# ---- design 1 ----
design_1/cell_classes.png
Drawn at 4 px/um. Fill, decap, tap and diode cells in grey.
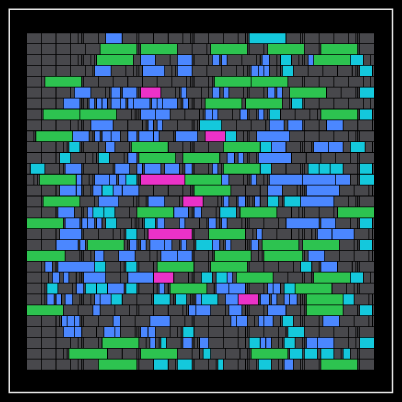

--- src/rtl/truth_table_lut.sv ---
// Purpose : runtime-programmable N-input truth table; serial shadow load with atomic commit, registered eval, full-table sweep.
// Latency : eval 1 cycle (inp/eval_en -> out/out_valid); sweep beat 0 one cycle after the start is taken, D beats total.
// Backpressure: cfg_ready low only while a sweep owns the block; eval is never stalled; sweep_start outside IDLE is dropped.
//
// Ports:
//   clk, rst_n                      clock, async active-low reset
//   cfg_valid/cfg_bit/cfg_ready     serial table load, address 0 first; cfg_done pulses after the D-th bit
//   inp, eval_en -> out, out_valid  registered lookup of the active table
//   sweep_start -> sweep_busy/_valid/_addr/_bit/_done   streams the active table in address order
module truth_table_lut #(
  parameter int N_INPUTS = 4
) (
  input  logic                clk,
  input  logic                rst_n,
  input  logic                cfg_valid,
  input  logic                cfg_bit,
  output logic                cfg_ready,
  output logic                cfg_done,
  input  logic [N_INPUTS-1:0] inp,
  input  logic                eval_en,
  output logic                out,
  output logic                out_valid,
  input  logic                sweep_start,
  output logic                sweep_busy,
  output logic                sweep_valid,
  output logic [N_INPUTS-1:0] sweep_addr,
  output logic                sweep_bit,
  output logic                sweep_done
);

  localparam int D  = 1 << N_INPUTS;
  localparam int CW = N_INPUTS + 1;

  typedef enum logic [1:0] {
    IDLE  = 2'd0,
    LOAD  = 2'd1,
    SWEEP = 2'd2
  } state_t;

  state_t              state;
  logic [CW-1:0]       cnt;
  logic [D-1:0]        shadow;
  logic [D-1:0]        active;
  logic [D-1:0]        shadow_nxt;
  logic [N_INPUTS-1:0] sweep_ptr;
  logic                cfg_acc;
  logic                last_bit;

  assign cfg_ready = (state != SWEEP);
  assign cfg_acc   = cfg_valid && cfg_ready;
  assign last_bit  = (cnt == CW'(D - 1));

  // Shadow with the incoming bit merged in; the commit copies this so the
  // final bit lands in the active table on the same edge it is accepted.
  // In IDLE cnt is always 0, so the first bit goes to entry 0.
  always_comb begin
    shadow_nxt = shadow;
    shadow_nxt[cnt[N_INPUTS-1:0]] = cfg_bit;
  end

  always_ff @(posedge clk or negedge rst_n) begin
    if (!rst_n) begin
      state       <= IDLE;
      cnt         <= '0;
      shadow      <= '0;
      active      <= '0;
      cfg_done    <= 1'b0;
      sweep_ptr   <= '0;
      sweep_busy  <= 1'b0;
      sweep_valid <= 1'b0;
      sweep_addr  <= '0;
      sweep_bit   <= 1'b0;
      sweep_done  <= 1'b0;
    end else begin
      cfg_done <= 1'b0;
      case (state)
        IDLE: begin
          // A load beats a simultaneous sweep request; the request is lost.
          if (cfg_acc) begin
            shadow <= shadow_nxt;
            cnt    <= CW'(1);
            state  <= LOAD;
          end else if (sweep_start) begin
            sweep_ptr <= '0;
            state     <= SWEEP;
          end
        end

        LOAD: begin
          if (cfg_acc) begin
            shadow <= shadow_nxt;
            if (last_bit) begin
              active   <= shadow_nxt;
              cnt      <= '0;
              cfg_done <= 1'b1;
              state    <= IDLE;
            end else begin
              cnt <= cnt + CW'(1);
            end
          end
        end

        SWEEP: begin
          // The first edge in SWEEP emits beat 0; the edge after the beat
          // flagged done retires the sweep, so busy spans exactly D cycles.
          if (sweep_done) begin
            sweep_busy  <= 1'b0;
            sweep_valid <= 1'b0;
            sweep_done  <= 1'b0;
            state       <= IDLE;
          end else begin
            sweep_busy  <= 1'b1;
            sweep_valid <= 1'b1;
            sweep_addr  <= sweep_ptr;
            sweep_bit   <= active[sweep_ptr];
            sweep_done  <= (sweep_ptr == N_INPUTS'(D - 1));
            sweep_ptr   <= sweep_ptr + N_INPUTS'(1);
          end
        end

        default: state <= IDLE;
      endcase
    end
  end

  // Evaluation reads the active table before any commit on the same edge.
  always_ff @(posedge clk or negedge rst_n) begin
    if (!rst_n) begin
      out       <= 1'b0;
      out_valid <= 1'b0;
    end else begin
      out_valid <= eval_en;
      if (eval_en) begin
        out <= active[inp];
      end
    end
  end

endmodule

--- config.mk ---
export PLATFORM = sky130hd
export DESIGN_NAME = truth_table_lut
export DESIGN_NICKNAME = d
export VERILOG_FILES = /design/src/rtl/truth_table_lut.sv
export SDC_FILE = /design/constraint.sdc
export NUM_CORES = 1
export LEC_CHECK = 0
export CAP_MARGIN = 20
export CORE_MARGIN = 4
export CORE_UTILIZATION = 35
export CTS_CLUSTER_DIAMETER = 150
export DETAILED_ROUTE_END_ITERATION = 6
export MAX_ROUTING_LAYER = met4
export PLACE_DENSITY_LB_ADDON = 0.05
export RECOVER_POWER = 100
export SKIP_LAST_GASP = 1
export SLEW_MARGIN = 40
export SYNTH_ARGS = -nofsm -noshare
export SYNTH_HDL_FRONTEND = slang
export SYNTH_SLANG_ARGS = --single-unit
--- constraint.sdc ---
create_clock -name clk -period 1.58 [get_ports clk]
set_clock_uncertainty 0.1 [all_clocks]
set_input_delay 0.316 -clock clk [delete_from_list [all_inputs] [get_ports clk]]
set_output_delay 0.316 -clock clk [all_outputs]
set_load 0.01 [all_outputs]
# ---- design 2 ----
===== src/rtl/acc_array_ctrl.sv =====
// Skewed accumulator array controller: a group counter produces a clear strobe that is
// delayed column by column, so each lane accumulates, reports its sum and restarts in turn.
module acc_array_ctrl #(
    parameter int ARRAY_SIZE = 4,
    parameter int NUM_CH     = 4,
    parameter int A_BITS     = 8,
    parameter int Z_BITS     = 12,
    parameter int SATURATE   = 0,
    localparam int CNT_W     = $clog2(ARRAY_SIZE + 1)
) (
    input  logic                                clk,
    input  logic                                rst,
    input  logic                                valid,
    input  logic                                interrupt,
    input  logic [CNT_W-1:0]                    acc_len,
    input  logic [NUM_CH*ARRAY_SIZE*A_BITS-1:0] in_data,
    output logic [NUM_CH*ARRAY_SIZE*Z_BITS-1:0] result,
    output logic [ARRAY_SIZE-1:0]               res_valid,
    output logic [ARRAY_SIZE-1:0]               res_abort,
    output logic [NUM_CH*ARRAY_SIZE-1:0]        ovf,
    output logic [CNT_W-1:0]                    selector_out,
    output logic                                clear_out
);
    localparam int LANES = NUM_CH * ARRAY_SIZE;

    logic [CNT_W-1:0]      cnt_q, cnt_d, len_q, len_in, len_eff;
    logic                  clear;
    logic [ARRAY_SIZE-1:0] clr_q, vld_q, abt_q, rv_q, ra_q;
    logic [Z_BITS-1:0]     acc_q [LANES];
    logic [Z_BITS-1:0]     acc_d [LANES];
    logic [Z_BITS-1:0]     res_q [LANES];
    logic [Z_BITS-1:0]     res_d [LANES];
    logic [LANES-1:0]      ovf_q, ovf_d;

    // The length is sampled live while idle so an L=1 group can clear on its first valid.
    always_comb begin
        len_in = acc_len;
        if (acc_len == '0 || acc_len > CNT_W'(ARRAY_SIZE))
            len_in = CNT_W'(ARRAY_SIZE);
        len_eff = (cnt_q == '0) ? len_in : len_q;
        clear   = (valid && (cnt_q == len_eff - CNT_W'(1))) || interrupt;
        cnt_d   = cnt_q;
        if (clear)
            cnt_d = '0;
        else if (valid)
            cnt_d = cnt_q + CNT_W'(1);
    end

    always_ff @(posedge clk or negedge rst) begin
        if (!rst) begin
            cnt_q <= '0;
            len_q <= CNT_W'(ARRAY_SIZE);
            clr_q <= '0;
            vld_q <= '0;
            abt_q <= '0;
            rv_q  <= '0;
            ra_q  <= '0;
        end else begin
            cnt_q <= cnt_d;
            if (cnt_q == '0)
                len_q <= len_in;
            clr_q <= {clr_q[ARRAY_SIZE-2:0], clear};
            vld_q <= {vld_q[ARRAY_SIZE-2:0], valid};
            abt_q <= {abt_q[ARRAY_SIZE-2:0], interrupt};
            rv_q  <= clr_q;
            ra_q  <= clr_q & abt_q;
        end
    end

    always_comb begin
        int unsigned      k;
        logic [Z_BITS:0]  add;
        logic [Z_BITS:0]  sum;
        logic [Z_BITS-1:0] nxt;
        for (int unsigned i = 0; i < LANES; i++) begin
            k   = i % ARRAY_SIZE;
            add = vld_q[k] ? (Z_BITS+1)'(in_data[i*A_BITS +: A_BITS]) : '0;
            sum = {1'b0, acc_q[i]} + add;
            nxt = (SATURATE != 0 && sum[Z_BITS]) ? '1 : sum[Z_BITS-1:0];
            acc_d[i] = acc_q[i];
            res_d[i] = res_q[i];
            // Overflow survives the clear edge so it is visible alongside the strobe.
            ovf_d[i] = (ovf_q[i] & ~rv_q[k]) | sum[Z_BITS];
            if (clr_q[k]) begin
                res_d[i] = nxt;
                acc_d[i] = '0;
            end else if (vld_q[k]) begin
                acc_d[i] = nxt;
            end
        end
    end

    always_ff @(posedge clk or negedge rst) begin
        if (!rst) begin
            for (int unsigned i = 0; i < LANES; i++) begin
                acc_q[i] <= '0;
                res_q[i] <= '0;
            end
            ovf_q <= '0;
        end else begin
            for (int unsigned i = 0; i < LANES; i++) begin
                acc_q[i] <= acc_d[i];
                res_q[i] <= res_d[i];
            end
            ovf_q <= ovf_d;
        end
    end

    always_comb begin
        result = '0;
        for (int unsigned i = 0; i < LANES; i++)
            result[i*Z_BITS +: Z_BITS] = res_q[i];
    end

    assign res_valid    = rv_q;
    assign res_abort    = ra_q;
    assign ovf          = ovf_q;
    assign selector_out = cnt_q;
    assign clear_out    = clr_q[ARRAY_SIZE-1];
endmodule


===== config.mk =====
export PLATFORM = sky130hd
export DESIGN_NAME = acc_array_ctrl
export DESIGN_NICKNAME = d
export VERILOG_FILES = /design/src/rtl/acc_array_ctrl.sv
export SDC_FILE = /design/constraint.sdc
export NUM_CORES = 1
export LEC_CHECK = 0
export CAP_MARGIN = 20
export CORE_MARGIN = 10
export CORE_UTILIZATION = 45
export CTS_CLUSTER_DIAMETER = 50
export DETAILED_ROUTE_END_ITERATION = 7
export PLACE_DENSITY_LB_ADDON = 0.3
export SYNTH_ARGS = -nofsm -noshare
export SYNTH_HDL_FRONTEND = slang
export SYNTH_SLANG_ARGS = --single-unit

===== constraint.sdc =====
create_clock -name clk -period 3.9 [get_ports clk]
set_input_delay 0.975 -clock clk [delete_from_list [all_inputs] [get_ports clk]]
set_output_delay 0.975 -clock clk [all_outputs]
set_load 0.02 [all_outputs]

# ---- design 3 ----
## config.mk

```make
export PLATFORM = sky130hd
export DESIGN_NAME = oport_alloc
export DESIGN_NICKNAME = d
export VERILOG_FILES = /design/src/rtl/oport_alloc.sv
export SDC_FILE = /design/constraint.sdc
export NUM_CORES = 1
export LEC_CHECK = 0
export CAP_MARGIN = 20
export CORE_UTILIZATION = 52
export DETAILED_ROUTE_END_ITERATION = 8
export PLACE_DENSITY = 0.84
export SYNTH_ARGS = -nofsm -noshare
export SYNTH_HDL_FRONTEND = slang
export SYNTH_SLANG_ARGS = --single-unit
```

## constraint.sdc

```tcl
create_clock -name clk -period 4.9 [get_ports clk]
set_clock_uncertainty 0.15 [all_clocks]
set_input_delay 0.49 -clock clk [delete_from_list [all_inputs] [get_ports clk]]
set_output_delay 0.49 -clock clk [all_outputs]
set_load 0.02 [all_outputs]
```

## src/rtl/oport_alloc.sv

```systemverilog
// Per-output switch allocator: round-robin arbitration over five inputs, packet-level
// locking until the tail flit, and per-VC downstream credit gating.
module oport_alloc #(
  parameter int PORTID = 0,
  parameter int NVC    = 4,
  parameter int VCW    = 2,
  parameter int CRED   = 4,
  parameter int CNTW   = 3
) (
  input  logic               clk,
  input  logic               rst_,
  input  logic [4:0]         req,
  input  logic [5*VCW-1:0]   rvch,
  input  logic [4:0]         tail,
  input  logic               fire,
  input  logic [NVC-1:0]     cred_in,
  output logic [4:0]         sel,
  output logic [4:0]         grt,
  output logic [VCW-1:0]     ovch,
  output logic               busy,
  output logic               err
);

  localparam int CW1 = CNTW + 1;

  typedef enum logic {IDLE, LOCK} state_e;

  state_e           state_q, state_d;
  logic [4:0]       sel_q, sel_d;
  logic [VCW-1:0]   ovch_q, ovch_d;
  logic [2:0]       ptr_q, ptr_d;
  logic             err_q, err_d;
  logic [CNTW-1:0]  cnt_q [NVC];
  logic [CNTW-1:0]  cnt_d [NVC];

  logic [VCW-1:0]   rv [5];
  logic [4:0]       elig, badvc;
  logic             own_cred, own_tail, win_vld, dec;
  logic [2:0]       win, own_idx;
  int unsigned      idx;
  logic [CNTW:0]    sum;

  assign own_cred = (cnt_q[ovch_q] != '0);
  assign sel      = sel_q;
  assign grt      = sel_q & {5{own_cred}};
  assign ovch     = ovch_q;
  assign busy     = (state_q == LOCK);
  assign err      = err_q;

  always_comb begin
    elig  = '0;
    badvc = '0;
    for (int unsigned i = 0; i < 5; i++) begin
      rv[i] = rvch[i*VCW +: VCW];
      if (int'(rv[i]) >= NVC) badvc[i] = req[i];
      else                    elig[i]  = req[i] && (cnt_q[rv[i]] != '0);
    end
  end

  // First eligible input scanning from ptr upward, wrapping at 5.
  always_comb begin
    win     = '0;
    win_vld = 1'b0;
    idx     = 0;
    for (int unsigned k = 0; k < 5; k++) begin
      idx = (32'(ptr_q) + k) % 5;
      if (!win_vld && elig[idx]) begin
        win_vld = 1'b1;
        win     = 3'(idx);
      end
    end
  end

  always_comb begin
    own_idx = '0;
    for (int unsigned k = 0; k < 5; k++)
      if (sel_q[k]) own_idx = 3'(k);
    own_tail = |(sel_q & tail);
  end

  always_comb begin
    state_d = state_q;
    sel_d   = sel_q;
    ovch_d  = ovch_q;
    ptr_d   = ptr_q;
    err_d   = err_q;
    dec     = 1'b0;
    sum     = '0;
    if (fire && (grt == '0)) err_d = 1'b1;
    case (state_q)
      IDLE: begin
        if (|badvc) err_d = 1'b1;
        if (win_vld) begin
          sel_d   = 5'b00001 << win;
          ovch_d  = rv[win];
          state_d = LOCK;
        end
      end
      LOCK: begin
        if (fire && own_cred && own_tail) begin
          sel_d   = '0;
          ptr_d   = (own_idx == 3'd4) ? 3'd0 : own_idx + 3'd1;
          state_d = IDLE;
        end
      end
      default: state_d = IDLE;
    endcase
    // Simultaneous return and consume on one VC cancel; overflow clamps and flags.
    for (int unsigned v = 0; v < NVC; v++) begin
      dec = fire && (|grt) && (ovch_q == VCW'(v));
      sum = {1'b0, cnt_q[v]} + CW1'(cred_in[v]) - CW1'(dec);
      if (sum > CW1'(CRED)) begin
        cnt_d[v] = CNTW'(CRED);
        err_d    = 1'b1;
      end else begin
        cnt_d[v] = sum[CNTW-1:0];
      end
    end
  end

  always_ff @(posedge clk or negedge rst_) begin
    if (!rst_) begin
      state_q <= IDLE;
      sel_q   <= '0;
      ovch_q  <= '0;
      ptr_q   <= '0;
      err_q   <= 1'b0;
      for (int unsigned v = 0; v < NVC; v++) cnt_q[v] <= CNTW'(CRED);
    end else begin
      state_q <= state_d;
      sel_q   <= sel_d;
      ovch_q  <= ovch_d;
      ptr_q   <= ptr_d;
      err_q   <= err_d;
      for (int unsigned v = 0; v < NVC; v++) cnt_q[v] <= cnt_d[v];
    end
  end

  a_sel_onehot: assert property (@(posedge clk) disable iff (!rst_) $onehot0(sel_q))
    else $error("oport_alloc[%0d]: sel not one-hot", PORTID);

endmodule

```

# ---- design 4 ----
File: src/rtl/ens_vote_argmax.sv
`default_nettype none
// ============================================================================
//  Module   : ens_vote_argmax
//  Purpose  : Accumulates NUM_ENS per-class score vectors (one per ensemble
//             member), then scans the class totals one per cycle and returns
//             the index and total of the highest-scoring class. Ties resolve
//             to the lowest class index.
//  Revision : 1.0 - initial release
// ============================================================================
module ens_vote_argmax #(
    parameter  int NUM_ENS     = 4,
    parameter  int NUM_CLASSES = 10,
    parameter  int SCORE_W     = 2,
    localparam int ACC_W       = SCORE_W + $clog2(NUM_ENS),
    localparam int IDX_W       = $clog2(NUM_CLASSES)
) (
    input  logic                           clk,
    input  logic                           rst_n,
    input  logic                           in_valid,
    output logic                           in_ready,
    input  logic [NUM_CLASSES*SCORE_W-1:0] in_data,
    output logic                           out_valid,
    input  logic                           out_ready,
    output logic [IDX_W-1:0]               out_class,
    output logic [ACC_W-1:0]               out_score
);

    localparam int             CNT_W    = $clog2(NUM_ENS);
    localparam logic [CNT_W-1:0] LAST_BEAT = CNT_W'(NUM_ENS - 1);
    localparam logic [IDX_W-1:0] LAST_IDX  = IDX_W'(NUM_CLASSES - 1);

    typedef enum logic [1:0] {
        ST_ACCUM  = 2'd0,
        ST_ARGMAX = 2'd1,
        ST_OUT    = 2'd2
    } state_t;

    state_t             state_q,    state_d;
    logic [CNT_W-1:0]   beat_cnt_q, beat_cnt_d;
    logic [IDX_W-1:0]   idx_q,      idx_d;
    logic [ACC_W-1:0]   best_q,     best_d;
    logic [IDX_W-1:0]   best_idx_q, best_idx_d;
    logic [ACC_W-1:0]   acc_q [NUM_CLASSES];
    logic [ACC_W-1:0]   acc_d [NUM_CLASSES];

    logic [ACC_W-1:0]   score_ext [NUM_CLASSES];
    logic [ACC_W-1:0]   acc_sel;

    // Slice each class score out of the input bus, zero-extended to ACC_W.
    generate
        for (genvar c = 0; c < NUM_CLASSES; c++) begin : g_score
            assign score_ext[c] = ACC_W'(in_data[c*SCORE_W +: SCORE_W]);
        end
    endgenerate

    // Class total currently under examination by the argmax scan.
    assign acc_sel = acc_q[idx_q];

    // Handshake flags decode straight from the state register.
    assign in_ready  = (state_q == ST_ACCUM);
    assign out_valid = (state_q == ST_OUT);
    assign out_class = best_idx_q;
    assign out_score = best_q;

    // Next-state and datapath update for accumulate / scan / present phases.
    always_comb begin
        state_d    = state_q;
        beat_cnt_d = beat_cnt_q;
        idx_d      = idx_q;
        best_d     = best_q;
        best_idx_d = best_idx_q;
        acc_d      = acc_q;

        case (state_q)
            ST_ACCUM: begin
                if (in_valid) begin
                    // The first beat overwrites, so a new vote never sees
                    // totals from the previous one.
                    for (int c = 0; c < NUM_CLASSES; c++) begin
                        if (beat_cnt_q == '0) begin
                            acc_d[c] = score_ext[c];
                        end else begin
                            acc_d[c] = acc_q[c] + score_ext[c];
                        end
                    end
                    if (beat_cnt_q == LAST_BEAT) begin
                        beat_cnt_d = '0;
                        state_d    = ST_ARGMAX;
                    end else begin
                        beat_cnt_d = beat_cnt_q + CNT_W'(1);
                    end
                end
            end

            ST_ARGMAX: begin
                // Strict compare keeps the earliest class on a tie.
                if (idx_q == '0) begin
                    best_d     = acc_sel;
                    best_idx_d = '0;
                end else if (acc_sel > best_q) begin
                    best_d     = acc_sel;
                    best_idx_d = idx_q;
                end
                if (idx_q == LAST_IDX) begin
                    idx_d   = '0;
                    state_d = ST_OUT;
                end else begin
                    idx_d = idx_q + IDX_W'(1);
                end
            end

            ST_OUT: begin
                if (out_ready) begin
                    state_d = ST_ACCUM;
                end
            end

            default: begin
                state_d = ST_ACCUM;
            end
        endcase
    end

    // State and datapath registers; reset clears every partial result.
    always_ff @(posedge clk or negedge rst_n) begin
        if (!rst_n) begin
            state_q    <= ST_ACCUM;
            beat_cnt_q <= '0;
            idx_q      <= '0;
            best_q     <= '0;
            best_idx_q <= '0;
            for (int c = 0; c < NUM_CLASSES; c++) begin
                acc_q[c] <= '0;
            end
        end else begin
            state_q    <= state_d;
            beat_cnt_q <= beat_cnt_d;
            idx_q      <= idx_d;
            best_q     <= best_d;
            best_idx_q <= best_idx_d;
            for (int c = 0; c < NUM_CLASSES; c++) begin
                acc_q[c] <= acc_d[c];
            end
        end
    end

endmodule
`default_nettype wire

File: config.mk
export PLATFORM = sky130hd
export DESIGN_NAME = ens_vote_argmax
export DESIGN_NICKNAME = d
export VERILOG_FILES = /design/src/rtl/ens_vote_argmax.sv
export SDC_FILE = /design/constraint.sdc
export NUM_CORES = 1
export LEC_CHECK = 0
export CORE_ASPECT_RATIO = 0.5
export CORE_MARGIN = 2
export CORE_UTILIZATION = 63
export CTS_BUF_LIST = sky130_fd_sc_hd__clkbuf_4 sky130_fd_sc_hd__clkbuf_8 sky130_fd_sc_hd__clkbuf_16
export DETAILED_ROUTE_END_ITERATION = 8
export GPL_TIMING_DRIVEN = 0
export PLACE_DENSITY = 0.86
export SYNTH_ARGS = -nofsm -noshare
export SYNTH_HDL_FRONTEND = slang
export SYNTH_SLANG_ARGS = --single-unit
File: constraint.sdc
create_clock -name clk -period 6.5 [get_ports clk]
set_input_delay 0.975 -clock clk [delete_from_list [all_inputs] [get_ports clk]]
set_output_delay 0.975 -clock clk [all_outputs]
set_load 0.02 [all_outputs]
# ---- design 5 ----
$ cat src/rtl/event_trigger_if.sv
// Sample, control and status bundle between the event trigger and its host/accumulator side.
// The trigger itself takes the slave view; whoever drives samples and controls takes master.
interface event_trigger_if #(
  parameter int unsigned COUNT_WIDTH = 16
);
  logic signed [7:0]      data_in;
  logic                   arm;
  logic                   force_trig;
  logic                   edge_sel;
  logic signed [7:0]      threshold;
  logic signed [7:0]      data_out;
  logic                   capture_strobe;
  logic                   busy;
  logic                   ready;
  logic [COUNT_WIDTH-1:0] trig_count;
  logic [7:0]             missed_count;

  modport master (
    output data_in, arm, force_trig, edge_sel, threshold,
    input  data_out, capture_strobe, busy, ready, trig_count, missed_count
  );

  modport slave (
    input  data_in, arm, force_trig, edge_sel, threshold,
    output data_out, capture_strobe, busy, ready, trig_count, missed_count
  );
endinterface

$ cat src/rtl/event_trigger.sv
// Threshold-crossing trigger with hold-off for the ADC front end; also provides a fixed
// pre-trigger delay of the sample stream so captured records include samples before the event.
module event_trigger #(
  parameter int unsigned PRE_TRIG_DEPTH = 16,
  parameter int unsigned HOLDOFF_CYCLES = 132,
  parameter int unsigned COUNT_WIDTH    = 16
) (
  input logic           clk,
  input logic           rst,
  event_trigger_if.slave bus
);

  localparam int unsigned FillWidth = $clog2(PRE_TRIG_DEPTH + 1);
  localparam int unsigned HoldWidth = (HOLDOFF_CYCLES > 1) ? $clog2(HOLDOFF_CYCLES) : 1;
  localparam logic [FillWidth-1:0] FillMax  = FillWidth'(PRE_TRIG_DEPTH);
  localparam logic [HoldWidth-1:0] HoldLoad = HoldWidth'(HOLDOFF_CYCLES - 1);

  typedef enum logic [1:0] {StIdle, StArmed, StHoldoff} state_e;

  logic signed [7:0]      stage_q [PRE_TRIG_DEPTH];
  logic [FillWidth-1:0]   fill_q;
  logic                   force_q;
  state_e                 state_q;
  logic [HoldWidth-1:0]   hold_q;
  logic                   strobe_q;
  logic [COUNT_WIDTH-1:0] trig_q;
  logic [7:0]             missed_q;

  logic              filled;
  logic signed [7:0] cur;
  logic signed [7:0] prev;
  logic              rise;
  logic              fall;
  logic              crossing;

  // Delay line shifts in every state so data_out is always a fixed-latency copy of data_in.
  always_ff @(posedge clk or posedge rst) begin
    if (rst) begin
      for (int i = 0; i < int'(PRE_TRIG_DEPTH); i++) begin
        stage_q[i] <= '0;
      end
    end else begin
      stage_q[0] <= bus.data_in;
      for (int i = 1; i < int'(PRE_TRIG_DEPTH); i++) begin
        stage_q[i] <= stage_q[i-1];
      end
    end
  end

  always_ff @(posedge clk or posedge rst) begin
    if (rst) begin
      fill_q <= '0;
    end else if (fill_q != FillMax) begin
      fill_q <= fill_q + 1'b1;
    end
  end

  // force_trig is registered so it lines up with a crossing sampled into stage0 on the same edge.
  always_ff @(posedge clk or posedge rst) begin
    if (rst) begin
      force_q <= 1'b0;
    end else begin
      force_q <= bus.force_trig;
    end
  end

  always_comb begin
    filled   = (fill_q == FillMax);
    cur      = stage_q[0];
    prev     = stage_q[1];
    rise     = (prev < bus.threshold) && (cur >= bus.threshold);
    fall     = (prev >= bus.threshold) && (cur < bus.threshold);
    crossing = filled && (bus.edge_sel ? fall : rise);
  end

  always_ff @(posedge clk or posedge rst) begin
    if (rst) begin
      state_q  <= StIdle;
      hold_q   <= '0;
      strobe_q <= 1'b0;
      trig_q   <= '0;
      missed_q <= '0;
    end else begin
      strobe_q <= 1'b0;
      case (state_q)
        StIdle: begin
          if (bus.arm && filled) begin
            state_q <= StArmed;
          end
        end
        StArmed: begin
          if (!bus.arm) begin
            state_q <= StIdle;
          end else if (crossing || force_q) begin
            strobe_q <= 1'b1;
            trig_q   <= trig_q + 1'b1;
            hold_q   <= HoldLoad;
            state_q  <= StHoldoff;
          end
        end
        StHoldoff: begin
          if (crossing && (missed_q != 8'hFF)) begin
            missed_q <= missed_q + 1'b1;
          end
          // Hold-off always runs to completion; arm only chooses where we land afterwards.
          if (hold_q == '0) begin
            state_q <= bus.arm ? StArmed : StIdle;
          end else begin
            hold_q <= hold_q - 1'b1;
          end
        end
        default: state_q <= StIdle;
      endcase
    end
  end

  assign bus.data_out       = stage_q[PRE_TRIG_DEPTH-1];
  assign bus.capture_strobe = strobe_q;
  assign bus.busy           = (state_q == StHoldoff);
  assign bus.ready          = (state_q == StArmed);
  assign bus.trig_count     = trig_q;
  assign bus.missed_count   = missed_q;

endmodule

$ cat src/flat_wrapper.sv
// flat-port wrapper written by rule: the top's interface ports become plain ports
module event_trigger_flat 
#(
  parameter int unsigned PRE_TRIG_DEPTH = 16,
  parameter int unsigned HOLDOFF_CYCLES = 132,
  parameter int unsigned COUNT_WIDTH    = 16
)
  (clk, rst, bus_data_in, bus_arm, bus_force_trig, bus_edge_sel, bus_threshold, bus_data_out, bus_capture_strobe, bus_busy, bus_ready, bus_trig_count, bus_missed_count);
  event_trigger_if #(.COUNT_WIDTH(COUNT_WIDTH)) bus_i ();
  input logic clk;
  input logic rst;
  input wire logic [$bits(bus_i.data_in)-1:0] bus_data_in;
  input wire logic [$bits(bus_i.arm)-1:0] bus_arm;
  input wire logic [$bits(bus_i.force_trig)-1:0] bus_force_trig;
  input wire logic [$bits(bus_i.edge_sel)-1:0] bus_edge_sel;
  input wire logic [$bits(bus_i.threshold)-1:0] bus_threshold;
  output wire logic [$bits(bus_i.data_out)-1:0] bus_data_out;
  output wire logic [$bits(bus_i.capture_strobe)-1:0] bus_capture_strobe;
  output wire logic [$bits(bus_i.busy)-1:0] bus_busy;
  output wire logic [$bits(bus_i.ready)-1:0] bus_ready;
  output wire logic [$bits(bus_i.trig_count)-1:0] bus_trig_count;
  output wire logic [$bits(bus_i.missed_count)-1:0] bus_missed_count;
  assign bus_i.data_in = bus_data_in;
  assign bus_i.arm = bus_arm;
  assign bus_i.force_trig = bus_force_trig;
  assign bus_i.edge_sel = bus_edge_sel;
  assign bus_i.threshold = bus_threshold;
  assign bus_data_out = bus_i.data_out;
  assign bus_capture_strobe = bus_i.capture_strobe;
  assign bus_busy = bus_i.busy;
  assign bus_ready = bus_i.ready;
  assign bus_trig_count = bus_i.trig_count;
  assign bus_missed_count = bus_i.missed_count;
  event_trigger #(.PRE_TRIG_DEPTH(PRE_TRIG_DEPTH), .HOLDOFF_CYCLES(HOLDOFF_CYCLES), .COUNT_WIDTH(COUNT_WIDTH)) u_core (.clk(clk), .rst(rst), .bus(bus_i));
endmodule
$ cat config.mk
export PLATFORM = sky130hd
export DESIGN_NAME = event_trigger_flat
export DESIGN_NICKNAME = d
export VERILOG_FILES = /design/src/rtl/event_trigger_if.sv /design/src/rtl/event_trigger.sv /design/src/flat_wrapper.sv
export SDC_FILE = /design/constraint.sdc
export NUM_CORES = 1
export LEC_CHECK = 0
export CORE_MARGIN = 2
export CORE_UTILIZATION = 60
export CTS_CLUSTER_SIZE = 40
export DETAILED_ROUTE_END_ITERATION = 10
export GPL_ROUTABILITY_DRIVEN = 0
export PLACE_DENSITY_LB_ADDON = 0.1
export SLEW_MARGIN = 20
export SYNTH_ARGS = -nofsm -noshare
export SYNTH_HDL_FRONTEND = slang
export SYNTH_SLANG_ARGS = --single-unit
export TNS_END_PERCENT = 100
$ cat constraint.sdc
create_clock -name clk -period 11 [get_ports clk]
set_clock_uncertainty 0.05 [all_clocks]
set_input_delay 2.2 -clock clk [delete_from_list [all_inputs] [get_ports clk]]
set_output_delay 2.2 -clock clk [all_outputs]
set_load 0.02 [all_outputs]

==> notes/layouts.md <==
Pictures saved along the way, in no particular order.

Clock wires, drivers and flops.
image #1
Drawn at 4 px/um.
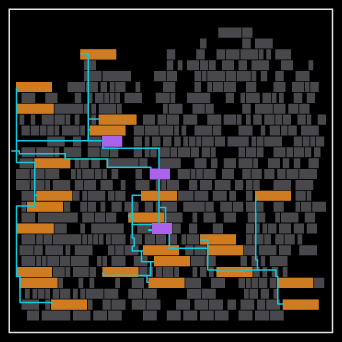
image #2
Drawn at 4 px/um.
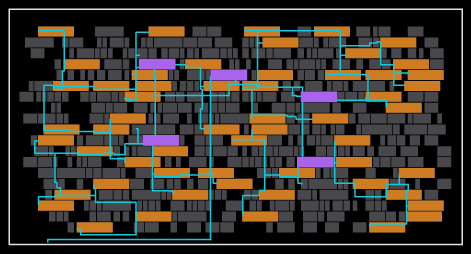
image #3
Drawn at 4 px/um.
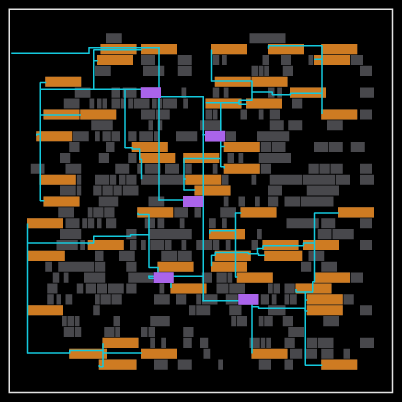
image #4
Drawn at 4 px/um.
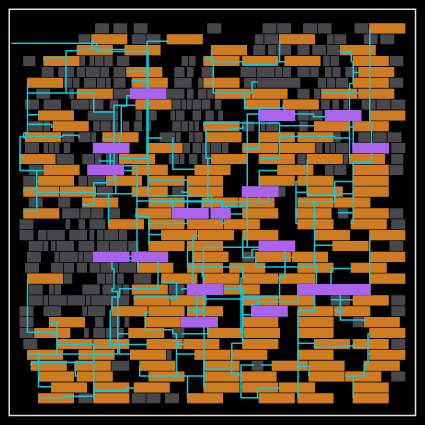
image #5
Drawn at 1.5 px/um.
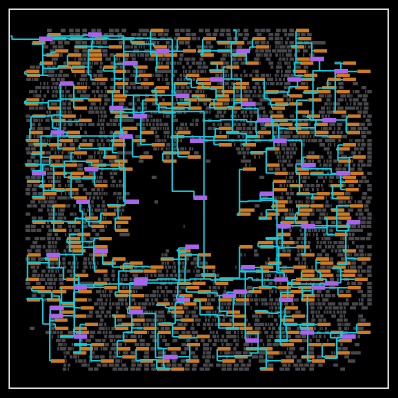
| picture | from |
|---|---|
| image #2 | design 4 |
| image #3 | design 1 |
| image #5 | design 2 |
| image #4 | design 5 |
| image #1 | design 3 |

design_5/final_congestion.png
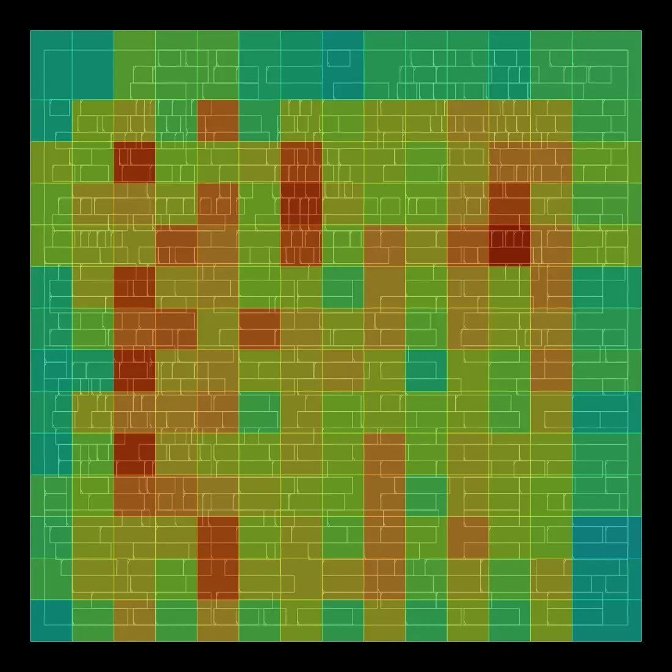
Routed WL per cell: 16.6 um
Final Util: 74.2%
met2 Usage GRT: 34.2%
met1 usage: 24.4%

design_5/pdn.png
Drawn at 4 px/um. Pins as bars on the die edge. Tap cells in grey.
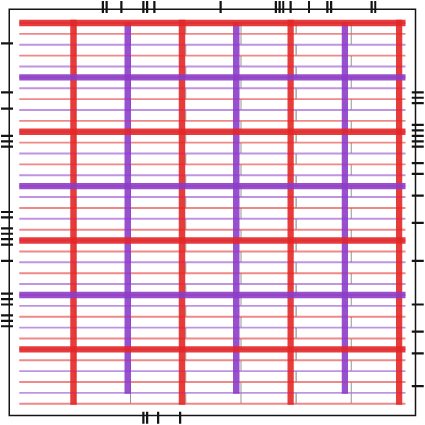
VDD: marked purple. VSS: marked red.
7 straps on met5. 56 signal pins sit on the boundary. 7 straps on met4.

==> Changelog: implementation, design 5 <==
### Implementation results

* Post-synth top area cell: dfrtp_1
* Gates resized, CTS repair at 0
* CTS tree: yes
* HPWL Detailed at 5.19 mm
* Main flop type: dfrtp_1
* Pin count of the biggest net entering global routing at 93
* First-pass GRT wire length at 15.2 mm
* Asr flop ratio synth at 100%
* R2R Path Start: u_core.prev[7]
* Synth Cell Area at 5660 um2
* Setup ws final at 6.43 ns
* DR WL met3 at 348 um
* Mean Syn Cell Area at 15.4 um2
* H-tree levels at 4
* Reg clk slew, reported paths at 0.07 ns
* HP Start: u_core.stage_q[61]
* Hold Path Sink: u_core.stage_q[53]
* M3 GR Usage at 5.87%
* MI comb cells at 166
* Fraction of layout cells with a size suffix above 1 at 9.75%
* Crit path to: u_core.hold_q[1]
* DR vias/cell at 5.37
* Final Hold Vio Count at 0
* Power Density at 211 nW/um2
* Hold Path Depth at 0
* Status: finished, final reports clean
* Top cells by area: dfrtp_1 (75%), ha_1 (4.9%), xnor2_1 (3.7%), nand4_1 (1.7%), buf_4 (1.2%)
* IO buf count at 55
* Post-layout period usage at 41.6%
* Slowest-stage cell, CP: clkdlybuf4s50_1
* Critical path launch point: bus_threshold[7]
* RSZ-0062 raised after global routing: no
* Top cell excl fill/tap: dfrtp_1
* Cell count in the Yosys report at 367
* Latency at later pin at 0.52 ns
* WL met2 at 4.75 mm
* Fin Setup TNS at 0 ns
* DRT antenna net count at 0
* DRT Wirelength at 9.14 mm
* Initial antenna violation count at 0
* Number of enable flip-flop cells at 0
==> design 5: kinds of logic after synthesis <==
logic type,synth area share (%)
muxes,0.398
and+or+nand+nor,8.73
adders and majority gates,4.86
DFF,74.7
buffers and inverters,3.11
AOI/OAI and AO/OA,4.22
xor gates and xnor gates,4.02
==> design 5: report_power, final <==
| group | switching (uW) | leakage [uW] | total [uW] | internal (uW) |
|---|---|---|---|---|
| sequential | 39.4 | 0.00203 | 710 | 671 |
| clock | 249 | 0.000281 | 561 | 313 |
| combinational | 97.7 | 0.000741 | 171 | 73.4 |
design_4/pdn.png
Drawn at 6 px/um. Pins as bars on the die edge. Tap cells in grey.
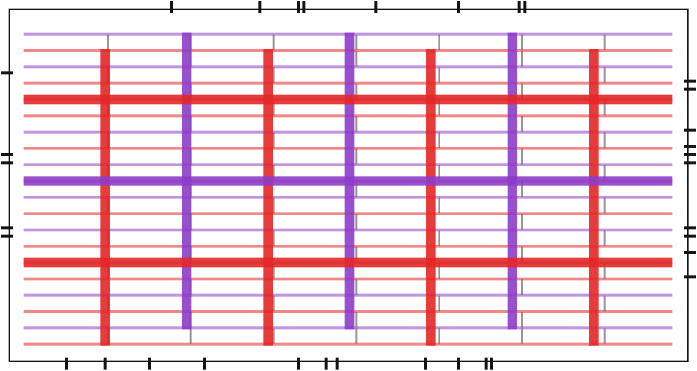
VDD: marked purple. VSS: marked red.
34 signal pins sit on the boundary. 3 straps on met5. 20 met1 rails follow the rows. 73 tap cells.
core area: 5590 um2
maximum vdd drop: 0.452 mV
chip width: 113 um

design_4/metal_stack.png
Drawn at 6 px/um.
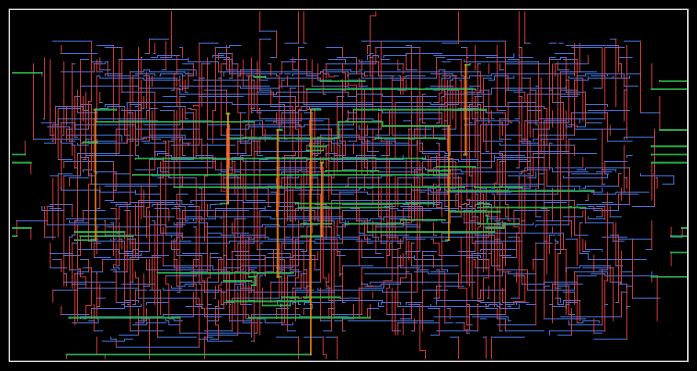
met2: marked red, wire length 4,160 um. met3: marked green, wire length 692 um. met1: marked blue, wire length 4,030 um. met4: marked orange, wire length 148 um.
overall global routing resource usage: 29.7%
DRT Wirelength: 9.04 mm

==> Changelog: implementation, design 4 <==
### Implementation results

* Cell count in the Yosys report at 399
* Delay-heaviest family, CP: AND-OR/OR-AND gates
* Final tally of max-slew violations at 0
* Post-CTS Setup Repair Bufs at 0
* Synth Cell Area at 3730 um2
* Required time of the critical path at 6.68 ns
* Area growth syn-to-layout at 16.2%
* Fp_density at 66.8%
* Vias in the first global route at 3,065
* Top cell excl fill/tap: dfrtp_1
* Comb pwr share at 57.1%
* CTS Buffer Depth at 2
* Syn Nets at 459
* MI comb cells at 283
* Post-Syn Instances at 399
* Grt ovf at 0
* Post-route cell area at 4340 um2
* Synth top area share at 37.5%
* Post-synth top area cell: dfrtp_1
* Num ports at 34
* Min Hold Slack at 0.526 ns
* Top class by area: logic gates
* DR vias/cell at 6.08
* Fin Setup TNS at 0 ns
* Final Hold Vio Count at 0
* Max incr delay on CP at 0.45 ns
* Yosys warns at 0
* Multiplexer share at 13.1%
* RD Place Congestion at 0.936
* Seq/Total Area, Yosys at 37.5%
* Crit path buf inv count at 1
* # clk buffers at 6
* Crit. path cell count at 9
* Final Non-Filler Cells at 514
* Tot Pwr at 2290 uW
* H-tree levels at 2
* Status: finished, final reports clean
* Die ar. at 6590 um2
* Tmin final at 2.84 ns
* Setup ws final at 3.66 ns
* Via count at 3,126
## design 4: power groups by stage
| stage | Clock (uW) | Combinational, uW | Sequential [uW] |
|---|---|---|---|
| final | 314 | 1310 | 666 |
| after global routing | 330 | 1450 | 689 |
| after CTS | 314 | 1300 | 662 |
| after detailed placement | 0 | 1290 | 668 |
| after global placement | 0 | 1210 | 650 |
| after floorplan | 0 | 929 | 657 |
## design 4: metal layers
metal,wire (um),share of wire [%],up-vias,track usage [%]
li1,-,-,1449,-
met1,4030,45,1550,39.6
met2,4160,46,112,49.1
met3,692,7.7,15,6.80
met4,148,1.6,0,10.3
met5,0,0,-,0
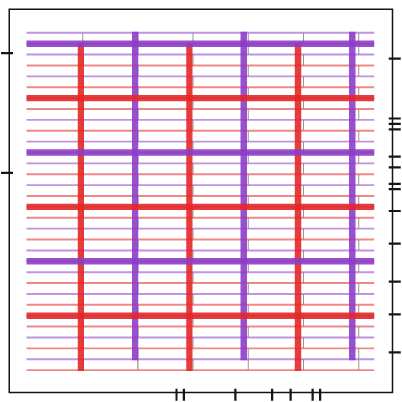
design_1/pdn.png
Drawn at 4 px/um. Pins as bars on the die edge. Tap cells in grey.
VDD: marked purple. VSS: marked red.
The core has 31 rows. 22 signal pins sit on the boundary. 32 met1 rails follow the rows.
chip width: 95.5 um
core area: 7330 um2
die height: 95.5 um
maximum vdd drop: 0.657 mV

design_1/metal_stack.png
Drawn at 4 px/um.
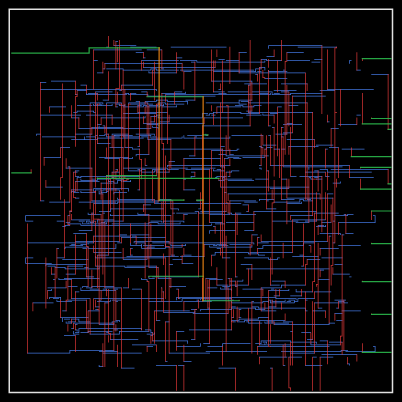
met1: marked blue, wire length 3,050 um. met3: marked green, wire length 206 um. met2: marked red, wire length 2,730 um. met4: marked orange, wire length 89.1 um.
via count: 1,938
DRT Wirelength: 6.07 mm
Routed WL per cell: 15.0 um

## Picture notes: design_1/cell_classes.png
other buffers and delay cells: marked cyan, cells 69. clock drivers and dummy loads: marked magenta, cells 7. all other logic: marked blue, cells 179. flip-flops: marked green, cells 52.
post-route cell area: 3520 um2
FP Rows: 31
Seq/total area: 37.1%
Final Util: 48.0%

==> Changelog: implementation, design 1 <==
### Implementation results

* Setup ws final at -0.0477 ns
* Xor+xnor area frac at 0%
* Main flop type: dfrtp_1
* Root Driver: clkbuf_8
* Min Hold Slack at 0.362 ns
* P_leak at 0.00170 uW
* Latency at later pin at 0.31 ns
* Gates resized, CTS repair at 16
* Diode count at 0
* Hold Crit Class: in -> async
* Status: finished, violations left
* Adder share at 2.34%
* DR vias/cell at 4.77
* Multiplexer share at 25.0%
* Crit. path cell count at 5
* Num ports at 22
* Failing checks: setup timing
* Flip-flop count of the largest register after layout at 16
* HPWL Detailed at 4.47 mm
* Top class by area: logic gates
* Mean Syn Cell Area at 10.9 um2
* Basic Gates by Area at 13.2%
* TritonCTS Sinks at 52
* Max Fclk at 614 MHz
* Yosys warns at 0
* MI comb cells at 173
* Top Registers: active (16), shadow (15), cnt (5)
* Synth Register Bits at 52
* Register Area at 1310 um2
* Slowest-stage cell, CP: mux4_2
* Post-Syn Instances at 246
* Initial antenna violation count at 0
* Critical path launch point: sweep_ptr[1]
* Setup violations, final at 11
* Setup CP Type: reg -> reg
* Post-CTS Hold Fix Bufs at 1
* DRT antenna net count at 0
* Crit path top cell by count: mux2i_1
* Setup crit end kind: register
* Seq/Total Area, Yosys at 48.6%
* Met1 usage at 20.0%
* Comb pwr share at 37.2%
[design 1: kinds of logic after synthesis]
| logic type | Yosys count |
|---|---|
| adders and majority gates | 5 |
| and+or+nand+nor | 81 |
| buffers and inverters | 21 |
| AOI/OAI and AO/OA | 32 |
| muxes | 55 |
| DFF | 52 |
[design 1: power groups by stage]
stage	logic, uW	clock network [uW]	registers (uW)
CTS	1830	1100	2110
floorplan	1230	0	1980
global route	2110	1150	2210
global placement	1810	0	2130
finish	1890	1060	2130
detailed placement	1840	0	2140
design_3/cell_classes.png
Drawn at 6 px/um. Fill, decap, tap and diode cells in grey.
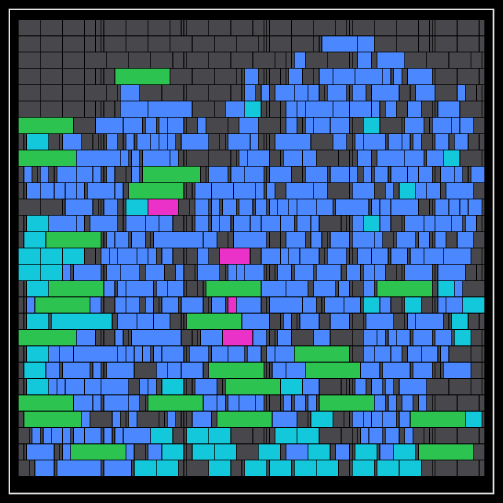
all other logic: marked blue, cells 364. flip-flops: marked green, cells 24. clock drivers and dummy loads: marked magenta, cells 4. other buffers and delay cells: marked cyan, cells 52.

==> Changelog: implementation, design 3 <==
### Implementation results

* Status: finished, final reports clean
* Delay-heaviest family, CP: simple AND/OR/NAND/NOR gates
* Reg2Reg Capture Point: ovch[1]
* R2R depth at 18
* Number of DRC markers in iteration 0 at 289
* Initial antenna violation count at 0
* CTS tree: yes
* Sw frac at 53.1%
* Synth cell types at 76
* Max_cap viols at 0
* Setup violations, final at 0
* Flops at 24
* Cell count in the Yosys report at 398
* Clk network pwr share at 4.0%
* Maximum vdd drop at 0.562 mV
* Tool warnings at 34
* Placed cell areas at 3720 um2
* R2R setup slack at 0.20 ns
* # clk buffers at 4
* Post-CTS Setup Repair Bufs at 0
* Reg power frac at 12.2%
* Comb pwr share at 83.8%
* Max incr delay on CP at 0.47 ns
* TritonCTS Sinks at 24
* Drt first pass iters at 5
* Fin Setup TNS at 0 ns
* Crit path top cell by count: ha_1
* Vias in the first global route at 3,086
* Gate Area at 2400 um2
* MI comb cells at 320
==> design 3: sequential cells by signal, summed over array words and instances, names as in the netlist <==
signal,cells
ovch,2
err,1
ptr_q,3
cnt_q,12
busy,1
sel,5
==> design 3: layout by cell type (no fill, tap or decap), types with 14 or more instances in the layout <==
master           count
inv_1               42
clkdlybuf4s50_1     40
ha_1                31
nand2_1             28
nor2_1              26
dfrtp_1             20
o21ai_0             19
a21oi_1             16
nor2b_1             14
nor3_1              14
design_2/cell_classes.png
Drawn at 2 px/um. Fill, decap, tap and diode cells in grey.
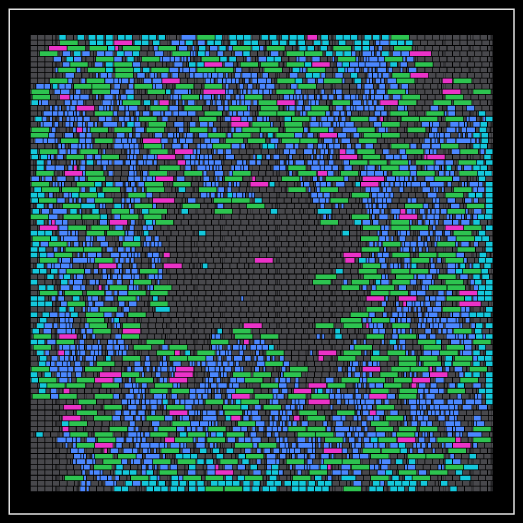
other buffers and delay cells: marked cyan, cells 387. clock drivers and dummy loads: marked magenta, cells 99. flip-flops: marked green, cells 423. all other logic: marked blue, cells 1,797.
Final Util: 57.3%
core area: 52,900 um2

==> Changelog: implementation, design 2 <==
### Implementation results

* Tot Pwr at 14,600 uW
* CTS Buf Count at 53
* Basic Gates by Area at 12.9%
* Number of enable flip-flop cells at 0
* CP Launch Type: register
* Top cells by count: dfrtp_1 (422), nor2_1 (193), a21oi_1 (149)
* Grt ovf at 0
* First-pass GRT wire length at 107 mm
* Met1 usage at 25.1%
* Setup violations, final at 0
* Max_cap viols at 0
* Die height at 252 um
* Status: finished, final reports clean
* Mean Syn Cell Area at 10.3 um2
* FP Rows at 84
* DRC at 0
* Gate Area at 12,700 um2
* Final Non-Filler Cells at 3,394
* Post-layout period usage at 79.9%
* Worst-margin pin slew at 1.03 ns
* Register Area at 10,600 um2
* Routed WL per cell at 19.6 um
* Root Driver: clkbuf_16
* Synth logic family: AND-OR/OR-AND gates
* RD Place Congestion at 0.916
* Slowest-stage cell, CP: dfrtp_2
* Drt first pass iters at 5
* Post-Syn Instances at 2,343
* Power Density at 482 nW/um2
* Number of DRC markers in iteration 0 at 1,058
* Tool warnings at 27
* HP Start: abt_q[1]
* Crit-path max FO at 31
* M3 GR Usage at 5.52%
* Crit path top cell by count: a21oi_1
* Top cell excl fill/tap: dfrtp_1
* Overall global routing resource usage at 20.7%
* Via count at 18,904
* Placed cell areas at 28,400 um2
==> design 2: cell families (layout without fill, tap and decap cells) <==
| family | Yosys count | in the layout |
|---|---|---|
| AOI/OAI and AO/OA | 583 | 583 |
| xor gates and xnor gates | 175 | 175 |
| adders and majority gates | 148 | 148 |
| buffers and inverters | 210 | 573 |
| DFF | 423 | 423 |
| muxes | 193 | 193 |
| and+or+nand+nor | 611 | 611 |
==> design 2: power breakdown <==
group	switching, uW	total, uW	internal (uW)
logic	2040	3850	1820
registers	482	5490	5010
clock network	2030	5250	3230
total	4550	14600	10000

# ---- design 6 ----
design_6/pdn.png
Drawn at 3 px/um. Pins as bars on the die edge. Tap cells in grey.
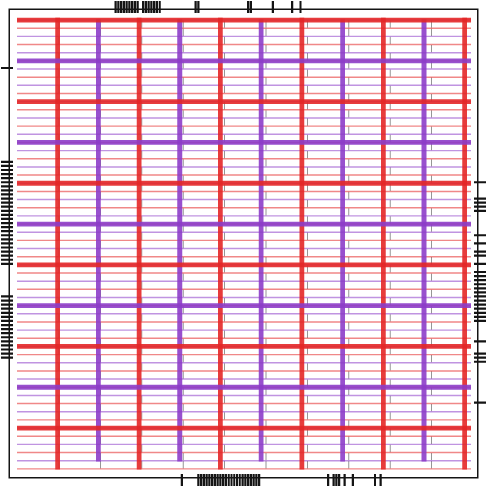

## src/rtl/tc_pl_cap_gain_auto.sv

```systemverilog
// Capture-path gain autoranger.
// Measures the peak |adc| over a sample window, steps the gain index against
// hi/lo thresholds, and funnels auto, manual and power-up gain loads through
// a single gain_en/gain_value request channel with completion handshake.
module tc_pl_cap_gain_auto #(
  parameter int GAIN_W    = 2,
  parameter int DATA_W    = 16,
  parameter int WIN_W     = 16,
  parameter int INIT_GAIN = 0,
  parameter int TO_CYC    = 1000000
) (
  input  logic              i_clk,
  input  logic              i_rst_n,
  input  logic              i_auto_en,
  input  logic              i_man_gain_req,
  input  logic [GAIN_W-1:0] i_man_gain_value,
  input  logic [DATA_W-1:0] i_adc_data,
  input  logic              i_adc_valid,
  input  logic [WIN_W-1:0]  i_win_len,
  input  logic [DATA_W-2:0] i_th_hi,
  input  logic [DATA_W-2:0] i_th_lo,
  input  logic [31:0]       i_settle_cyc,
  input  logic              i_clr_err,
  output logic [GAIN_W-1:0] o_gain_value,
  output logic              o_gain_en,
  input  logic              i_gain_cmpt,
  output logic [GAIN_W-1:0] o_cur_gain,
  output logic [DATA_W-2:0] o_peak_out,
  output logic              o_busy,
  output logic              o_over_rng,
  output logic              o_timeout_err
);

  localparam logic [GAIN_W-1:0] GMAX   = '1;
  localparam logic [GAIN_W-1:0] INIT_G = GAIN_W'(INIT_GAIN);
  localparam logic [31:0]       TO_LIM = 32'(TO_CYC);
  localparam logic signed [DATA_W-1:0] SMIN = {1'b1, {(DATA_W-1){1'b0}}};

  typedef enum logic [2:0] {
    S_IDLE, S_MEAS, S_DECIDE, S_REQ, S_WAIT, S_SETTLE
  } state_t;

  state_t            r_state;
  logic              r_pend;
  logic [GAIN_W-1:0] r_pend_val;
  logic [GAIN_W-1:0] r_gain_value;
  logic              r_gain_en;
  logic [GAIN_W-1:0] r_cur_gain;
  logic [DATA_W-2:0] r_peak;
  logic [DATA_W-2:0] r_peak_out;
  logic [WIN_W-1:0]  r_win_cnt;
  logic [31:0]       r_to_cnt;
  logic [31:0]       r_set_cnt;
  logic              r_over_rng;
  logic              r_timeout_err;

  // Magnitude of a signed sample; the most negative code has no positive
  // twin, so it clips to the largest positive magnitude.
  function automatic logic [DATA_W-2:0] sat_abs(input logic signed [DATA_W-1:0] x);
    if (x == SMIN)
      sat_abs = '1;
    else if (x[DATA_W-1])
      sat_abs = (~x[DATA_W-2:0]) + (DATA_W-1)'(1);
    else
      sat_abs = x[DATA_W-2:0];
  endfunction

  logic signed [DATA_W-1:0] w_adc_s;
  logic [DATA_W-2:0] w_abs;
  logic [DATA_W-2:0] w_new_peak;
  logic [WIN_W-1:0]  w_win_eff;
  logic [WIN_W:0]    w_cnt_nxt;
  logic              w_win_done;
  logic              w_settle_done;
  logic              w_req_go;
  logic [GAIN_W-1:0] w_req_tgt;
  logic              w_to_meas;
  logic              w_over_set;
  logic              w_to_set;

  assign w_adc_s       = signed'(i_adc_data);
  assign w_abs         = sat_abs(w_adc_s);
  assign w_new_peak    = (w_abs > r_peak) ? w_abs : r_peak;
  assign w_win_eff     = (i_win_len == '0) ? WIN_W'(1) : i_win_len;
  assign w_cnt_nxt     = {1'b0, r_win_cnt} + (WIN_W+1)'(1);
  assign w_win_done    = (w_cnt_nxt >= {1'b0, w_win_eff});
  assign w_settle_done = (({1'b0, r_set_cnt} + 33'd1) >= {1'b0, i_settle_cyc});

  // Sticky-flag set events: over-range only when already at the lowest gain,
  // timeout only if no completion arrives in the expiry cycle itself.
  assign w_over_set = (r_state == S_DECIDE) && !r_pend &&
                      (r_peak_out >= i_th_hi) && (r_cur_gain == '0);
  assign w_to_set   = (r_state == S_WAIT) && !i_gain_cmpt && (r_to_cnt >= TO_LIM);

  // Request arbitration: pending (manual/init) beats any auto step, and the
  // hi check beats the lo check so overlapping thresholds resolve downward.
  always_comb begin
    w_req_go  = 1'b0;
    w_req_tgt = r_cur_gain;
    w_to_meas = 1'b0;
    case (r_state)
      S_IDLE: begin
        if (r_pend) begin
          w_req_go  = 1'b1;
          w_req_tgt = r_pend_val;
        end else begin
          w_to_meas = i_auto_en;
        end
      end
      S_DECIDE: begin
        if (r_pend) begin
          w_req_go  = 1'b1;
          w_req_tgt = r_pend_val;
        end else if (r_peak_out >= i_th_hi) begin
          if (r_cur_gain != '0) begin
            w_req_go  = 1'b1;
            w_req_tgt = r_cur_gain - GAIN_W'(1);
          end else begin
            w_to_meas = i_auto_en;
          end
        end else if (r_peak_out < i_th_lo) begin
          if (r_cur_gain != GMAX) begin
            w_req_go  = 1'b1;
            w_req_tgt = r_cur_gain + GAIN_W'(1);
          end else begin
            w_to_meas = i_auto_en;
          end
        end else begin
          w_to_meas = i_auto_en;
        end
      end
      default: ;
    endcase
  end

  // Main controller: window measurement, request issue, completion wait, settle.
  always_ff @(posedge i_clk or negedge i_rst_n) begin
    if (!i_rst_n) begin
      r_state      <= S_IDLE;
      r_pend       <= 1'b1;
      r_pend_val   <= INIT_G;
      r_gain_value <= INIT_G;
      r_gain_en    <= 1'b0;
      r_cur_gain   <= INIT_G;
      r_peak       <= '0;
      r_peak_out   <= '0;
      r_win_cnt    <= '0;
      r_to_cnt     <= '0;
      r_set_cnt    <= '0;
    end else begin
      r_gain_en <= 1'b0;
      if (i_man_gain_req) begin
        r_pend     <= 1'b1;
        r_pend_val <= i_man_gain_value;
      end
      if (w_req_go) begin
        // A manual request landing in the issue cycle stays pending.
        if (!i_man_gain_req) r_pend <= 1'b0;
        r_gain_value <= w_req_tgt;
        r_gain_en    <= 1'b1;
        r_to_cnt     <= '0;
        r_state      <= S_REQ;
      end else begin
        case (r_state)
          S_IDLE: begin
            if (w_to_meas) begin
              r_peak    <= '0;
              r_win_cnt <= '0;
              r_state   <= S_MEAS;
            end
          end
          S_MEAS: begin
            if (!i_auto_en) begin
              r_state <= S_IDLE;
            end else if (i_adc_valid) begin
              r_peak    <= w_new_peak;
              r_win_cnt <= w_cnt_nxt[WIN_W-1:0];
              if (w_win_done) begin
                r_peak_out <= w_new_peak;
                r_state    <= S_DECIDE;
              end
            end
          end
          S_DECIDE: begin
            if (w_to_meas) begin
              r_peak    <= '0;
              r_win_cnt <= '0;
              r_state   <= S_MEAS;
            end else begin
              r_state <= S_IDLE;
            end
          end
          S_REQ: begin
            // Counter holds the number of cycles elapsed since the strobe.
            r_to_cnt <= 32'd1;
            r_state  <= S_WAIT;
          end
          S_WAIT: begin
            if (i_gain_cmpt) begin
              r_cur_gain <= r_gain_value;
              r_set_cnt  <= '0;
              r_state    <= S_SETTLE;
            end else if (r_to_cnt >= TO_LIM) begin
              r_state <= S_IDLE;
            end else begin
              r_to_cnt <= r_to_cnt + 32'd1;
            end
          end
          S_SETTLE: begin
            if (w_settle_done) r_state <= S_IDLE;
            else               r_set_cnt <= r_set_cnt + 32'd1;
          end
          default: r_state <= S_IDLE;
        endcase
      end
    end
  end

  // Sticky error flags; a set event in the clear cycle wins.
  always_ff @(posedge i_clk or negedge i_rst_n) begin
    if (!i_rst_n) begin
      r_over_rng    <= 1'b0;
      r_timeout_err <= 1'b0;
    end else begin
      if (i_clr_err) begin
        r_over_rng    <= 1'b0;
        r_timeout_err <= 1'b0;
      end
      if (w_over_set) r_over_rng    <= 1'b1;
      if (w_to_set)   r_timeout_err <= 1'b1;
    end
  end

  assign o_gain_value  = r_gain_value;
  assign o_gain_en     = r_gain_en;
  assign o_cur_gain    = r_cur_gain;
  assign o_peak_out    = r_peak_out;
  assign o_busy        = (r_state != S_IDLE);
  assign o_over_rng    = r_over_rng;
  assign o_timeout_err = r_timeout_err;

endmodule

```

## config.mk

```make
export PLATFORM = sky130hd
export DESIGN_NAME = tc_pl_cap_gain_auto
export DESIGN_NICKNAME = d
export VERILOG_FILES = /design/src/rtl/tc_pl_cap_gain_auto.sv
export SDC_FILE = /design/constraint.sdc
export NUM_CORES = 1
export LEC_CHECK = 0
export CAP_MARGIN = 25
export CORE_MARGIN = 2
export CORE_UTILIZATION = 40
export DETAILED_ROUTE_END_ITERATION = 7
export HOLD_SLACK_MARGIN = 0.08
export PLACE_DENSITY = 0.73
export SYNTH_ARGS = -nofsm -noshare
export SYNTH_HDL_FRONTEND = slang
export SYNTH_SLANG_ARGS = --single-unit
```

## constraint.sdc

```tcl
create_clock -name i_clk -period 3.68 [get_ports i_clk]
set_input_delay 0.552 -clock i_clk [delete_from_list [all_inputs] [get_ports i_clk]]
set_output_delay 0.552 -clock i_clk [all_outputs]
set_load 0.01 [all_outputs]
```

# ---- design 7 ----
<file path="config.mk">
export PLATFORM = sky130hd
export DESIGN_NAME = control_unit_pipe
export DESIGN_NICKNAME = d
export VERILOG_FILES = /design/src/rtl/ctrl_pkg.sv /design/src/rtl/ctrl_decode_comb.sv /design/src/rtl/control_unit_pipe.sv
export SDC_FILE = /design/constraint.sdc
export NUM_CORES = 1
export LEC_CHECK = 0
export ABC_AREA = 1
export CAP_MARGIN = 20
export CORE_MARGIN = 2
export CORE_UTILIZATION = 44
export CTS_CLUSTER_DIAMETER = 120
export DETAILED_ROUTE_END_ITERATION = 10
export PLACE_DENSITY = 0.81
export SLEW_MARGIN = 20
export SYNTH_ARGS = -nofsm -noshare
export SYNTH_HDL_FRONTEND = slang
export SYNTH_HIERARCHICAL = 1
export SYNTH_SLANG_ARGS = --single-unit
</file>
<file path="constraint.sdc">
create_clock -name clk -period 1.15 [get_ports clk]
set_input_delay 0.2875 -clock clk [delete_from_list [all_inputs] [get_ports clk]]
set_output_delay 0.2875 -clock clk [all_outputs]
set_load 0.01 [all_outputs]
</file>
<file path="src/rtl/ctrl_pkg.sv">
// ctrl_pkg: opcodes, control-field encodings, FSM states and the packed control word
package ctrl_pkg;

    localparam logic [6:0] OP_R      = 7'b0110011;
    localparam logic [6:0] OP_I      = 7'b0010011;
    localparam logic [6:0] OP_STORE  = 7'b0100011;
    localparam logic [6:0] OP_LOAD   = 7'b0000011;
    localparam logic [6:0] OP_BRANCH = 7'b1100011;
    localparam logic [6:0] OP_JAL    = 7'b1101111;
    localparam logic [6:0] OP_JALR   = 7'b1100111;
    localparam logic [6:0] OP_LUI    = 7'b0110111;
    localparam logic [6:0] OP_AUIPC  = 7'b0010111;

    typedef enum logic [3:0] {
        ALU_ADD  = 4'b0000,
        ALU_SUB  = 4'b0001,
        ALU_SLL  = 4'b0010,
        ALU_SLT  = 4'b0011,
        ALU_SLTU = 4'b0100,
        ALU_XOR  = 4'b0101,
        ALU_SRL  = 4'b0110,
        ALU_SRA  = 4'b0111,
        ALU_OR   = 4'b1000,
        ALU_AND  = 4'b1001,
        ALU_LUI  = 4'b1111
    } alu_op_e;

    typedef enum logic [2:0] {
        IMM_I = 3'b000,
        IMM_S = 3'b001,
        IMM_B = 3'b010,
        IMM_J = 3'b011,
        IMM_U = 3'b100
    } imm_sel_e;

    typedef enum logic [1:0] {
        WB_ALU = 2'b00,
        WB_MEM = 2'b01,
        WB_PC4 = 2'b10
    } mem_to_reg_e;

    typedef enum logic {RUN, LOAD_WAIT} state_e;

    typedef struct packed {
        alu_op_e     alu;
        imm_sel_e    imm;
        mem_to_reg_e wb;
        logic        reg_write;
        logic        op_a;
        logic        op_b;
        logic        load;
        logic        store;
        logic        mem_en;
        logic        branch;
        logic        next_sel;
        logic        jalr;
        logic        illegal;
    } ctrl_word_t;

    // f7 only distinguishes SUB from ADD and SRA from SRL
    function automatic alu_op_e alu_f(input logic [2:0] f3, input logic f7);
        case (f3)
            3'b000:  return f7 ? ALU_SUB : ALU_ADD;
            3'b001:  return ALU_SLL;
            3'b010:  return ALU_SLT;
            3'b011:  return ALU_SLTU;
            3'b100:  return ALU_XOR;
            3'b101:  return f7 ? ALU_SRA : ALU_SRL;
            3'b110:  return ALU_OR;
            default: return ALU_AND;
        endcase
    endfunction

endpackage

</file>
<file path="src/rtl/ctrl_decode_comb.sv">
// ctrl_decode_comb: combinational opcode/fun3/fun7 to control-word decoder
module ctrl_decode_comb
    import ctrl_pkg::*;
(
    input  logic [6:0] opcode_i,
    input  logic [2:0] fun3_i,
    input  logic       fun7_i,
    output ctrl_word_t word_o
);

    // decode by opcode, then squash side-effect strobes on illegal encodings
    always_comb begin
        word_o = '0;
        case (opcode_i)
            OP_R: begin
                word_o.alu       = alu_f(fun3_i, fun7_i);
                word_o.reg_write = 1'b1;
                word_o.illegal   = fun7_i & (fun3_i != 3'b000) & (fun3_i != 3'b101);
            end
            OP_I: begin
                word_o.alu       = alu_f(fun3_i, (fun3_i == 3'b101) & fun7_i);
                word_o.reg_write = 1'b1;
                word_o.op_b      = 1'b1;
                word_o.illegal   = (fun3_i == 3'b001) & fun7_i;
            end
            OP_STORE: begin
                word_o.imm    = IMM_S;
                word_o.op_b   = 1'b1;
                word_o.store  = 1'b1;
                word_o.mem_en = 1'b1;
            end
            OP_LOAD: begin
                word_o.wb   = WB_MEM;
                word_o.op_b = 1'b1;
                word_o.load = 1'b1;
            end
            OP_BRANCH: begin
                word_o.imm    = IMM_B;
                word_o.op_a   = 1'b1;
                word_o.op_b   = 1'b1;
                word_o.branch = 1'b1;
            end
            OP_JAL: begin
                word_o.imm       = IMM_J;
                word_o.wb        = WB_PC4;
                word_o.reg_write = 1'b1;
                word_o.op_a      = 1'b1;
                word_o.op_b      = 1'b1;
                word_o.next_sel  = 1'b1;
            end
            OP_JALR: begin
                word_o.wb        = WB_PC4;
                word_o.reg_write = 1'b1;
                word_o.op_b      = 1'b1;
                word_o.jalr      = 1'b1;
            end
            OP_LUI: begin
                word_o.alu       = ALU_LUI;
                word_o.imm       = IMM_U;
                word_o.reg_write = 1'b1;
                word_o.op_b      = 1'b1;
            end
            OP_AUIPC: begin
                word_o.imm       = IMM_U;
                word_o.reg_write = 1'b1;
                word_o.op_a      = 1'b1;
                word_o.op_b      = 1'b1;
            end
            default: word_o.illegal = 1'b1;
        endcase
        if (word_o.illegal) begin
            word_o.reg_write = 1'b0;
            word_o.store     = 1'b0;
            word_o.mem_en    = 1'b0;
            word_o.load      = 1'b0;
            word_o.branch    = 1'b0;
            word_o.next_sel  = 1'b0;
            word_o.jalr      = 1'b0;
        end
    end

endmodule

</file>
<file path="src/rtl/control_unit_pipe.sv">
// control_unit_pipe: registered, handshaked decode-stage control unit with load-wait stall
module control_unit_pipe
    import ctrl_pkg::*;
#(
    parameter int FUNCTION3    = 3,
    parameter int OPCODE       = 7,
    parameter int ALU_CONTROL  = 4,
    parameter int LOAD_TIMEOUT = 16
) (
    input  logic                   clk,
    input  logic                   rst,
    input  logic                   instr_valid_i,
    output logic                   instr_ready_o,
    input  logic [OPCODE-1:0]      opcode_i,
    input  logic [FUNCTION3-1:0]   fun3,
    input  logic                   fun7,
    input  logic                   flush_i,
    input  logic                   dm_valid,
    input  logic                   ex_ready_i,
    output logic                   ctrl_valid_o,
    output logic [ALU_CONTROL-1:0] alu_control,
    output logic [2:0]             imm_sel,
    output logic [1:0]             mem_to_reg,
    output logic                   reg_write_o,
    output logic                   operand_a_o,
    output logic                   operand_b_o,
    output logic                   Load,
    output logic                   Store,
    output logic                   mem_en,
    output logic                   Branch,
    output logic                   next_sel,
    output logic                   Jalr,
    output logic                   illegal_o,
    output logic                   load_wb_o,
    output logic                   load_err_o,
    output logic                   stall_o
);

    localparam int CW = $clog2(LOAD_TIMEOUT);

    state_e         state_q;
    logic [CW-1:0]  cnt_q;
    logic           valid_q;
    logic           wb_q;
    logic           err_q;
    ctrl_word_t     word_q;
    ctrl_word_t     word_d;
    logic           accept;

    ctrl_decode_comb u_dec (
        .opcode_i (opcode_i),
        .fun3_i   (fun3),
        .fun7_i   (fun7),
        .word_o   (word_d)
    );

    assign instr_ready_o = (state_q == RUN) & (!valid_q | ex_ready_i);
    assign accept        = instr_valid_i & instr_ready_o;
    assign stall_o       = (state_q == LOAD_WAIT);

    // handshake, output register and load-wait FSM with timeout counter
    always_ff @(posedge clk or posedge rst) begin
        if (rst) begin
            state_q <= RUN;
            cnt_q   <= '0;
            valid_q <= 1'b0;
            word_q  <= '0;
            wb_q    <= 1'b0;
            err_q   <= 1'b0;
        end else begin
            wb_q  <= 1'b0;
            err_q <= 1'b0;
            if (state_q == RUN) begin
                if (flush_i) begin
                    valid_q <= 1'b0;
                end else if (accept) begin
                    word_q  <= word_d;
                    valid_q <= 1'b1;
                    if (word_d.load) begin
                        state_q <= LOAD_WAIT;
                        cnt_q   <= '0;
                    end
                end else if (ex_ready_i) begin
                    valid_q <= 1'b0;
                end
            end else begin
                if (ex_ready_i) valid_q <= 1'b0;
                if (dm_valid) begin
                    wb_q    <= 1'b1;
                    state_q <= RUN;
                end else if (cnt_q == CW'(LOAD_TIMEOUT - 1)) begin
                    err_q   <= 1'b1;
                    state_q <= RUN;
                end else begin
                    cnt_q <= cnt_q + 1'b1;
                end
            end
        end
    end

    assign ctrl_valid_o = valid_q;
    assign alu_control  = word_q.alu;
    assign imm_sel      = word_q.imm;
    assign mem_to_reg   = word_q.wb;
    assign reg_write_o  = word_q.reg_write;
    assign operand_a_o  = word_q.op_a;
    assign operand_b_o  = word_q.op_b;
    assign Load         = word_q.load;
    assign Store        = word_q.store;
    assign mem_en       = word_q.mem_en;
    assign Branch       = word_q.branch;
    assign next_sel     = word_q.next_sel;
    assign Jalr         = word_q.jalr;
    assign illegal_o    = word_q.illegal;
    assign load_wb_o    = wb_q;
    assign load_err_o   = err_q;

endmodule

</file>
# ---- design 8 ----
==> src/rtl/mips_pkg.sv <==
// rtl/mips_pkg.sv - shared core constants and program-loader state encoding
package mips_pkg;

  localparam int INSTR_W = 32;

  localparam logic [2:0] LD_IDLE  = 3'd0;
  localparam logic [2:0] LD_RECV  = 3'd1;
  localparam logic [2:0] LD_WRITE = 3'd2;
  localparam logic [2:0] LD_CHECK = 3'd3;
  localparam logic [2:0] LD_DONE  = 3'd4;
  localparam logic [2:0] LD_ERROR = 3'd5;

  typedef enum logic [2:0] {
    ST_IDLE  = LD_IDLE,
    ST_RECV  = LD_RECV,
    ST_WRITE = LD_WRITE,
    ST_CHECK = LD_CHECK,
    ST_DONE  = LD_DONE,
    ST_ERROR = LD_ERROR
  } ld_state_e;

endpackage

==> src/rtl/byte_packer.sv <==
// rtl/byte_packer.sv - big-endian byte-to-instruction-word shift packer
module byte_packer
  import mips_pkg::*;
(
  input  logic               clk,
  input  logic               rst,
  input  logic               clear_i,
  input  logic               shift_en_i,
  input  logic [7:0]         byte_i,
  output logic [INSTR_W-1:0] word_o,
  output logic               word_full_o
);

  logic [1:0]         cnt_q, cnt_d;
  logic [INSTR_W-1:0] shift_q, shift_d;

  always_comb begin
    cnt_d   = cnt_q;
    shift_d = shift_q;
    if (clear_i) begin
      cnt_d   = '0;
      shift_d = '0;
    end else if (shift_en_i) begin
      cnt_d   = cnt_q + 2'd1;
      shift_d = {shift_q[INSTR_W-9:0], byte_i};
    end
  end

  always_ff @(posedge clk or posedge rst) begin
    if (rst) begin
      cnt_q   <= '0;
      shift_q <= '0;
    end else begin
      cnt_q   <= cnt_d;
      shift_q <= shift_d;
    end
  end

  // Pulses alongside the 4th byte so the packed word is in shift_q on the following cycle.
  assign word_full_o = shift_en_i && !clear_i && (cnt_q == 2'd3);
  assign word_o      = shift_q;

endmodule

==> src/rtl/imem_loader.sv <==
// rtl/imem_loader.sv - boot-time byte-stream loader into instruction memory (option: LOADER_CHECKSUM_EN)
module imem_loader
  import mips_pkg::*;
#(
  parameter int ADDR_W = 8
) (
  input  logic               clk,
  input  logic               rst,
  input  logic               start,
  input  logic [ADDR_W:0]    word_count,
  input  logic               byte_valid,
  input  logic [7:0]         byte_data,
  output logic               byte_ready,
  output logic               imem_we,
  output logic [ADDR_W-1:0]  imem_addr,
  output logic [INSTR_W-1:0] imem_wdata,
  output logic               cpu_rst,
  output logic               busy,
  output logic               done,
  output logic               err
);

  localparam logic [ADDR_W:0] MAX_WORDS = {1'b1, {ADDR_W{1'b0}}};

`ifdef LOADER_CHECKSUM_EN
  localparam ld_state_e ST_FIN = ST_CHECK;
`else
  localparam ld_state_e ST_FIN = ST_DONE;
`endif

  ld_state_e         state_q, state_d;
  logic [ADDR_W:0]   wc_q, wc_d, idx_q, idx_d, idx_inc, wc_clamped;
  logic [ADDR_W-1:0] addr_q, addr_d;
  logic              byte_ready_q, imem_we_q, cpu_rst_q, busy_q, done_q;
  logic              start_acc, accept, data_acc, word_full;

  assign start_acc  = start && (state_q == ST_IDLE || state_q == ST_DONE || state_q == ST_ERROR);
  assign accept     = byte_valid && byte_ready_q;
  assign data_acc   = accept && (state_q == ST_RECV);
  assign idx_inc    = idx_q + 1'b1;
  assign wc_clamped = (word_count > MAX_WORDS) ? MAX_WORDS : word_count;

`ifdef LOADER_CHECKSUM_EN
  logic [7:0] csum_q, csum_d;
  logic       err_q;
`endif

  byte_packer u_packer (
    .clk         (clk),
    .rst         (rst),
    .clear_i     (start_acc),
    .shift_en_i  (data_acc),
    .byte_i      (byte_data),
    .word_o      (imem_wdata),
    .word_full_o (word_full)
  );

  always_comb begin
    state_d = state_q;
    wc_d    = wc_q;
    idx_d   = idx_q;
    addr_d  = addr_q;
`ifdef LOADER_CHECKSUM_EN
    csum_d  = csum_q;
    if (data_acc) csum_d = csum_q + byte_data;
`endif
    case (state_q)
      ST_IDLE, ST_DONE, ST_ERROR: begin
        if (start) begin
          wc_d    = wc_clamped;
          idx_d   = '0;
`ifdef LOADER_CHECKSUM_EN
          csum_d  = '0;
`endif
          state_d = (wc_clamped == '0) ? ST_FIN : ST_RECV;
        end
      end
      ST_RECV: begin
        if (word_full) begin
          state_d = ST_WRITE;
          addr_d  = idx_q[ADDR_W-1:0];
        end
      end
      ST_WRITE: begin
        idx_d   = idx_inc;
        state_d = (idx_inc == wc_q) ? ST_FIN : ST_RECV;
      end
`ifdef LOADER_CHECKSUM_EN
      ST_CHECK: begin
        if (accept) state_d = (byte_data == csum_q) ? ST_DONE : ST_ERROR;
      end
`endif
      default: state_d = ST_IDLE;
    endcase
  end

  // Every output flag is a registered decode of the next state.
  always_ff @(posedge clk or posedge rst) begin
    if (rst) begin
      state_q      <= ST_IDLE;
      wc_q         <= '0;
      idx_q        <= '0;
      addr_q       <= '0;
      byte_ready_q <= 1'b0;
      imem_we_q    <= 1'b0;
      cpu_rst_q    <= 1'b1;
      busy_q       <= 1'b0;
      done_q       <= 1'b0;
    end else begin
      state_q      <= state_d;
      wc_q         <= wc_d;
      idx_q        <= idx_d;
      addr_q       <= addr_d;
      byte_ready_q <= (state_d == ST_RECV) || (state_d == ST_CHECK);
      imem_we_q    <= (state_d == ST_WRITE);
      cpu_rst_q    <= (state_d != ST_DONE);
      busy_q       <= (state_d == ST_RECV) || (state_d == ST_WRITE) || (state_d == ST_CHECK);
      done_q       <= (state_d == ST_DONE);
    end
  end

`ifdef LOADER_CHECKSUM_EN
  always_ff @(posedge clk or posedge rst) begin
    if (rst) begin
      csum_q <= '0;
      err_q  <= 1'b0;
    end else begin
      csum_q <= csum_d;
      err_q  <= (state_d == ST_ERROR);
    end
  end
  assign err = err_q;
`else
  assign err = 1'b0;
`endif

  assign byte_ready = byte_ready_q;
  assign imem_we    = imem_we_q;
  assign imem_addr  = addr_q;
  assign cpu_rst    = cpu_rst_q;
  assign busy       = busy_q;
  assign done       = done_q;

endmodule
==> config.mk <==
export PLATFORM = sky130hd
export DESIGN_NAME = imem_loader
export DESIGN_NICKNAME = d
export VERILOG_FILES = /design/src/rtl/mips_pkg.sv /design/src/rtl/byte_packer.sv /design/src/rtl/imem_loader.sv
export SDC_FILE = /design/constraint.sdc
export NUM_CORES = 1
export LEC_CHECK = 0
export ABC_CLOCK_PERIOD_IN_PS = 2300
export CORE_ASPECT_RATIO = 0.75
export CORE_UTILIZATION = 40
export DETAILED_ROUTE_END_ITERATION = 6
export GPL_TIMING_DRIVEN = 0
export HOLD_SLACK_MARGIN = 0.02
export PLACE_DENSITY = 0.68
export RECOVER_POWER = 100
export SLEW_MARGIN = 25
export SYNTH_ARGS = -nofsm -noshare
export SYNTH_HDL_FRONTEND = slang
export SYNTH_SLANG_ARGS = --single-unit
==> constraint.sdc <==
create_clock -name clk -period 2.3 [get_ports clk]
set_clock_uncertainty 0.05 [all_clocks]
set_input_delay 0.46 -clock clk [delete_from_list [all_inputs] [get_ports clk]]
set_output_delay 0.46 -clock clk [all_outputs]
set_load 0.02 [all_outputs]
# ---- design 9 ----
**src/rtl/clock_control.sv**
```systemverilog
// CPU clock sequencer: debounced front-panel buttons drive a RUN/STOP/STEP FSM
// that emits a one-cycle clock-enable at one of four programmable rates.
module clock_control #(
  parameter int unsigned DEBOUNCE = 250000,
  parameter int unsigned DIV0     = 12500000,
  parameter int unsigned DIV1     = 1250000,
  parameter int unsigned DIV2     = 125000,
  parameter int unsigned DIV3     = 12500
) (
  input  logic       clk_i,
  input  logic       rst,
  input  logic       btn_run_i,
  input  logic       btn_step_i,
  input  logic       btn_speed_i,
  input  logic       hlt_i,
  output logic       tick_o,
  output logic       running_o,
  output logic [1:0] speed_o
);

  localparam int unsigned DB_W = (DEBOUNCE > 1) ? $clog2(DEBOUNCE) : 1;
  localparam logic [DB_W-1:0] DB_LAST = DB_W'(DEBOUNCE - 1);

  typedef enum logic [1:0] {
    S_RUN  = 2'd0,
    S_STOP = 2'd1,
    S_STEP = 2'd2
  } state_t;

  logic [2:0]  w_btn;
  logic [2:0]  w_evt;
  logic [31:0] w_div_last;

  state_t      r_state;
  logic [31:0] r_div;
  logic        r_tick;
  logic        r_running;
  logic [1:0]  r_speed;

  function automatic logic [31:0] div_of(input logic [1:0] s);
    case (s)
      2'd0:    div_of = 32'(DIV0);
      2'd1:    div_of = 32'(DIV1);
      2'd2:    div_of = 32'(DIV2);
      default: div_of = 32'(DIV3);
    endcase
  endfunction

  assign w_btn      = {btn_speed_i, btn_step_i, btn_run_i};
  assign w_div_last = div_of(r_speed) - 32'd1;

  // Per button: 2-FF synchronizer, hold-time debounce, rising-edge press pulse
  for (genvar gi = 0; gi < 3; gi++) begin : g_btn
    logic            r_s1;
    logic            r_s2;
    logic            r_lvl;
    logic            r_pulse;
    logic [DB_W-1:0] r_cnt;

    always_ff @(posedge clk_i or posedge rst) begin
      if (rst) begin
        r_s1 <= 1'b0;
        r_s2 <= 1'b0;
      end else begin
        r_s1 <= w_btn[gi];
        r_s2 <= r_s1;
      end
    end

    always_ff @(posedge clk_i or posedge rst) begin
      if (rst) begin
        r_cnt   <= '0;
        r_lvl   <= 1'b0;
        r_pulse <= 1'b0;
      end else if (r_s2 == r_lvl) begin
        r_cnt   <= '0;
        r_pulse <= 1'b0;
      end else if (r_cnt == DB_LAST) begin
        r_cnt   <= '0;
        r_lvl   <= r_s2;
        r_pulse <= r_s2;
      end else begin
        r_cnt   <= r_cnt + DB_W'(1);
        r_pulse <= 1'b0;
      end
    end

    assign w_evt[gi] = r_pulse;
  end

  // Sequencing FSM; halt outranks run, run outranks speed, speed outranks a due tick
  always_ff @(posedge clk_i or posedge rst) begin
    if (rst) begin
      r_state   <= S_RUN;
      r_div     <= 32'd0;
      r_tick    <= 1'b0;
      r_running <= 1'b1;
      r_speed   <= 2'd0;
    end else begin
      r_tick <= 1'b0;
      if (w_evt[2]) begin
        r_speed <= r_speed + 2'd1;
      end
      case (r_state)
        S_RUN: begin
          if (hlt_i || w_evt[0]) begin
            r_state   <= S_STOP;
            r_running <= 1'b0;
            r_div     <= 32'd0;
          end else if (w_evt[2]) begin
            r_div <= 32'd0;
          end else if (r_div == w_div_last) begin
            r_div  <= 32'd0;
            r_tick <= 1'b1;
          end else begin
            r_div <= r_div + 32'd1;
          end
        end
        S_STOP: begin
          r_div <= 32'd0;
          if (w_evt[0] && !hlt_i) begin
            r_state   <= S_RUN;
            r_running <= 1'b1;
          end else if (w_evt[1]) begin
            r_state <= S_STEP;
            r_tick  <= 1'b1;
          end
        end
        S_STEP: begin
          r_div   <= 32'd0;
          r_state <= S_STOP;
        end
        default: begin
          r_div     <= 32'd0;
          r_state   <= S_STOP;
          r_running <= 1'b0;
        end
      endcase
    end
  end

  assign tick_o    = r_tick;
  assign running_o = r_running;
  assign speed_o   = r_speed;

endmodule

```
**config.mk**
```make
export PLATFORM = sky130hd
export DESIGN_NAME = clock_control
export DESIGN_NICKNAME = d
export VERILOG_FILES = /design/src/rtl/clock_control.sv
export SDC_FILE = /design/constraint.sdc
export NUM_CORES = 1
export LEC_CHECK = 0
export CORE_MARGIN = 5
export CORE_UTILIZATION = 40
export CTS_CLUSTER_DIAMETER = 40
export DETAILED_ROUTE_END_ITERATION = 6
export PLACE_DENSITY = 0.59
export RECOVER_POWER = 50
export SLEW_MARGIN = 20
export SYNTH_ARGS = -nofsm -noshare
export SYNTH_HDL_FRONTEND = slang
export SYNTH_SLANG_ARGS = --single-unit
```
**constraint.sdc**
```tcl
create_clock -name clk_i -period 4.7 [get_ports clk_i]
set_input_delay 0.94 -clock clk_i [delete_from_list [all_inputs] [get_ports clk_i]]
set_output_delay 0.94 -clock clk_i [all_outputs]
set_load 0.01 [all_outputs]
```
design_8/clock_map.png
Drawn at 4 px/um.
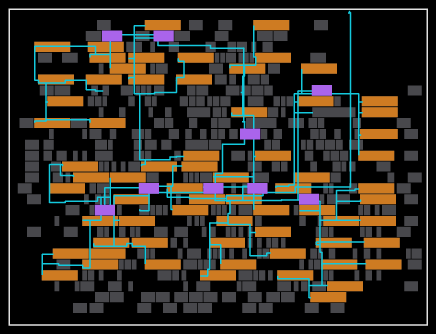
cells driving clock nets: marked purple, count 9. flip-flops: marked orange, count 68. clock wires: marked cyan, length 927 um.
There are 10 routed clock nets. Position of the flops: spread over the die.

==> Changelog: implementation, design 8 <==
### Implementation results

* Hold Path Depth at 2
* Seq/Total Area, Yosys at 54.4%
* Post-synth top area cell: dfrtp_1
* Bufs w/o clock at 87
* Fraction of layout cells with a size suffix above 1 at 10.7%
* Top cells by area: dfrtp_1 (54%), nand2_1 (9.8%), o21ai_0 (6.6%), mux2_2 (2.9%), xnor2_1 (2.0%)
* HP Start: wc_q[3]
* Top cell excl fill/tap: nand2_1
* Placed cell areas at 3940 um2
* TritonCTS Sinks at 68
* Root Driver: clkbuf_8
* Post-CTS Hold Fix Bufs at 0
* WP data arrival at 2.28 ns
* Top class by area: sequential cells
* Pin count of the biggest net entering global routing at 55
* Asr flop ratio synth at 100%
* Crit. path cell count at 6
* Tmin final at 2.11 ns
* Status: finished, final reports clean
* DRC at 0
* Max incr delay on CP at 0.53 ns
* Number of DRC markers in iteration 0 at 122
* Slowest-stage cell, CP: clkbuf_1
* DR vias/cell at 5.02
* R2R depth at 7
* Grt ovf at 0
* Nets at 420
* Fp_density at 41.9%
* Crit-path cells: clkdlybuf4s50_1 > nand2_1 > nor3_4 > clkbuf_1 > mux2i_1 > nor2_1
* Overall global routing resource usage at 19.9%
-- design 8: synth_stat cells, types with 4 or more instances --
cell	n
a21oi_1	4
nand2_1	82
xor2_1	5
nand3b_1	8
clkbuf_1	8
nand3_1	6
o21ai_0	41
xnor2_1	7
nor2_1	16
buf_2	7
and2_1	4
mux2_2	8
mux2i_1	6
and3_1	4
dfrtp_1	67
-- design 8: registers in the layout (all words and copies together) (netlist names) --
signal and flops:
idx_q 9, u_packer.cnt_q 2, byte_ready 1, done 1, cpu_rst 1, busy 1
wc_q 9, u_packer.word_o 32, imem_we 1, state_q 3, imem_addr 8
design_7/final_congestion.png
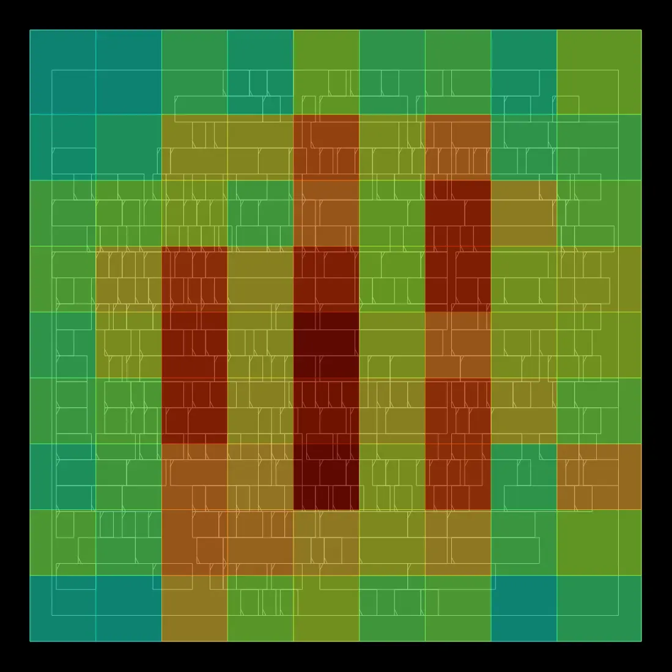
met2 Usage GRT: 33.9%
met1 usage: 24.4%

==> Changelog: implementation, design 7 <==
### Implementation results

* Post-CTS Setup Repair Bufs at 2
* Tmin final at 1.33 ns
* Failing checks: setup timing
* Worst-margin pin slew at 0.291 ns
* HPWL Detailed at 2.87 mm
* RSZ-0062 raised after global routing: yes
* DRC at 0
* Status: finished, violations left
* Number of DRC markers in iteration 0 at 61
* Flops at 27
* Setup violations, final at 46
* Psw at 570 uW
* Root Driver: clkbuf_4
* Setup ws final at -0.181 ns
* Fin Setup TNS at -3.88 ns
* Final tally of max-slew violations at 0
* Routed WL per cell at 12.5 um
* Clk_skew at 0.00542 ns
design 7: cells by family after synthesis:
| logic type | after synthesis | share of synthesized area [%] |
|---|---|---|
| simple gates | 121 | 37.4 |
| compound gates | 28 | 9.62 |
| xor+xnor | 1 | 0.552 |
| buf+inv | 32 | 9.07 |
| fa+ha+maj | 1 | 0.789 |
| flops | 27 | 42.6 |
design 7: routing by layer:
metal	up-vias	wire length (um)
met2	53	2190
met4	0	61
met1	778	1760
met3	8	212
met5	-	0
li1	843	-
design 7: worst max-delay path, cell delays in order (launching register included):
cell,delay (ns)
dfrtp_2,0.47
buf_12,0.14
buf_6,0.11
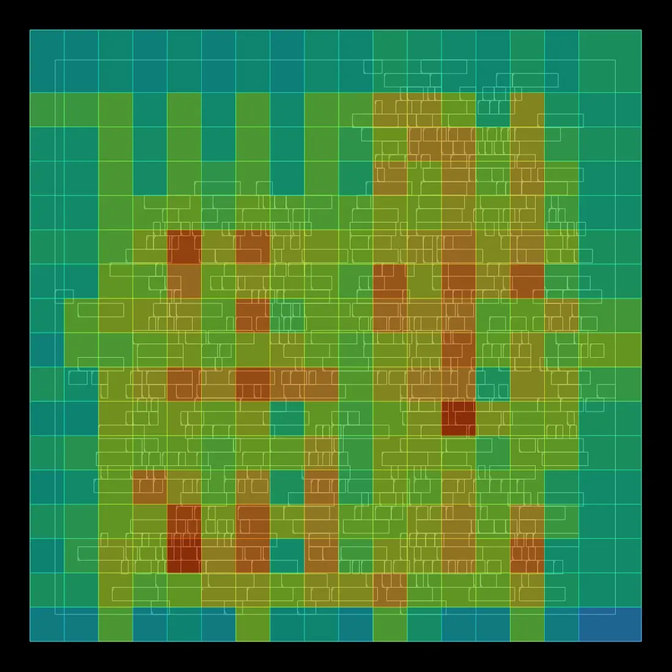
design_9/final_congestion.png
met1 usage: 19.0%
met2 Usage GRT: 22.1%
overall global routing resource usage: 14.0%
M3 GR Usage: 3.02%

==> Changelog: implementation, design 9 <==
### Implementation results

* Status: finished, final reports clean
* Comb pwr share at 2.4%
* Initial antenna violation count at 0
* Setup crit end kind: register
* HPWL Detailed at 6.29 mm
* Top cells by count: dfrtp_1 (103), nor2_1 (82), xor2_1 (62)
* Top cell excl fill/tap: dfrtp_1
* Drt first pass iters at 5
* Required time of the critical path at 4.99 ns
* Clk network pwr share at 46.4%
* Register Area at 2600 um2
* Delay-heaviest family, CP: simple AND/OR/NAND/NOR gates
* Non-clk invs at 10
* Worst slack at placement at 1.86 ns
* Syn Nets at 523
* Max_cap viols at 0
* WP data arrival at 2.88 ns
* Gate Area at 2420 um2
* Worst-margin pin slew at 0.940 ns
* DRT antenna net count at 0
* Xor+xnor area frac at 15.9%
-- design 9: final timing paths --
kind	startpoint	endpoint	slack, ns	depth (start not counted)
setup reg to reg	speed_o[0]	tick_o	2.11	10
hold reg to reg	g_btn[0].r_s1	g_btn[0].r_s2	0.35	0
min in group asynchronous	rst	g_btn[1].r_s1	1.20	2
max in group asynchronous	rst	r_div[3]	2.63	3
hold / removal	g_btn[0].r_s1	g_btn[0].r_s2	0.35	0
setup / recovery	speed_o[0]	tick_o	2.11	10
design_6/clock_map.png
Drawn at 2 px/um.
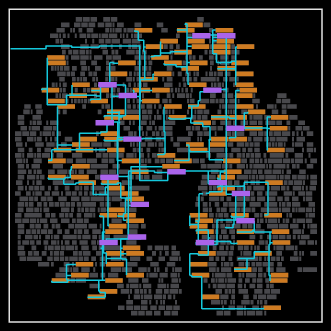
cells driving clock nets: marked purple, count 17. flip-flops: marked orange, count 123. clock wires: marked cyan, length 1,920 um.
There are 18 routed clock nets.

About design_6/pdn.png:
VDD: marked purple. VSS: marked red.
The core has 55 rows. 56 met1 rails follow the rows. 11 straps on met5. 11 straps on met4. 126 signal pins sit on the boundary.

==> Changelog: implementation, design 6 <==
### Implementation results

* Status: finished, violations left
* Failing checks: setup timing
* Synth Register Bits at 123
* Post-Syn Instances at 1,050
* R2R depth at 17
* Worst slack at placement at -1.11 ns
* Syn Nets at 1,250
* CP Launch Type: input port
* CTS Buf Count at 17
* Number of enable flip-flop cells at 0
* R2R Path Start: r_set_cnt[0]
* Die ar. at 24,200 um2
* Layout buffering overhead excluding clock cells at 18.9%
* Met1 usage at 25.5%
* Power in the clock group at 1800 uW
* Synth Cell Area at 9200 um2
* RD Place Congestion at 0.858
* FP Rows at 55
* Xor+xnor area frac at 6.57%
* Seq/total area at 23.4%
* Setup violations, final at 48
* IO buf count at 125
* Max_cap viols at 0
* Top Usage Layer GRT: met2
* Drt first pass iters at 4
* WL met2 at 12.7 mm
* Routed WL per cell at 16.1 um
* Reg power frac at 27.4%
* Final Hold Vio Count at 0
* Final Util at 58.1%
* R2R setup slack at -0.14 ns
* Top cell excl fill/tap: dfrtp_1
* WP data arrival at 4.30 ns
* RSZ-0062 raised after global routing: yes
* H-tree levels at 4
* Sequential power at 1900 uW
* Tot Pwr at 6940 uW
* Non-clk invs at 116
* Asr flop ratio synth at 100%
* CTS tree: yes
* Fraction of layout cells with a size suffix above 1 at 23.8%
* Setup ws final at -0.322 ns
* Combinational share of cell area at 46.9%
* Clk network pwr share at 26.0%
## design 6: metrics by stage
step | hold WS (ns) | cells | instance area [um2]
finish | 0.183 | 1587 | 13200
global route | 0.274 | 1587 | 13200
CTS | 0.265 | 1574 | 12500
detailed placement | 0.492 | 1526 | 11600
global placement | 0.482 | 1526 | 11600
floorplan | 0.256 | 1050 | 9270
## design 6: registers in the layout, indices dropped and copies added (netlist names)
name and flops:
r_win_cnt 16, o_over_rng 1, r_set_cnt 32, o_gain_en 1, o_peak_out 15, r_to_cnt 32, r_pend 1, o_cur_gain 2
r_peak 15, r_pend_val 2, r_state 3, o_timeout_err 1, o_gain_value 2

# ---- design 10 ----
design_10/metal_stack.png
Drawn at 3 px/um.
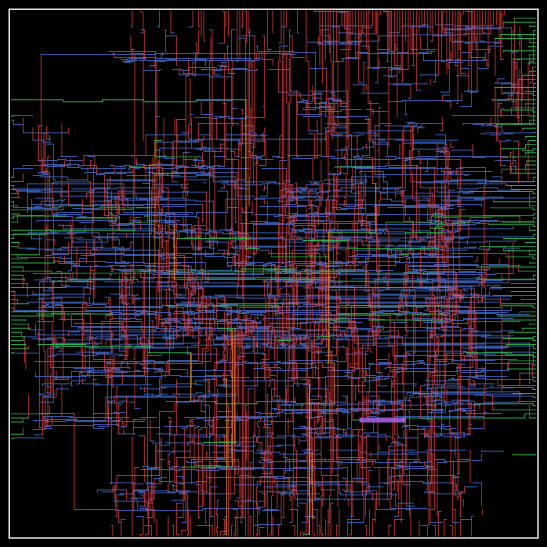

**config.mk**
```make
export PLATFORM = sky130hd
export DESIGN_NAME = alu_issue_ctrl
export DESIGN_NICKNAME = d
export VERILOG_FILES = /design/src/rtl/riscv_pkg.sv /design/src/rtl/alu_issue_ctrl_imm_gen.sv /design/src/rtl/alu_issue_ctrl.sv
export SDC_FILE = /design/constraint.sdc
export NUM_CORES = 1
export LEC_CHECK = 0
export CAP_MARGIN = 10
export CORE_MARGIN = 2
export CORE_UTILIZATION = 30
export CTS_BUF_LIST = sky130_fd_sc_hd__clkbuf_8
export DETAILED_ROUTE_END_ITERATION = 10
export PLACE_DENSITY = 0.53
export SLEW_MARGIN = 20
export SYNTH_ARGS = -nofsm -noshare
export SYNTH_HDL_FRONTEND = slang
export SYNTH_SLANG_ARGS = --single-unit
```
**constraint.sdc**
```tcl
create_clock -name clk -period 7.9 [get_ports clk]
set_input_delay 1.975 -clock clk [delete_from_list [all_inputs] [get_ports clk]]
set_output_delay 1.975 -clock clk [all_outputs]
set_load 0.01 [all_outputs]
```
**src/rtl/riscv_pkg.sv**
```systemverilog
// Shared RV32I decode constants and the ALU opcode encoding used by alu_issue_ctrl.
package riscv_pkg;

  typedef enum logic [3:0] {
    ALU_ADD      = 4'd0,
    ALU_AND      = 4'd1,
    ALU_SLL      = 4'd2,
    ALU_SRL      = 4'd3,
    ALU_OR       = 4'd4,
    ALU_XOR      = 4'd5,
    ALU_OUT_ONE  = 4'd6,
    ALU_OUT_ZERO = 4'd7,
    ALU_SRA      = 4'd8,
    ALU_LUI      = 4'd9,
    ALU_SUB      = 4'd10
  } alu_op_t;

  typedef enum logic [1:0] {
    ST_IDLE = 2'd0,
    ST_EXEC = 2'd1,
    ST_WB   = 2'd2
  } state_t;

  localparam logic [6:0] OPC_OP     = 7'b0110011;
  localparam logic [6:0] OPC_OP_IMM = 7'b0010011;
  localparam logic [6:0] OPC_LUI    = 7'b0110111;
  localparam logic [6:0] OPC_AUIPC  = 7'b0010111;
  localparam logic [6:0] OPC_BRANCH = 7'b1100011;

  localparam logic [6:0] F7_BASE = 7'b0000000;
  localparam logic [6:0] F7_ALT  = 7'b0100000;

  localparam logic [2:0] F3_ADD_SUB = 3'b000;
  localparam logic [2:0] F3_SLL     = 3'b001;
  localparam logic [2:0] F3_SLT     = 3'b010;
  localparam logic [2:0] F3_SLTU    = 3'b011;
  localparam logic [2:0] F3_XOR     = 3'b100;
  localparam logic [2:0] F3_SRL_SRA = 3'b101;
  localparam logic [2:0] F3_OR      = 3'b110;
  localparam logic [2:0] F3_AND     = 3'b111;

  localparam logic [2:0] F3_BEQ  = 3'b000;
  localparam logic [2:0] F3_BNE  = 3'b001;
  localparam logic [2:0] F3_BLT  = 3'b100;
  localparam logic [2:0] F3_BGE  = 3'b101;
  localparam logic [2:0] F3_BLTU = 3'b110;
  localparam logic [2:0] F3_BGEU = 3'b111;

  // Shift encodings carry funct7 in the upper immediate bits, which must be checked.
  function automatic logic is_shift_f3(input logic [2:0] f3);
    return (f3 == F3_SLL) || (f3 == F3_SRL_SRA);
  endfunction

endpackage

```
**src/rtl/alu_issue_ctrl_imm_gen.sv**
```systemverilog
// Combinational immediate extraction for RV32I I/U/B formats and shift amounts.
module imm_gen #(
  parameter int XLEN = 32
) (
  input  logic [31:7]     instr,
  output logic [XLEN-1:0] imm_itype,
  output logic [XLEN-1:0] imm_utype,
  output logic [XLEN-1:0] imm_btype,
  output logic [XLEN-1:0] imm_shamt,
  output logic [XLEN-1:0] imm_lui
);

  assign imm_itype = {{(XLEN-11){instr[31]}}, instr[30:20]};
  assign imm_utype = {{(XLEN-31){instr[31]}}, instr[30:12], 12'b0};
  assign imm_btype = {{(XLEN-12){instr[31]}}, instr[7], instr[30:25], instr[11:8], 1'b0};
  assign imm_shamt = {{(XLEN-5){1'b0}}, instr[24:20]};
  // The ALU performs the <<12 for LUI, so only the raw upper field is passed on.
  assign imm_lui   = {{(XLEN-20){1'b0}}, instr[31:12]};

endmodule

```
**src/rtl/alu_issue_ctrl.sv**
```systemverilog
// Issues one RV32I ALU/branch instruction at a time to a 1-cycle registered ALU and
// presents writeback / branch resolution when the result returns.
module alu_issue_ctrl
  import riscv_pkg::*;
#(
  parameter int XLEN       = 32,
  parameter bit SUPPORT_BR = 1'b1
) (
  input  logic            clk,
  input  logic            rst,
  input  logic            instr_valid_i,
  output logic            instr_ready_o,
  input  logic [31:0]     instr_i,
  input  logic [XLEN-1:0] pc_i,
  input  logic [XLEN-1:0] rs1_data_i,
  input  logic [XLEN-1:0] rs2_data_i,
  output alu_op_t         alu_op_o,
  output logic [XLEN-1:0] alu_a_o,
  output logic [XLEN-1:0] alu_b_o,
  input  logic [XLEN-1:0] alu_result_i,
  output logic            wb_valid_o,
  output logic            wb_we_o,
  output logic [4:0]      wb_rd_o,
  output logic [XLEN-1:0] wb_data_o,
  output logic            br_taken_o,
  output logic [XLEN-1:0] br_target_o,
  output logic            illegal_o,
  output logic [1:0]      dbg_state
);

  // Handshake: a transfer happens on a rising edge where instr_valid_i and instr_ready_o
  // are both high; instr_ready_o is high only in IDLE and WB, and is itself registered.
  state_t state;
  logic   accept;
  assign accept    = instr_valid_i && instr_ready_o;
  assign dbg_state = state;

  logic [6:0] opc, f7;
  logic [2:0] f3;
  logic [4:0] rd;
  assign opc = instr_i[6:0];
  assign rd  = instr_i[11:7];
  assign f3  = instr_i[14:12];
  assign f7  = instr_i[31:25];

  logic [XLEN-1:0] imm_itype, imm_utype, imm_btype, imm_shamt, imm_lui;

  imm_gen #(.XLEN(XLEN)) u_imm_gen (
    .instr     (instr_i[31:7]),
    .imm_itype (imm_itype),
    .imm_utype (imm_utype),
    .imm_btype (imm_btype),
    .imm_shamt (imm_shamt),
    .imm_lui   (imm_lui)
  );

  logic            is_imm, is_shift, alt;
  logic [XLEN-1:0] opnd_b;
  assign is_imm   = (opc == OPC_OP_IMM);
  assign is_shift = is_shift_f3(f3);
  assign alt      = (f7 == F7_ALT);
  assign opnd_b   = !is_imm ? rs2_data_i : (is_shift ? imm_shamt : imm_itype);

  alu_op_t         dec_op;
  logic [XLEN-1:0] dec_a, dec_b;
  logic            dec_wr, dec_branch, dec_illegal;

  always_comb begin
    dec_op      = ALU_ADD;
    dec_a       = rs1_data_i;
    dec_b       = opnd_b;
    dec_wr      = 1'b1;
    dec_branch  = 1'b0;
    dec_illegal = 1'b0;
    case (opc)
      OPC_OP, OPC_OP_IMM: begin
        // funct7 only matters for register ops and immediate shifts; ALT is SUB/SRA only.
        if ((!is_imm || is_shift) && (f7 != F7_BASE) &&
            !(alt && ((f3 == F3_SRL_SRA) || ((f3 == F3_ADD_SUB) && !is_imm))))
          dec_illegal = 1'b1;
        case (f3)
          F3_ADD_SUB: if (alt && !is_imm) dec_op = ALU_SUB; else dec_op = ALU_ADD;
          F3_SLL:     dec_op = ALU_SLL;
          F3_SLT:     if ($signed(rs1_data_i) < $signed(opnd_b)) dec_op = ALU_OUT_ONE;
                      else dec_op = ALU_OUT_ZERO;
          F3_SLTU:    if (rs1_data_i < opnd_b) dec_op = ALU_OUT_ONE;
                      else dec_op = ALU_OUT_ZERO;
          F3_XOR:     dec_op = ALU_XOR;
          F3_SRL_SRA: if (alt) dec_op = ALU_SRA; else dec_op = ALU_SRL;
          F3_OR:      dec_op = ALU_OR;
          F3_AND:     dec_op = ALU_AND;
          default:    dec_op = ALU_AND;
        endcase
      end
      OPC_LUI: begin
        dec_op = ALU_LUI;
        dec_a  = '0;
        dec_b  = imm_lui;
      end
      OPC_AUIPC: begin
        dec_a = pc_i;
        dec_b = imm_utype;
      end
      OPC_BRANCH: begin
        dec_a      = pc_i;
        dec_b      = imm_btype;
        dec_wr     = 1'b0;
        dec_branch = 1'b1;
        if (!SUPPORT_BR || (f3 == F3_SLT) || (f3 == F3_SLTU))
          dec_illegal = 1'b1;
      end
      default: dec_illegal = 1'b1;
    endcase
    if (dec_illegal) begin
      dec_op     = ALU_OUT_ZERO;
      dec_wr     = 1'b0;
      dec_branch = 1'b0;
    end
    if (rd == 5'd0)
      dec_wr = 1'b0;
  end

  logic            wr_q, branch_q, illegal_q;
  logic [4:0]      rd_q;
  logic [2:0]      f3_q;
  logic [XLEN-1:0] rs1_q, rs2_q;
  logic            taken;

  always_comb begin
    taken = 1'b0;
    case (f3_q)
      F3_BEQ:  taken = (rs1_q == rs2_q);
      F3_BNE:  taken = (rs1_q != rs2_q);
      F3_BLT:  taken = ($signed(rs1_q) <  $signed(rs2_q));
      F3_BGE:  taken = ($signed(rs1_q) >= $signed(rs2_q));
      F3_BLTU: taken = (rs1_q <  rs2_q);
      F3_BGEU: taken = (rs1_q >= rs2_q);
      default: taken = 1'b0;
    endcase
  end

  always_ff @(posedge clk or posedge rst) begin
    if (rst) begin
      state         <= ST_IDLE;
      instr_ready_o <= 1'b1;
      alu_op_o      <= ALU_ADD;
      alu_a_o       <= '0;
      alu_b_o       <= '0;
      wb_valid_o    <= 1'b0;
      wb_we_o       <= 1'b0;
      wb_rd_o       <= '0;
      br_taken_o    <= 1'b0;
      illegal_o     <= 1'b0;
      wr_q          <= 1'b0;
      branch_q      <= 1'b0;
      illegal_q     <= 1'b0;
      rd_q          <= '0;
      f3_q          <= '0;
      rs1_q         <= '0;
      rs2_q         <= '0;
    end else begin
      if (accept) begin
        alu_op_o  <= dec_op;
        alu_a_o   <= dec_a;
        alu_b_o   <= dec_b;
        wr_q      <= dec_wr;
        branch_q  <= dec_branch;
        illegal_q <= dec_illegal;
        rd_q      <= rd;
        f3_q      <= f3;
        rs1_q     <= rs1_data_i;
        rs2_q     <= rs2_data_i;
      end
      case (state)
        ST_IDLE: begin
          if (accept) begin
            state         <= ST_EXEC;
            instr_ready_o <= 1'b0;
          end
        end
        ST_EXEC: begin
          state         <= ST_WB;
          instr_ready_o <= 1'b1;
          wb_valid_o    <= 1'b1;
          wb_we_o       <= wr_q;
          wb_rd_o       <= rd_q;
          br_taken_o    <= branch_q && taken;
          illegal_o     <= illegal_q;
        end
        ST_WB: begin
          wb_valid_o <= 1'b0;
          wb_we_o    <= 1'b0;
          wb_rd_o    <= '0;
          br_taken_o <= 1'b0;
          illegal_o  <= 1'b0;
          if (accept) begin
            state         <= ST_EXEC;
            instr_ready_o <= 1'b0;
          end else begin
            state <= ST_IDLE;
          end
        end
        default: begin
          state         <= ST_IDLE;
          instr_ready_o <= 1'b1;
        end
      endcase
    end
  end

  // The ALU result arrives in WB, so data and target pass straight through, gated by the pulse.
  assign wb_data_o   = wb_valid_o ? alu_result_i : '0;
  assign br_target_o = wb_valid_o ? alu_result_i : '0;

endmodule

```
# ---- design 11 ----
File: src/rtl/rc_add_sub_seq_pkg.sv
// Shared constants and types for the wide add/subtract sequencer.
//   DATA_INDEX_LIMIT : MSB index of one arithmetic slice word
//   SLICE_W          : width of the shared ripple-carry slice (32)
//   seq_state_e      : sequencer FSM encoding, also exported on the debug port
package rc_add_sub_seq_pkg;

  localparam int DATA_INDEX_LIMIT = 31;
  localparam int SLICE_W          = DATA_INDEX_LIMIT + 1;

  typedef enum logic [1:0] {
    SEQ_IDLE = 2'b00,
    SEQ_CALC = 2'b01,
    SEQ_DONE = 2'b10
  } seq_state_e;

endpackage

File: src/rtl/rc_add_sub_seq_add_sub_slice_32.sv
// add_sub_slice_32: combinational 32-bit ripple-carry adder used as the one
// shared arithmetic slice of the wide add/subtract sequencer.
// Subtraction is done by the caller pre-inverting B and driving ci_i = 1.
// Ports:
//   a_i   [31:0] in   operand word A
//   b_i   [31:0] in   operand word B, already inverted for subtract
//   ci_i         in   carry in (chained from the previous word)
//   s_o   [31:0] out  sum word
//   co_o         out  carry out of bit 31
//   c31_o        out  carry into bit 31 (used for signed overflow)
module add_sub_slice_32
  import rc_add_sub_seq_pkg::*;
(
  input  logic [SLICE_W-1:0] a_i,
  input  logic [SLICE_W-1:0] b_i,
  input  logic               ci_i,
  output logic [SLICE_W-1:0] s_o,
  output logic               co_o,
  output logic               c31_o
);

  // c[i] is the carry into bit i; c[SLICE_W] is the carry out of the word.
  logic [SLICE_W:0] c;

  always_comb begin
    c    = '0;
    s_o  = '0;
    c[0] = ci_i;
    for (int i = 0; i < SLICE_W; i++) begin
      s_o[i]  = a_i[i] ^ b_i[i] ^ c[i];
      c[i+1]  = (a_i[i] & b_i[i]) | (c[i] & (a_i[i] ^ b_i[i]));
    end
  end

  assign co_o  = c[SLICE_W];
  assign c31_o = c[SLICE_W-1];

endmodule

File: src/rtl/rc_add_sub_seq.sv
// rc_add_sub_seq: multi-cycle wide (32*NUM_WORDS-bit) add/subtract built on a
// single shared 32-bit ripple-carry slice. One word per cycle, LSW first, with
// the carry chained through a register. START/BUSY/DONE handshake.
//
// Handshake: START is sampled only in IDLE or DONE; when sampled high, A, B and
// SnA are latched on that edge. BUSY is high for NUM_WORDS cycles after the
// accept, then DONE is high for exactly one cycle, from which Y/CO/OV are
// valid. START during BUSY is ignored; START during DONE starts the next
// operation with no idle gap.
//
// Optional feature macro: RC_ADD_SUB_SEQ_OVERFLOW_EN
//   defined   : OV = carry into bit 31 xor carry out of the final word
//   undefined : OV tied to 0, no overflow register
//
// Ports:
//   CLK          in   clock, rising edge
//   RST          in   synchronous active-high reset
//   START        in   operation request
//   SnA          in   0 = A + B, 1 = A - B
//   A, B  [W-1:0] in  operands
//   Y     [W-1:0] out result register
//   CO           out  carry out of top word (subtract: 1 = no borrow)
//   OV           out  signed overflow flag
//   BUSY         out  words being computed
//   DONE         out  one-cycle completion pulse
//   dbg_state_o  out  current FSM state (seq_state_e encoding)
module rc_add_sub_seq
  import rc_add_sub_seq_pkg::*;
#(
  parameter  int NUM_WORDS = 2,
  localparam int W         = SLICE_W * NUM_WORDS
) (
  input  logic         CLK,
  input  logic         RST,
  input  logic         START,
  input  logic         SnA,
  input  logic [W-1:0] A,
  input  logic [W-1:0] B,
  output logic [W-1:0] Y,
  output logic         CO,
  output logic         OV,
  output logic         BUSY,
  output logic         DONE,
  output logic [1:0]   dbg_state_o
);

  localparam int IDX_W = (NUM_WORDS > 1) ? $clog2(NUM_WORDS) : 1;

  seq_state_e state_q, state_d;
  logic [IDX_W-1:0] idx_q, idx_d;
  logic carry_q, carry_d;
  logic sna_q, sna_d;
  logic co_q, co_d;
  logic [NUM_WORDS-1:0][SLICE_W-1:0] a_q, a_d;
  logic [NUM_WORDS-1:0][SLICE_W-1:0] b_q, b_d;
  logic [NUM_WORDS-1:0][SLICE_W-1:0] y_q, y_d;
`ifdef RC_ADD_SUB_SEQ_OVERFLOW_EN
  logic ov_q, ov_d;
`endif

  logic [SLICE_W-1:0] slice_s;
  logic slice_co;
  logic slice_c31;
  logic last_word;

  assign last_word = (idx_q == IDX_W'(NUM_WORDS - 1));

  // The slice always looks at the currently indexed word; its result is only
  // consumed while in CALC.
  add_sub_slice_32 u_slice (
    .a_i   (a_q[idx_q]),
    .b_i   (b_q[idx_q] ^ {SLICE_W{sna_q}}),
    .ci_i  (carry_q),
    .s_o   (slice_s),
    .co_o  (slice_co),
    .c31_o (slice_c31)
  );

  always_comb begin
    state_d = state_q;
    idx_d   = idx_q;
    carry_d = carry_q;
    sna_d   = sna_q;
    co_d    = co_q;
    a_d     = a_q;
    b_d     = b_q;
    y_d     = y_q;
`ifdef RC_ADD_SUB_SEQ_OVERFLOW_EN
    ov_d    = ov_q;
`endif
    unique case (state_q)
      SEQ_IDLE, SEQ_DONE: begin
        if (START) begin
          a_d     = A;
          b_d     = B;
          sna_d   = SnA;
          // Subtract is A + ~B + 1: the +1 enters as the first carry-in.
          carry_d = SnA;
          idx_d   = '0;
          state_d = SEQ_CALC;
        end else begin
          state_d = SEQ_IDLE;
        end
      end
      SEQ_CALC: begin
        y_d[idx_q] = slice_s;
        carry_d    = slice_co;
        idx_d      = idx_q + 1'b1;
        if (last_word) begin
          idx_d   = '0;
          co_d    = slice_co;
          state_d = SEQ_DONE;
`ifdef RC_ADD_SUB_SEQ_OVERFLOW_EN
          ov_d    = slice_c31 ^ slice_co;
`endif
        end
      end
      default: state_d = SEQ_IDLE;
    endcase
  end

  always_ff @(posedge CLK) begin
    if (RST) begin
      state_q <= SEQ_IDLE;
      idx_q   <= '0;
      carry_q <= 1'b0;
      sna_q   <= 1'b0;
      co_q    <= 1'b0;
      a_q     <= '0;
      b_q     <= '0;
      y_q     <= '0;
`ifdef RC_ADD_SUB_SEQ_OVERFLOW_EN
      ov_q    <= 1'b0;
`endif
    end else begin
      state_q <= state_d;
      idx_q   <= idx_d;
      carry_q <= carry_d;
      sna_q   <= sna_d;
      co_q    <= co_d;
      a_q     <= a_d;
      b_q     <= b_d;
      y_q     <= y_d;
`ifdef RC_ADD_SUB_SEQ_OVERFLOW_EN
      ov_q    <= ov_d;
`endif
    end
  end

`ifdef RC_ADD_SUB_SEQ_OVERFLOW_EN
  assign OV = ov_q;
`else
  // Carry into bit 31 only matters for overflow detection.
  logic unused_c31;
  assign unused_c31 = slice_c31;
  assign OV = 1'b0;
`endif

  assign Y           = y_q;
  assign CO          = co_q;
  assign BUSY        = (state_q == SEQ_CALC);
  assign DONE        = (state_q == SEQ_DONE);
  assign dbg_state_o = state_q;

endmodule

File: config.mk
export PLATFORM = sky130hd
export DESIGN_NAME = rc_add_sub_seq
export DESIGN_NICKNAME = d
export VERILOG_FILES = /design/src/rtl/rc_add_sub_seq_pkg.sv /design/src/rtl/rc_add_sub_seq_add_sub_slice_32.sv /design/src/rtl/rc_add_sub_seq.sv
export SDC_FILE = /design/constraint.sdc
export NUM_CORES = 1
export LEC_CHECK = 0
export CAP_MARGIN = 40
export CELL_PAD_IN_SITES_DETAIL_PLACEMENT = 1
export CELL_PAD_IN_SITES_GLOBAL_PLACEMENT = 1
export CORE_MARGIN = 8
export CORE_UTILIZATION = 40
export DETAILED_ROUTE_END_ITERATION = 10
export PLACE_DENSITY = 0.9
export SYNTH_ARGS = -nofsm -noshare
export SYNTH_HDL_FRONTEND = slang
export SYNTH_HIERARCHICAL = 1
export SYNTH_SLANG_ARGS = --single-unit
File: constraint.sdc
create_clock -name CLK -period 21.9 [get_ports CLK]
set_input_delay 3.285 -clock CLK [delete_from_list [all_inputs] [get_ports CLK]]
set_output_delay 3.285 -clock CLK [all_outputs]
set_load 0.01 [all_outputs]
# ---- design 12 ----
===== src/rtl/serializer_p2s.sv =====
// Parallel-to-serial PHY stage: one-byte buffer, MSB-first shifter,
// COM fill on idle slots and a COM training run after reset.
module serializer_p2s #(
    parameter int                DATA_W  = 8,
    parameter logic [DATA_W-1:0] COM_SYM = 8'hBC,
    parameter int                MIN_COM = 4
) (
    input  logic              clk,
    input  logic              reset_L,
    input  logic [DATA_W-1:0] data_in,
    input  logic              valid_in,
    output logic              ready_out,
    output logic              data_out,
    output logic              sym_start,
    output logic              is_data
);

    typedef enum logic {
        TRAIN,
        DATA
    } state_t;

    localparam logic [2:0] MSB      = 3'(DATA_W - 1);
    localparam logic [3:0] LAST_COM = 4'(MIN_COM - 1);

    state_t            state_q;
    state_t            state_d;
    logic [DATA_W-1:0] sym_q;
    logic [DATA_W-1:0] buf_q;
    logic [2:0]        cnt_q;
    logic [3:0]        com_cnt;
    logic              buf_full;
    logic              sym_data;
    logic              boundary;
    logic              accept;

    assign boundary  = (cnt_q == MSB);
    assign ready_out = (state_q == DATA) && !buf_full;
    assign accept    = valid_in && ready_out;

    always_ff @(posedge clk or negedge reset_L) begin
        if (!reset_L) begin
            state_q <= TRAIN;
        end else begin
            state_q <= state_d;
        end
    end

    // Leave training on the boundary that completes the last COM
    always_comb begin
        state_d = state_q;
        unique case (state_q)
            TRAIN: begin
                if (boundary && com_cnt == LAST_COM) begin
                    state_d = DATA;
                end
            end
            DATA: state_d = DATA;
        endcase
    end

    always_ff @(posedge clk or negedge reset_L) begin
        if (!reset_L) begin
            sym_q     <= COM_SYM;
            buf_q     <= '0;
            cnt_q     <= '0;
            com_cnt   <= '0;
            buf_full  <= 1'b0;
            sym_data  <= 1'b0;
            data_out  <= 1'b0;
            sym_start <= 1'b0;
            is_data   <= 1'b0;
        end else begin
            data_out  <= sym_q[MSB - cnt_q];
            sym_start <= (cnt_q == 3'd0);
            is_data   <= sym_data;
            cnt_q     <= cnt_q + 3'd1;
            if (boundary) begin
                if (state_q == DATA && buf_full) begin
                    sym_q    <= buf_q;
                    sym_data <= 1'b1;
                    buf_full <= 1'b0;
                end else begin
                    sym_q    <= COM_SYM;
                    sym_data <= 1'b0;
                end
            end
            if (state_q == TRAIN && boundary) begin
                com_cnt <= com_cnt + 4'd1;
            end
            // A same-edge accept wins over the boundary release
            if (accept) begin
                buf_q    <= data_in;
                buf_full <= 1'b1;
            end
        end
    end

endmodule


===== config.mk =====
export PLATFORM = sky130hd
export DESIGN_NAME = serializer_p2s
export DESIGN_NICKNAME = d
export VERILOG_FILES = /design/src/rtl/serializer_p2s.sv
export SDC_FILE = /design/constraint.sdc
export NUM_CORES = 1
export LEC_CHECK = 0
export CAP_MARGIN = 20
export CORE_MARGIN = 1
export CORE_UTILIZATION = 30
export DETAILED_ROUTE_END_ITERATION = 10
export PLACE_DENSITY = 0.52
export SETUP_SLACK_MARGIN = 0.3
export SYNTH_ARGS = -nofsm -noshare
export SYNTH_HDL_FRONTEND = slang
export SYNTH_SLANG_ARGS = --single-unit

===== constraint.sdc =====
create_clock -name clk -period 2 [get_ports clk]
set_input_delay 0.2 -clock clk [delete_from_list [all_inputs] [get_ports clk]]
set_output_delay 0.2 -clock clk [all_outputs]
set_load 0.1 [all_outputs]

design_10/cell_classes.png
Drawn at 3 px/um. Fill, decap, tap and diode cells in grey.
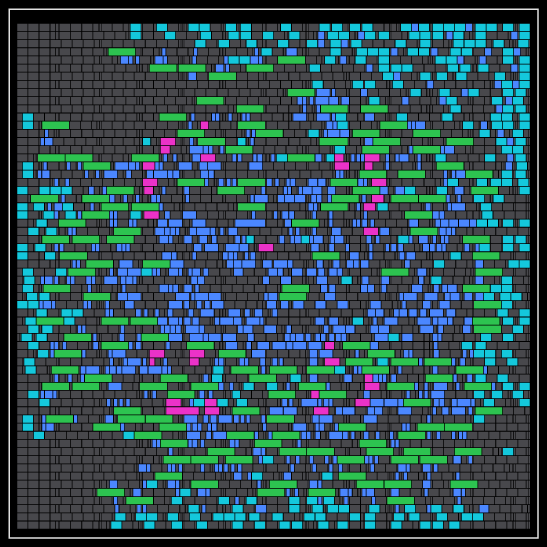
flip-flops: marked green, cells 155. other buffers and delay cells: marked cyan, cells 312. all other logic: marked blue, cells 759. clock drivers and dummy loads: marked magenta, cells 32.
post-route cell area: 12,400 um2
Seq/total area: 31.3%
core area: 28,900 um2

## Picture notes: design_10/metal_stack.png
met3: marked green, wire length 2,250 um. met5: marked purple, wire length 13.8 um. met2: marked red, wire length 14,400 um. met4: marked orange, wire length 470 um. met1: marked blue, wire length 14,700 um.

==> Changelog: implementation, design 10 <==
### Implementation results

* CTS Buffer Depth at 2
* Top class by area: logic gates
* Placed cell areas at 12,000 um2
* Setup ws final at 2.12 ns
* Hold Path Sink: rd_q[1]
* FP Rows at 62
* WP data arrival at 6.14 ns
* CTS Buf Count at 17
* Drt first pass iters at 5
* Vias in the first global route at 8,361
* Combinational share of cell area at 35.2%
* Pin count of the biggest net entering global routing at 91
* Via count at 8,172
* Reg clk slew, reported paths at 0.10 ns
* Final Util at 43.0%
* Tot Pwr at 3910 uW
* Status: finished, final reports clean
* Main flop type: dfrtp_1
* Seq/Total Area, Yosys at 43.8%
* R2R Path Start: rs1_q[31]
* Power in the clock group at 613 uW
* IO buf count at 306
* Power Density at 315 nW/um2
* Adder share at 9.47%
* Internal power at 2390 uW
* Required time of the critical path at 8.25 ns
* P_leak at 0.00540 uW
* Mean Syn Cell Area at 8.85 um2
* Tool warnings at 29
* Top Layout Cells: clkdlybuf4s50_1 (306), nand2_1 (238), dfrtp_1 (154), ha_1 (67), nor2_1 (57)
* Top cells by count: nand2_1 (240), dfrtp_1 (154), ha_1 (67)
* DRC at 0
* Max Fclk at 173 MHz
* Xor+xnor area frac at 0.0989%
* Crit path to: alu_op_o[0]
* Reg power frac at 34.8%
* Slowest-stage cell, CP: clkdlybuf4s50_1
* Multiplexer share at 1.48%
* Number of DRC markers in iteration 0 at 504
* Post-layout period usage at 73.2%
* Clk network pwr share at 15.7%
* Synth Register Bits at 155
-- design 10: metal layers --
metal	vias to the layer above	part of all wire (%)	GRT usage (%)
met5	-	0.041	0
met4	2	1.5	4.79
met3	33	7.1	4.50
met2	277	45	32.4
met1	3909	46	29.2
li1	3951	-	-
-- design 10: critical path, delay by kind of cell --
kind | cells | cell delay, ns
AOI/OAI and AO/OA | 5 | 0.85
and+or+nand+nor | 5 | 2.11
adders and majority gates | 1 | 0.39
buffers and inverters | 1 | 0.80
design_11/pdn.png
Drawn at 3 px/um. Pins as bars on the die edge. Tap cells in grey.
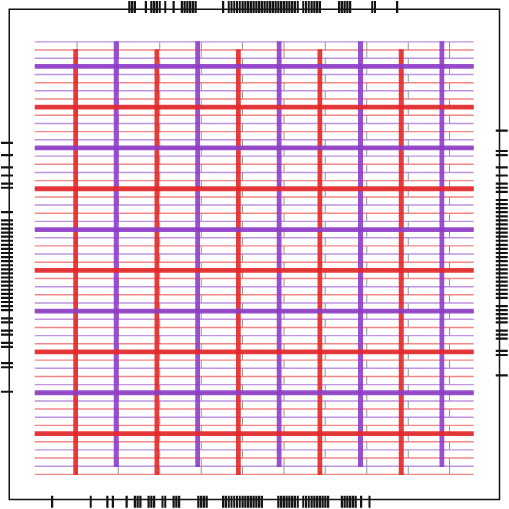
VSS: marked red. VDD: marked purple.
202 signal pins sit on the boundary. 54 met1 rails follow the rows. 275 tap cells. 10 straps on met5.

==> Changelog: implementation, design 11 <==
### Implementation results

* Fill count at 2,435
* Tmin final at 14.22 ns
* Routed WL per cell at 19.2 um
* Synth Register Bits at 198
* Latency at later pin at 0.43 ns
* Max_cap viols at 0
* Tool warnings at 28
* Drt first pass iters at 5
* Pin count of the biggest net entering global routing at 116
* Diode count at 0
* DRT Wirelength at 27.2 mm
* WP data arrival at 14.50 ns
* Crit-path max FO at 32
* Gates resized, CTS repair at 0
* Num ports at 202
* M1 WL at 11.7 mm
* Top Metal Used: met4
* Power in the clock group at 316 uW
* Min Hold Slack at 0.455 ns
* Clk network pwr share at 36.0%
* Status: finished, final reports clean
* Via count at 7,158
* IO buf count at 200
* Clk_skew at 0.0152 ns
* Setup crit end kind: register
* Tot Pwr at 876 uW
* Top cells by area: dfxtp_1 (46%), nand2_1 (14%), a21oi_1 (9.5%), fa_1 (7.4%), mux2i_1 (7.4%)
* Post-CTS Setup Repair Bufs at 0
* Top Layout Cells: nand2_1 (325), clkdlybuf4s50_1 (199), dfxtp_1 (196), a21oi_1 (164), mux2i_1 (64)
* Max Fclk at 70.3 MHz
* FP Rows at 53
* Non-clk invs at 11
* Met1 usage at 24.0%
* Required time of the critical path at 22.18 ns
* Flops at 198
* Delay-heaviest family, CP: adder cells
## design 11: worst paths after layout
| kind | from | to | slack (ns) | cells past startpoint |
|---|---|---|---|---|
| max | idx_q | Y[31] | 7.68 | 39 |
| max reg2reg | idx_q | Y[31] | 7.68 | 39 |
| min reg2reg | a_q[45] | a_q[45] | 0.46 | 2 |
| min | a_q[45] | a_q[45] | 0.46 | 2 |
## design 11: state kept, by name (all words and copies together), names as in the netlist
name         cells
carry_q          1
b_q             64
dbg_state_o      2
Y               64
CO               1
idx_q            1
sna_q            1
a_q             64
design_12/pdn.png
Drawn at 8 px/um. Pins as bars on the die edge. Tap cells in grey.
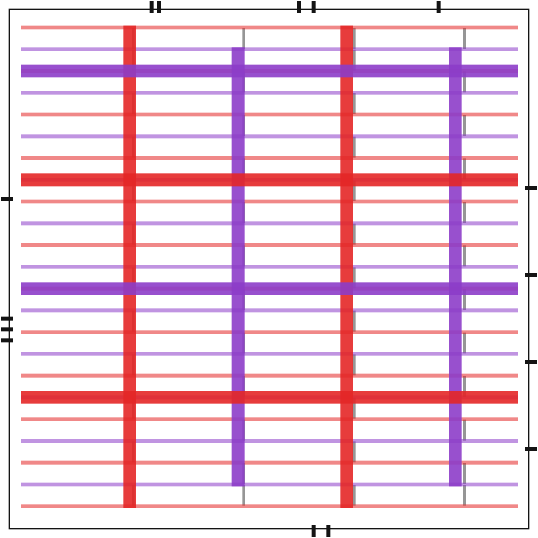
VSS: marked red. VDD: marked purple.
23 met1 rails follow the rows. 15 signal pins sit on the boundary. 48 tap cells. The core has 22 rows.
core area: 3720 um2
die height: 64.7 um
chip width: 64.7 um
maximum vdd drop: 0.363 mV

==> Changelog: implementation, design 12 <==
### Implementation results

* Synth top area share at 50.8%
* # clk buffers at 7
* DR WL met3 at 72 um
* Fill count at 378
* Max Fclk at 658 MHz
* Clock-cell share of area at 6.81%
* Worst-margin pin slew at 0.366 ns
* CP Launch Type: register
* Setup CP Type: reg -> reg
* Seq/total area at 49.2%
* Synth Register Bits at 29
* DRT antenna net count at 0
* Clk_skew at 0.00150 ns
* Crit-path max FO at 13
* Pin count of the biggest net entering global routing at 30
* Setup ws final at 0.480 ns
* Max_cap viols at 0
* Latency at later pin at 0.27 ns
* Fraction of layout cells with a size suffix above 1 at 34.0%
* WP data arrival at 1.68 ns
* Bufs w/o clock at 15
* Comb pwr share at 11.4%
* Met1 usage at 15.0%
* Final Hold Vio Count at 0
* Count leader, synth: dfrtp_1
* Final Util at 40.1%
* R2R Path Start: cnt_q[0]
* Routed WL per cell at 11.9 um
* CTS Buf Count at 5
* Root Driver: clkbuf_8
* Nets at 117
* Met2 Usage GRT at 13.5%
* Area growth syn-to-layout at 26.1%
* M1 WL at 896 um
* Slew margin rel. at 75.6%
* Layout buffering overhead excluding clock cells at 9.24%
* Top cells by count: dfrtp_1 (24), mux2_4 (8), nand2_1 (7)
* Final tally of max-slew violations at 0
* TritonCTS Sinks at 29
* Internal power at 1040 uW
* Top Registers: buf_q (8), sym_q (8), com_cnt (4)
* Placed cell areas at 1380 um2
* RD Place Congestion at 0.705
* Status: finished, final reports clean
==> design 12: power by group through the flow <==
| stage | combinational, uW | clock, uW | sequential (uW) |
|---|---|---|---|
| 2_1_floorplan | 83.8 | 0 | 701 |
| 3_3_place_gp | 153 | 0 | 687 |
| 3_5_place_dp | 156 | 0 | 687 |
| 4_1_cts | 156 | 537 | 677 |
| 5_1_grt | 166 | 568 | 684 |
| 6_report | 153 | 514 | 676 |
==> design 12: worst max-delay path: stages, from the launching register on <==
cell	delay, ns
dfrtp_1	0.44
ha_1	0.22
ha_4	0.21
and2b_2	0.20
mux2_2	0.33

==> screenshots <==
Routing congestion.
shot_01.png
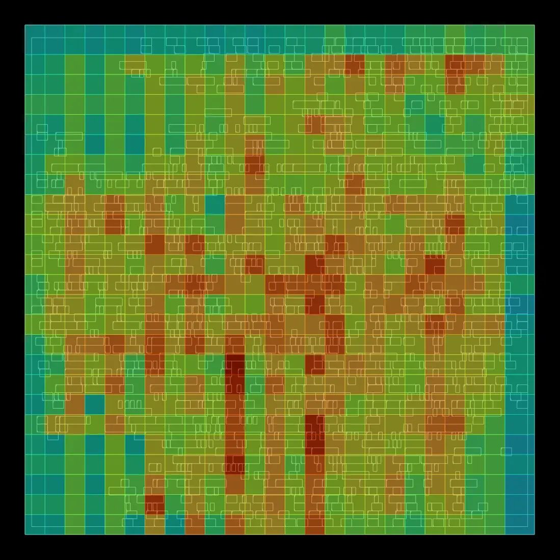
shot_02.png
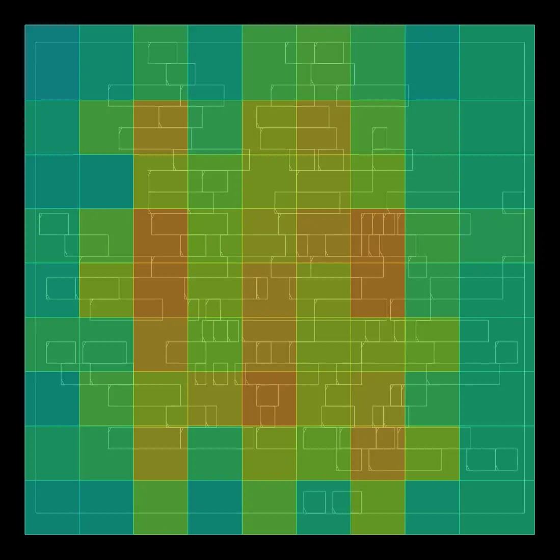
shot_03.png
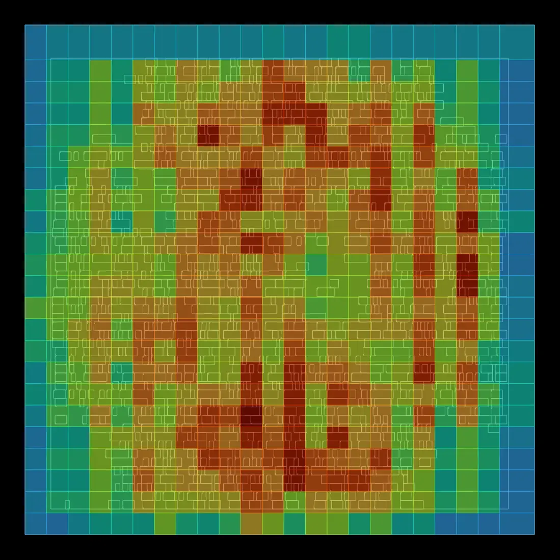
Of these, highest utilization: shot_03.png
Of these, lowest track usage: shot_02.png
shot_02.png comes from design 12.
shot_01.png comes from design 10.
shot_03.png comes from design 11.



==> layout pictures side by side <==
Routing congestion.
(a)
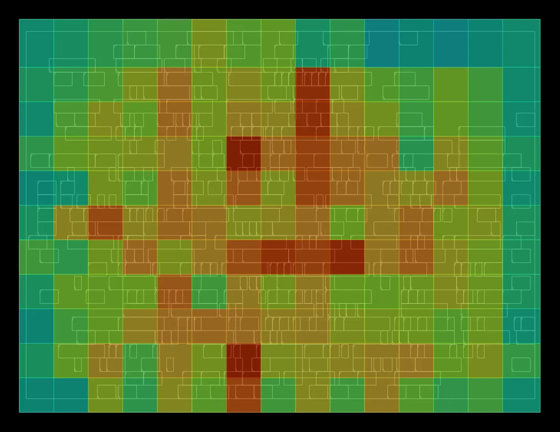
(b)
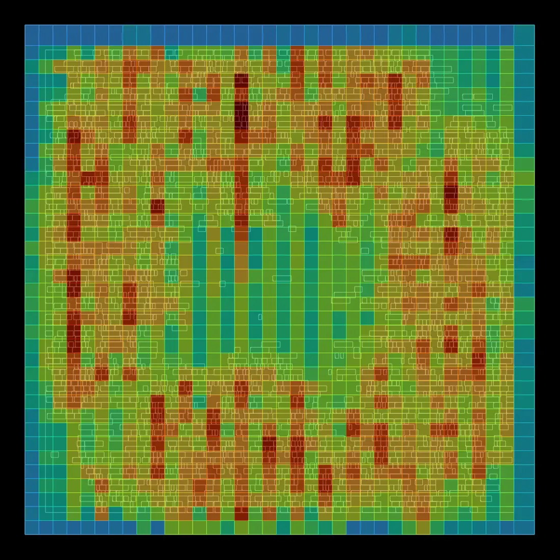
(c)
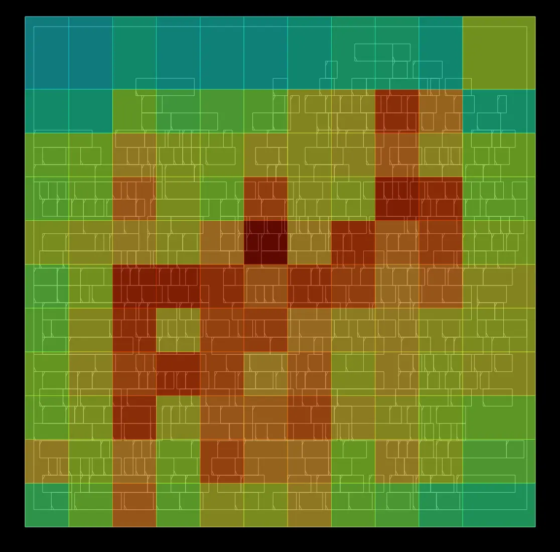
(d)
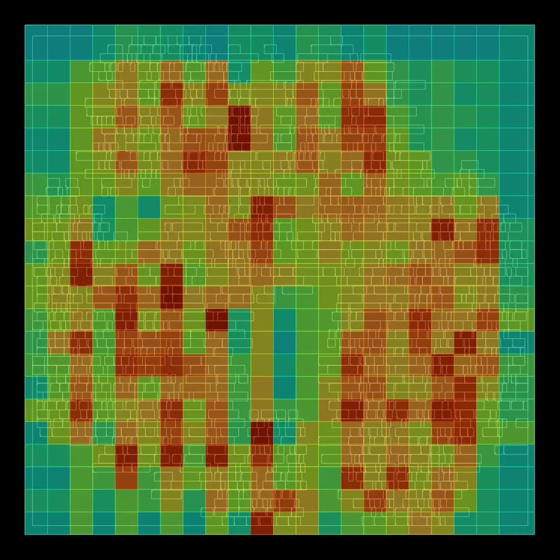
(e)
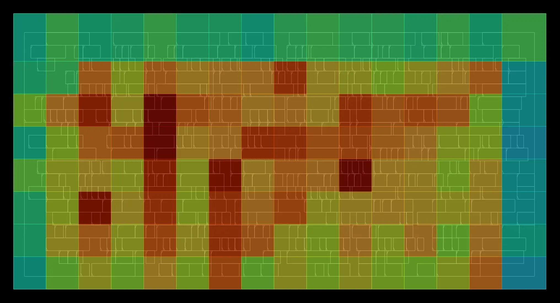
Of these, highest utilization: (e)
(c) is design 3.
(a) is design 8.
(b) is design 2.
(d) is design 6.
(e) is design 4.


==> layout pictures side by side <==
Clock wires, drivers and flops.
Plate I
Drawn at 2 px/um.
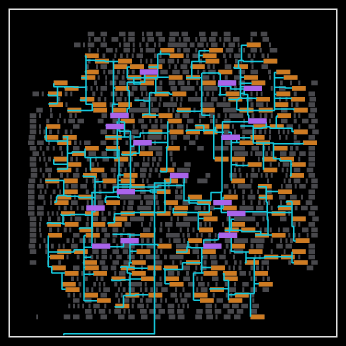
Plate II
Drawn at 6 px/um.
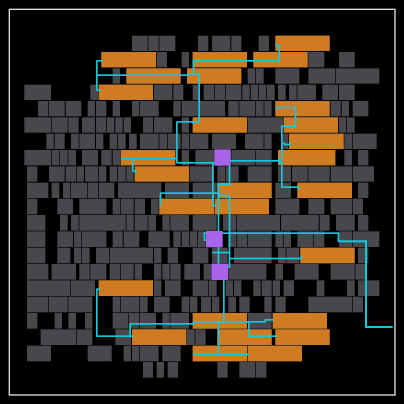
Plate III
Drawn at 6 px/um.
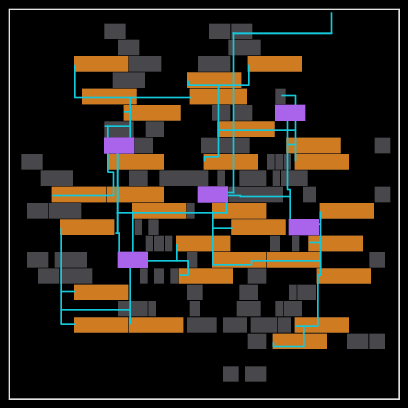
Plate IV
Drawn at 3 px/um.
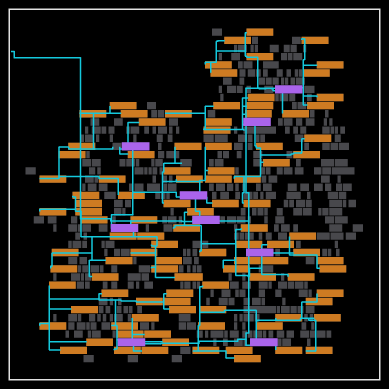
Plate V
Drawn at 2 px/um.
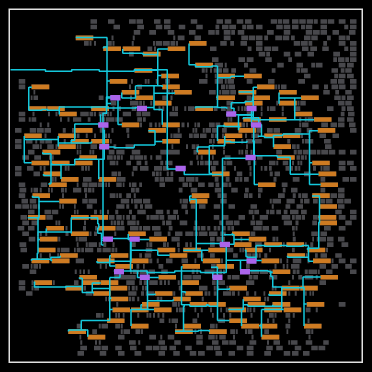
Plate III -> design 12
Plate V -> design 10
Plate II -> design 7
Plate IV -> design 9
Plate I -> design 11
The one with the largest die is Plate V.
The one with the most sequential cells is Plate I.

Key to Plate I:
clock wires: marked cyan, length 2,330 um. cells driving clock nets: marked purple, count 17. flip-flops: marked orange, count 198.
There are 18 routed clock nets.

No activity file was given, so power comes from the tool's default toggle rates.
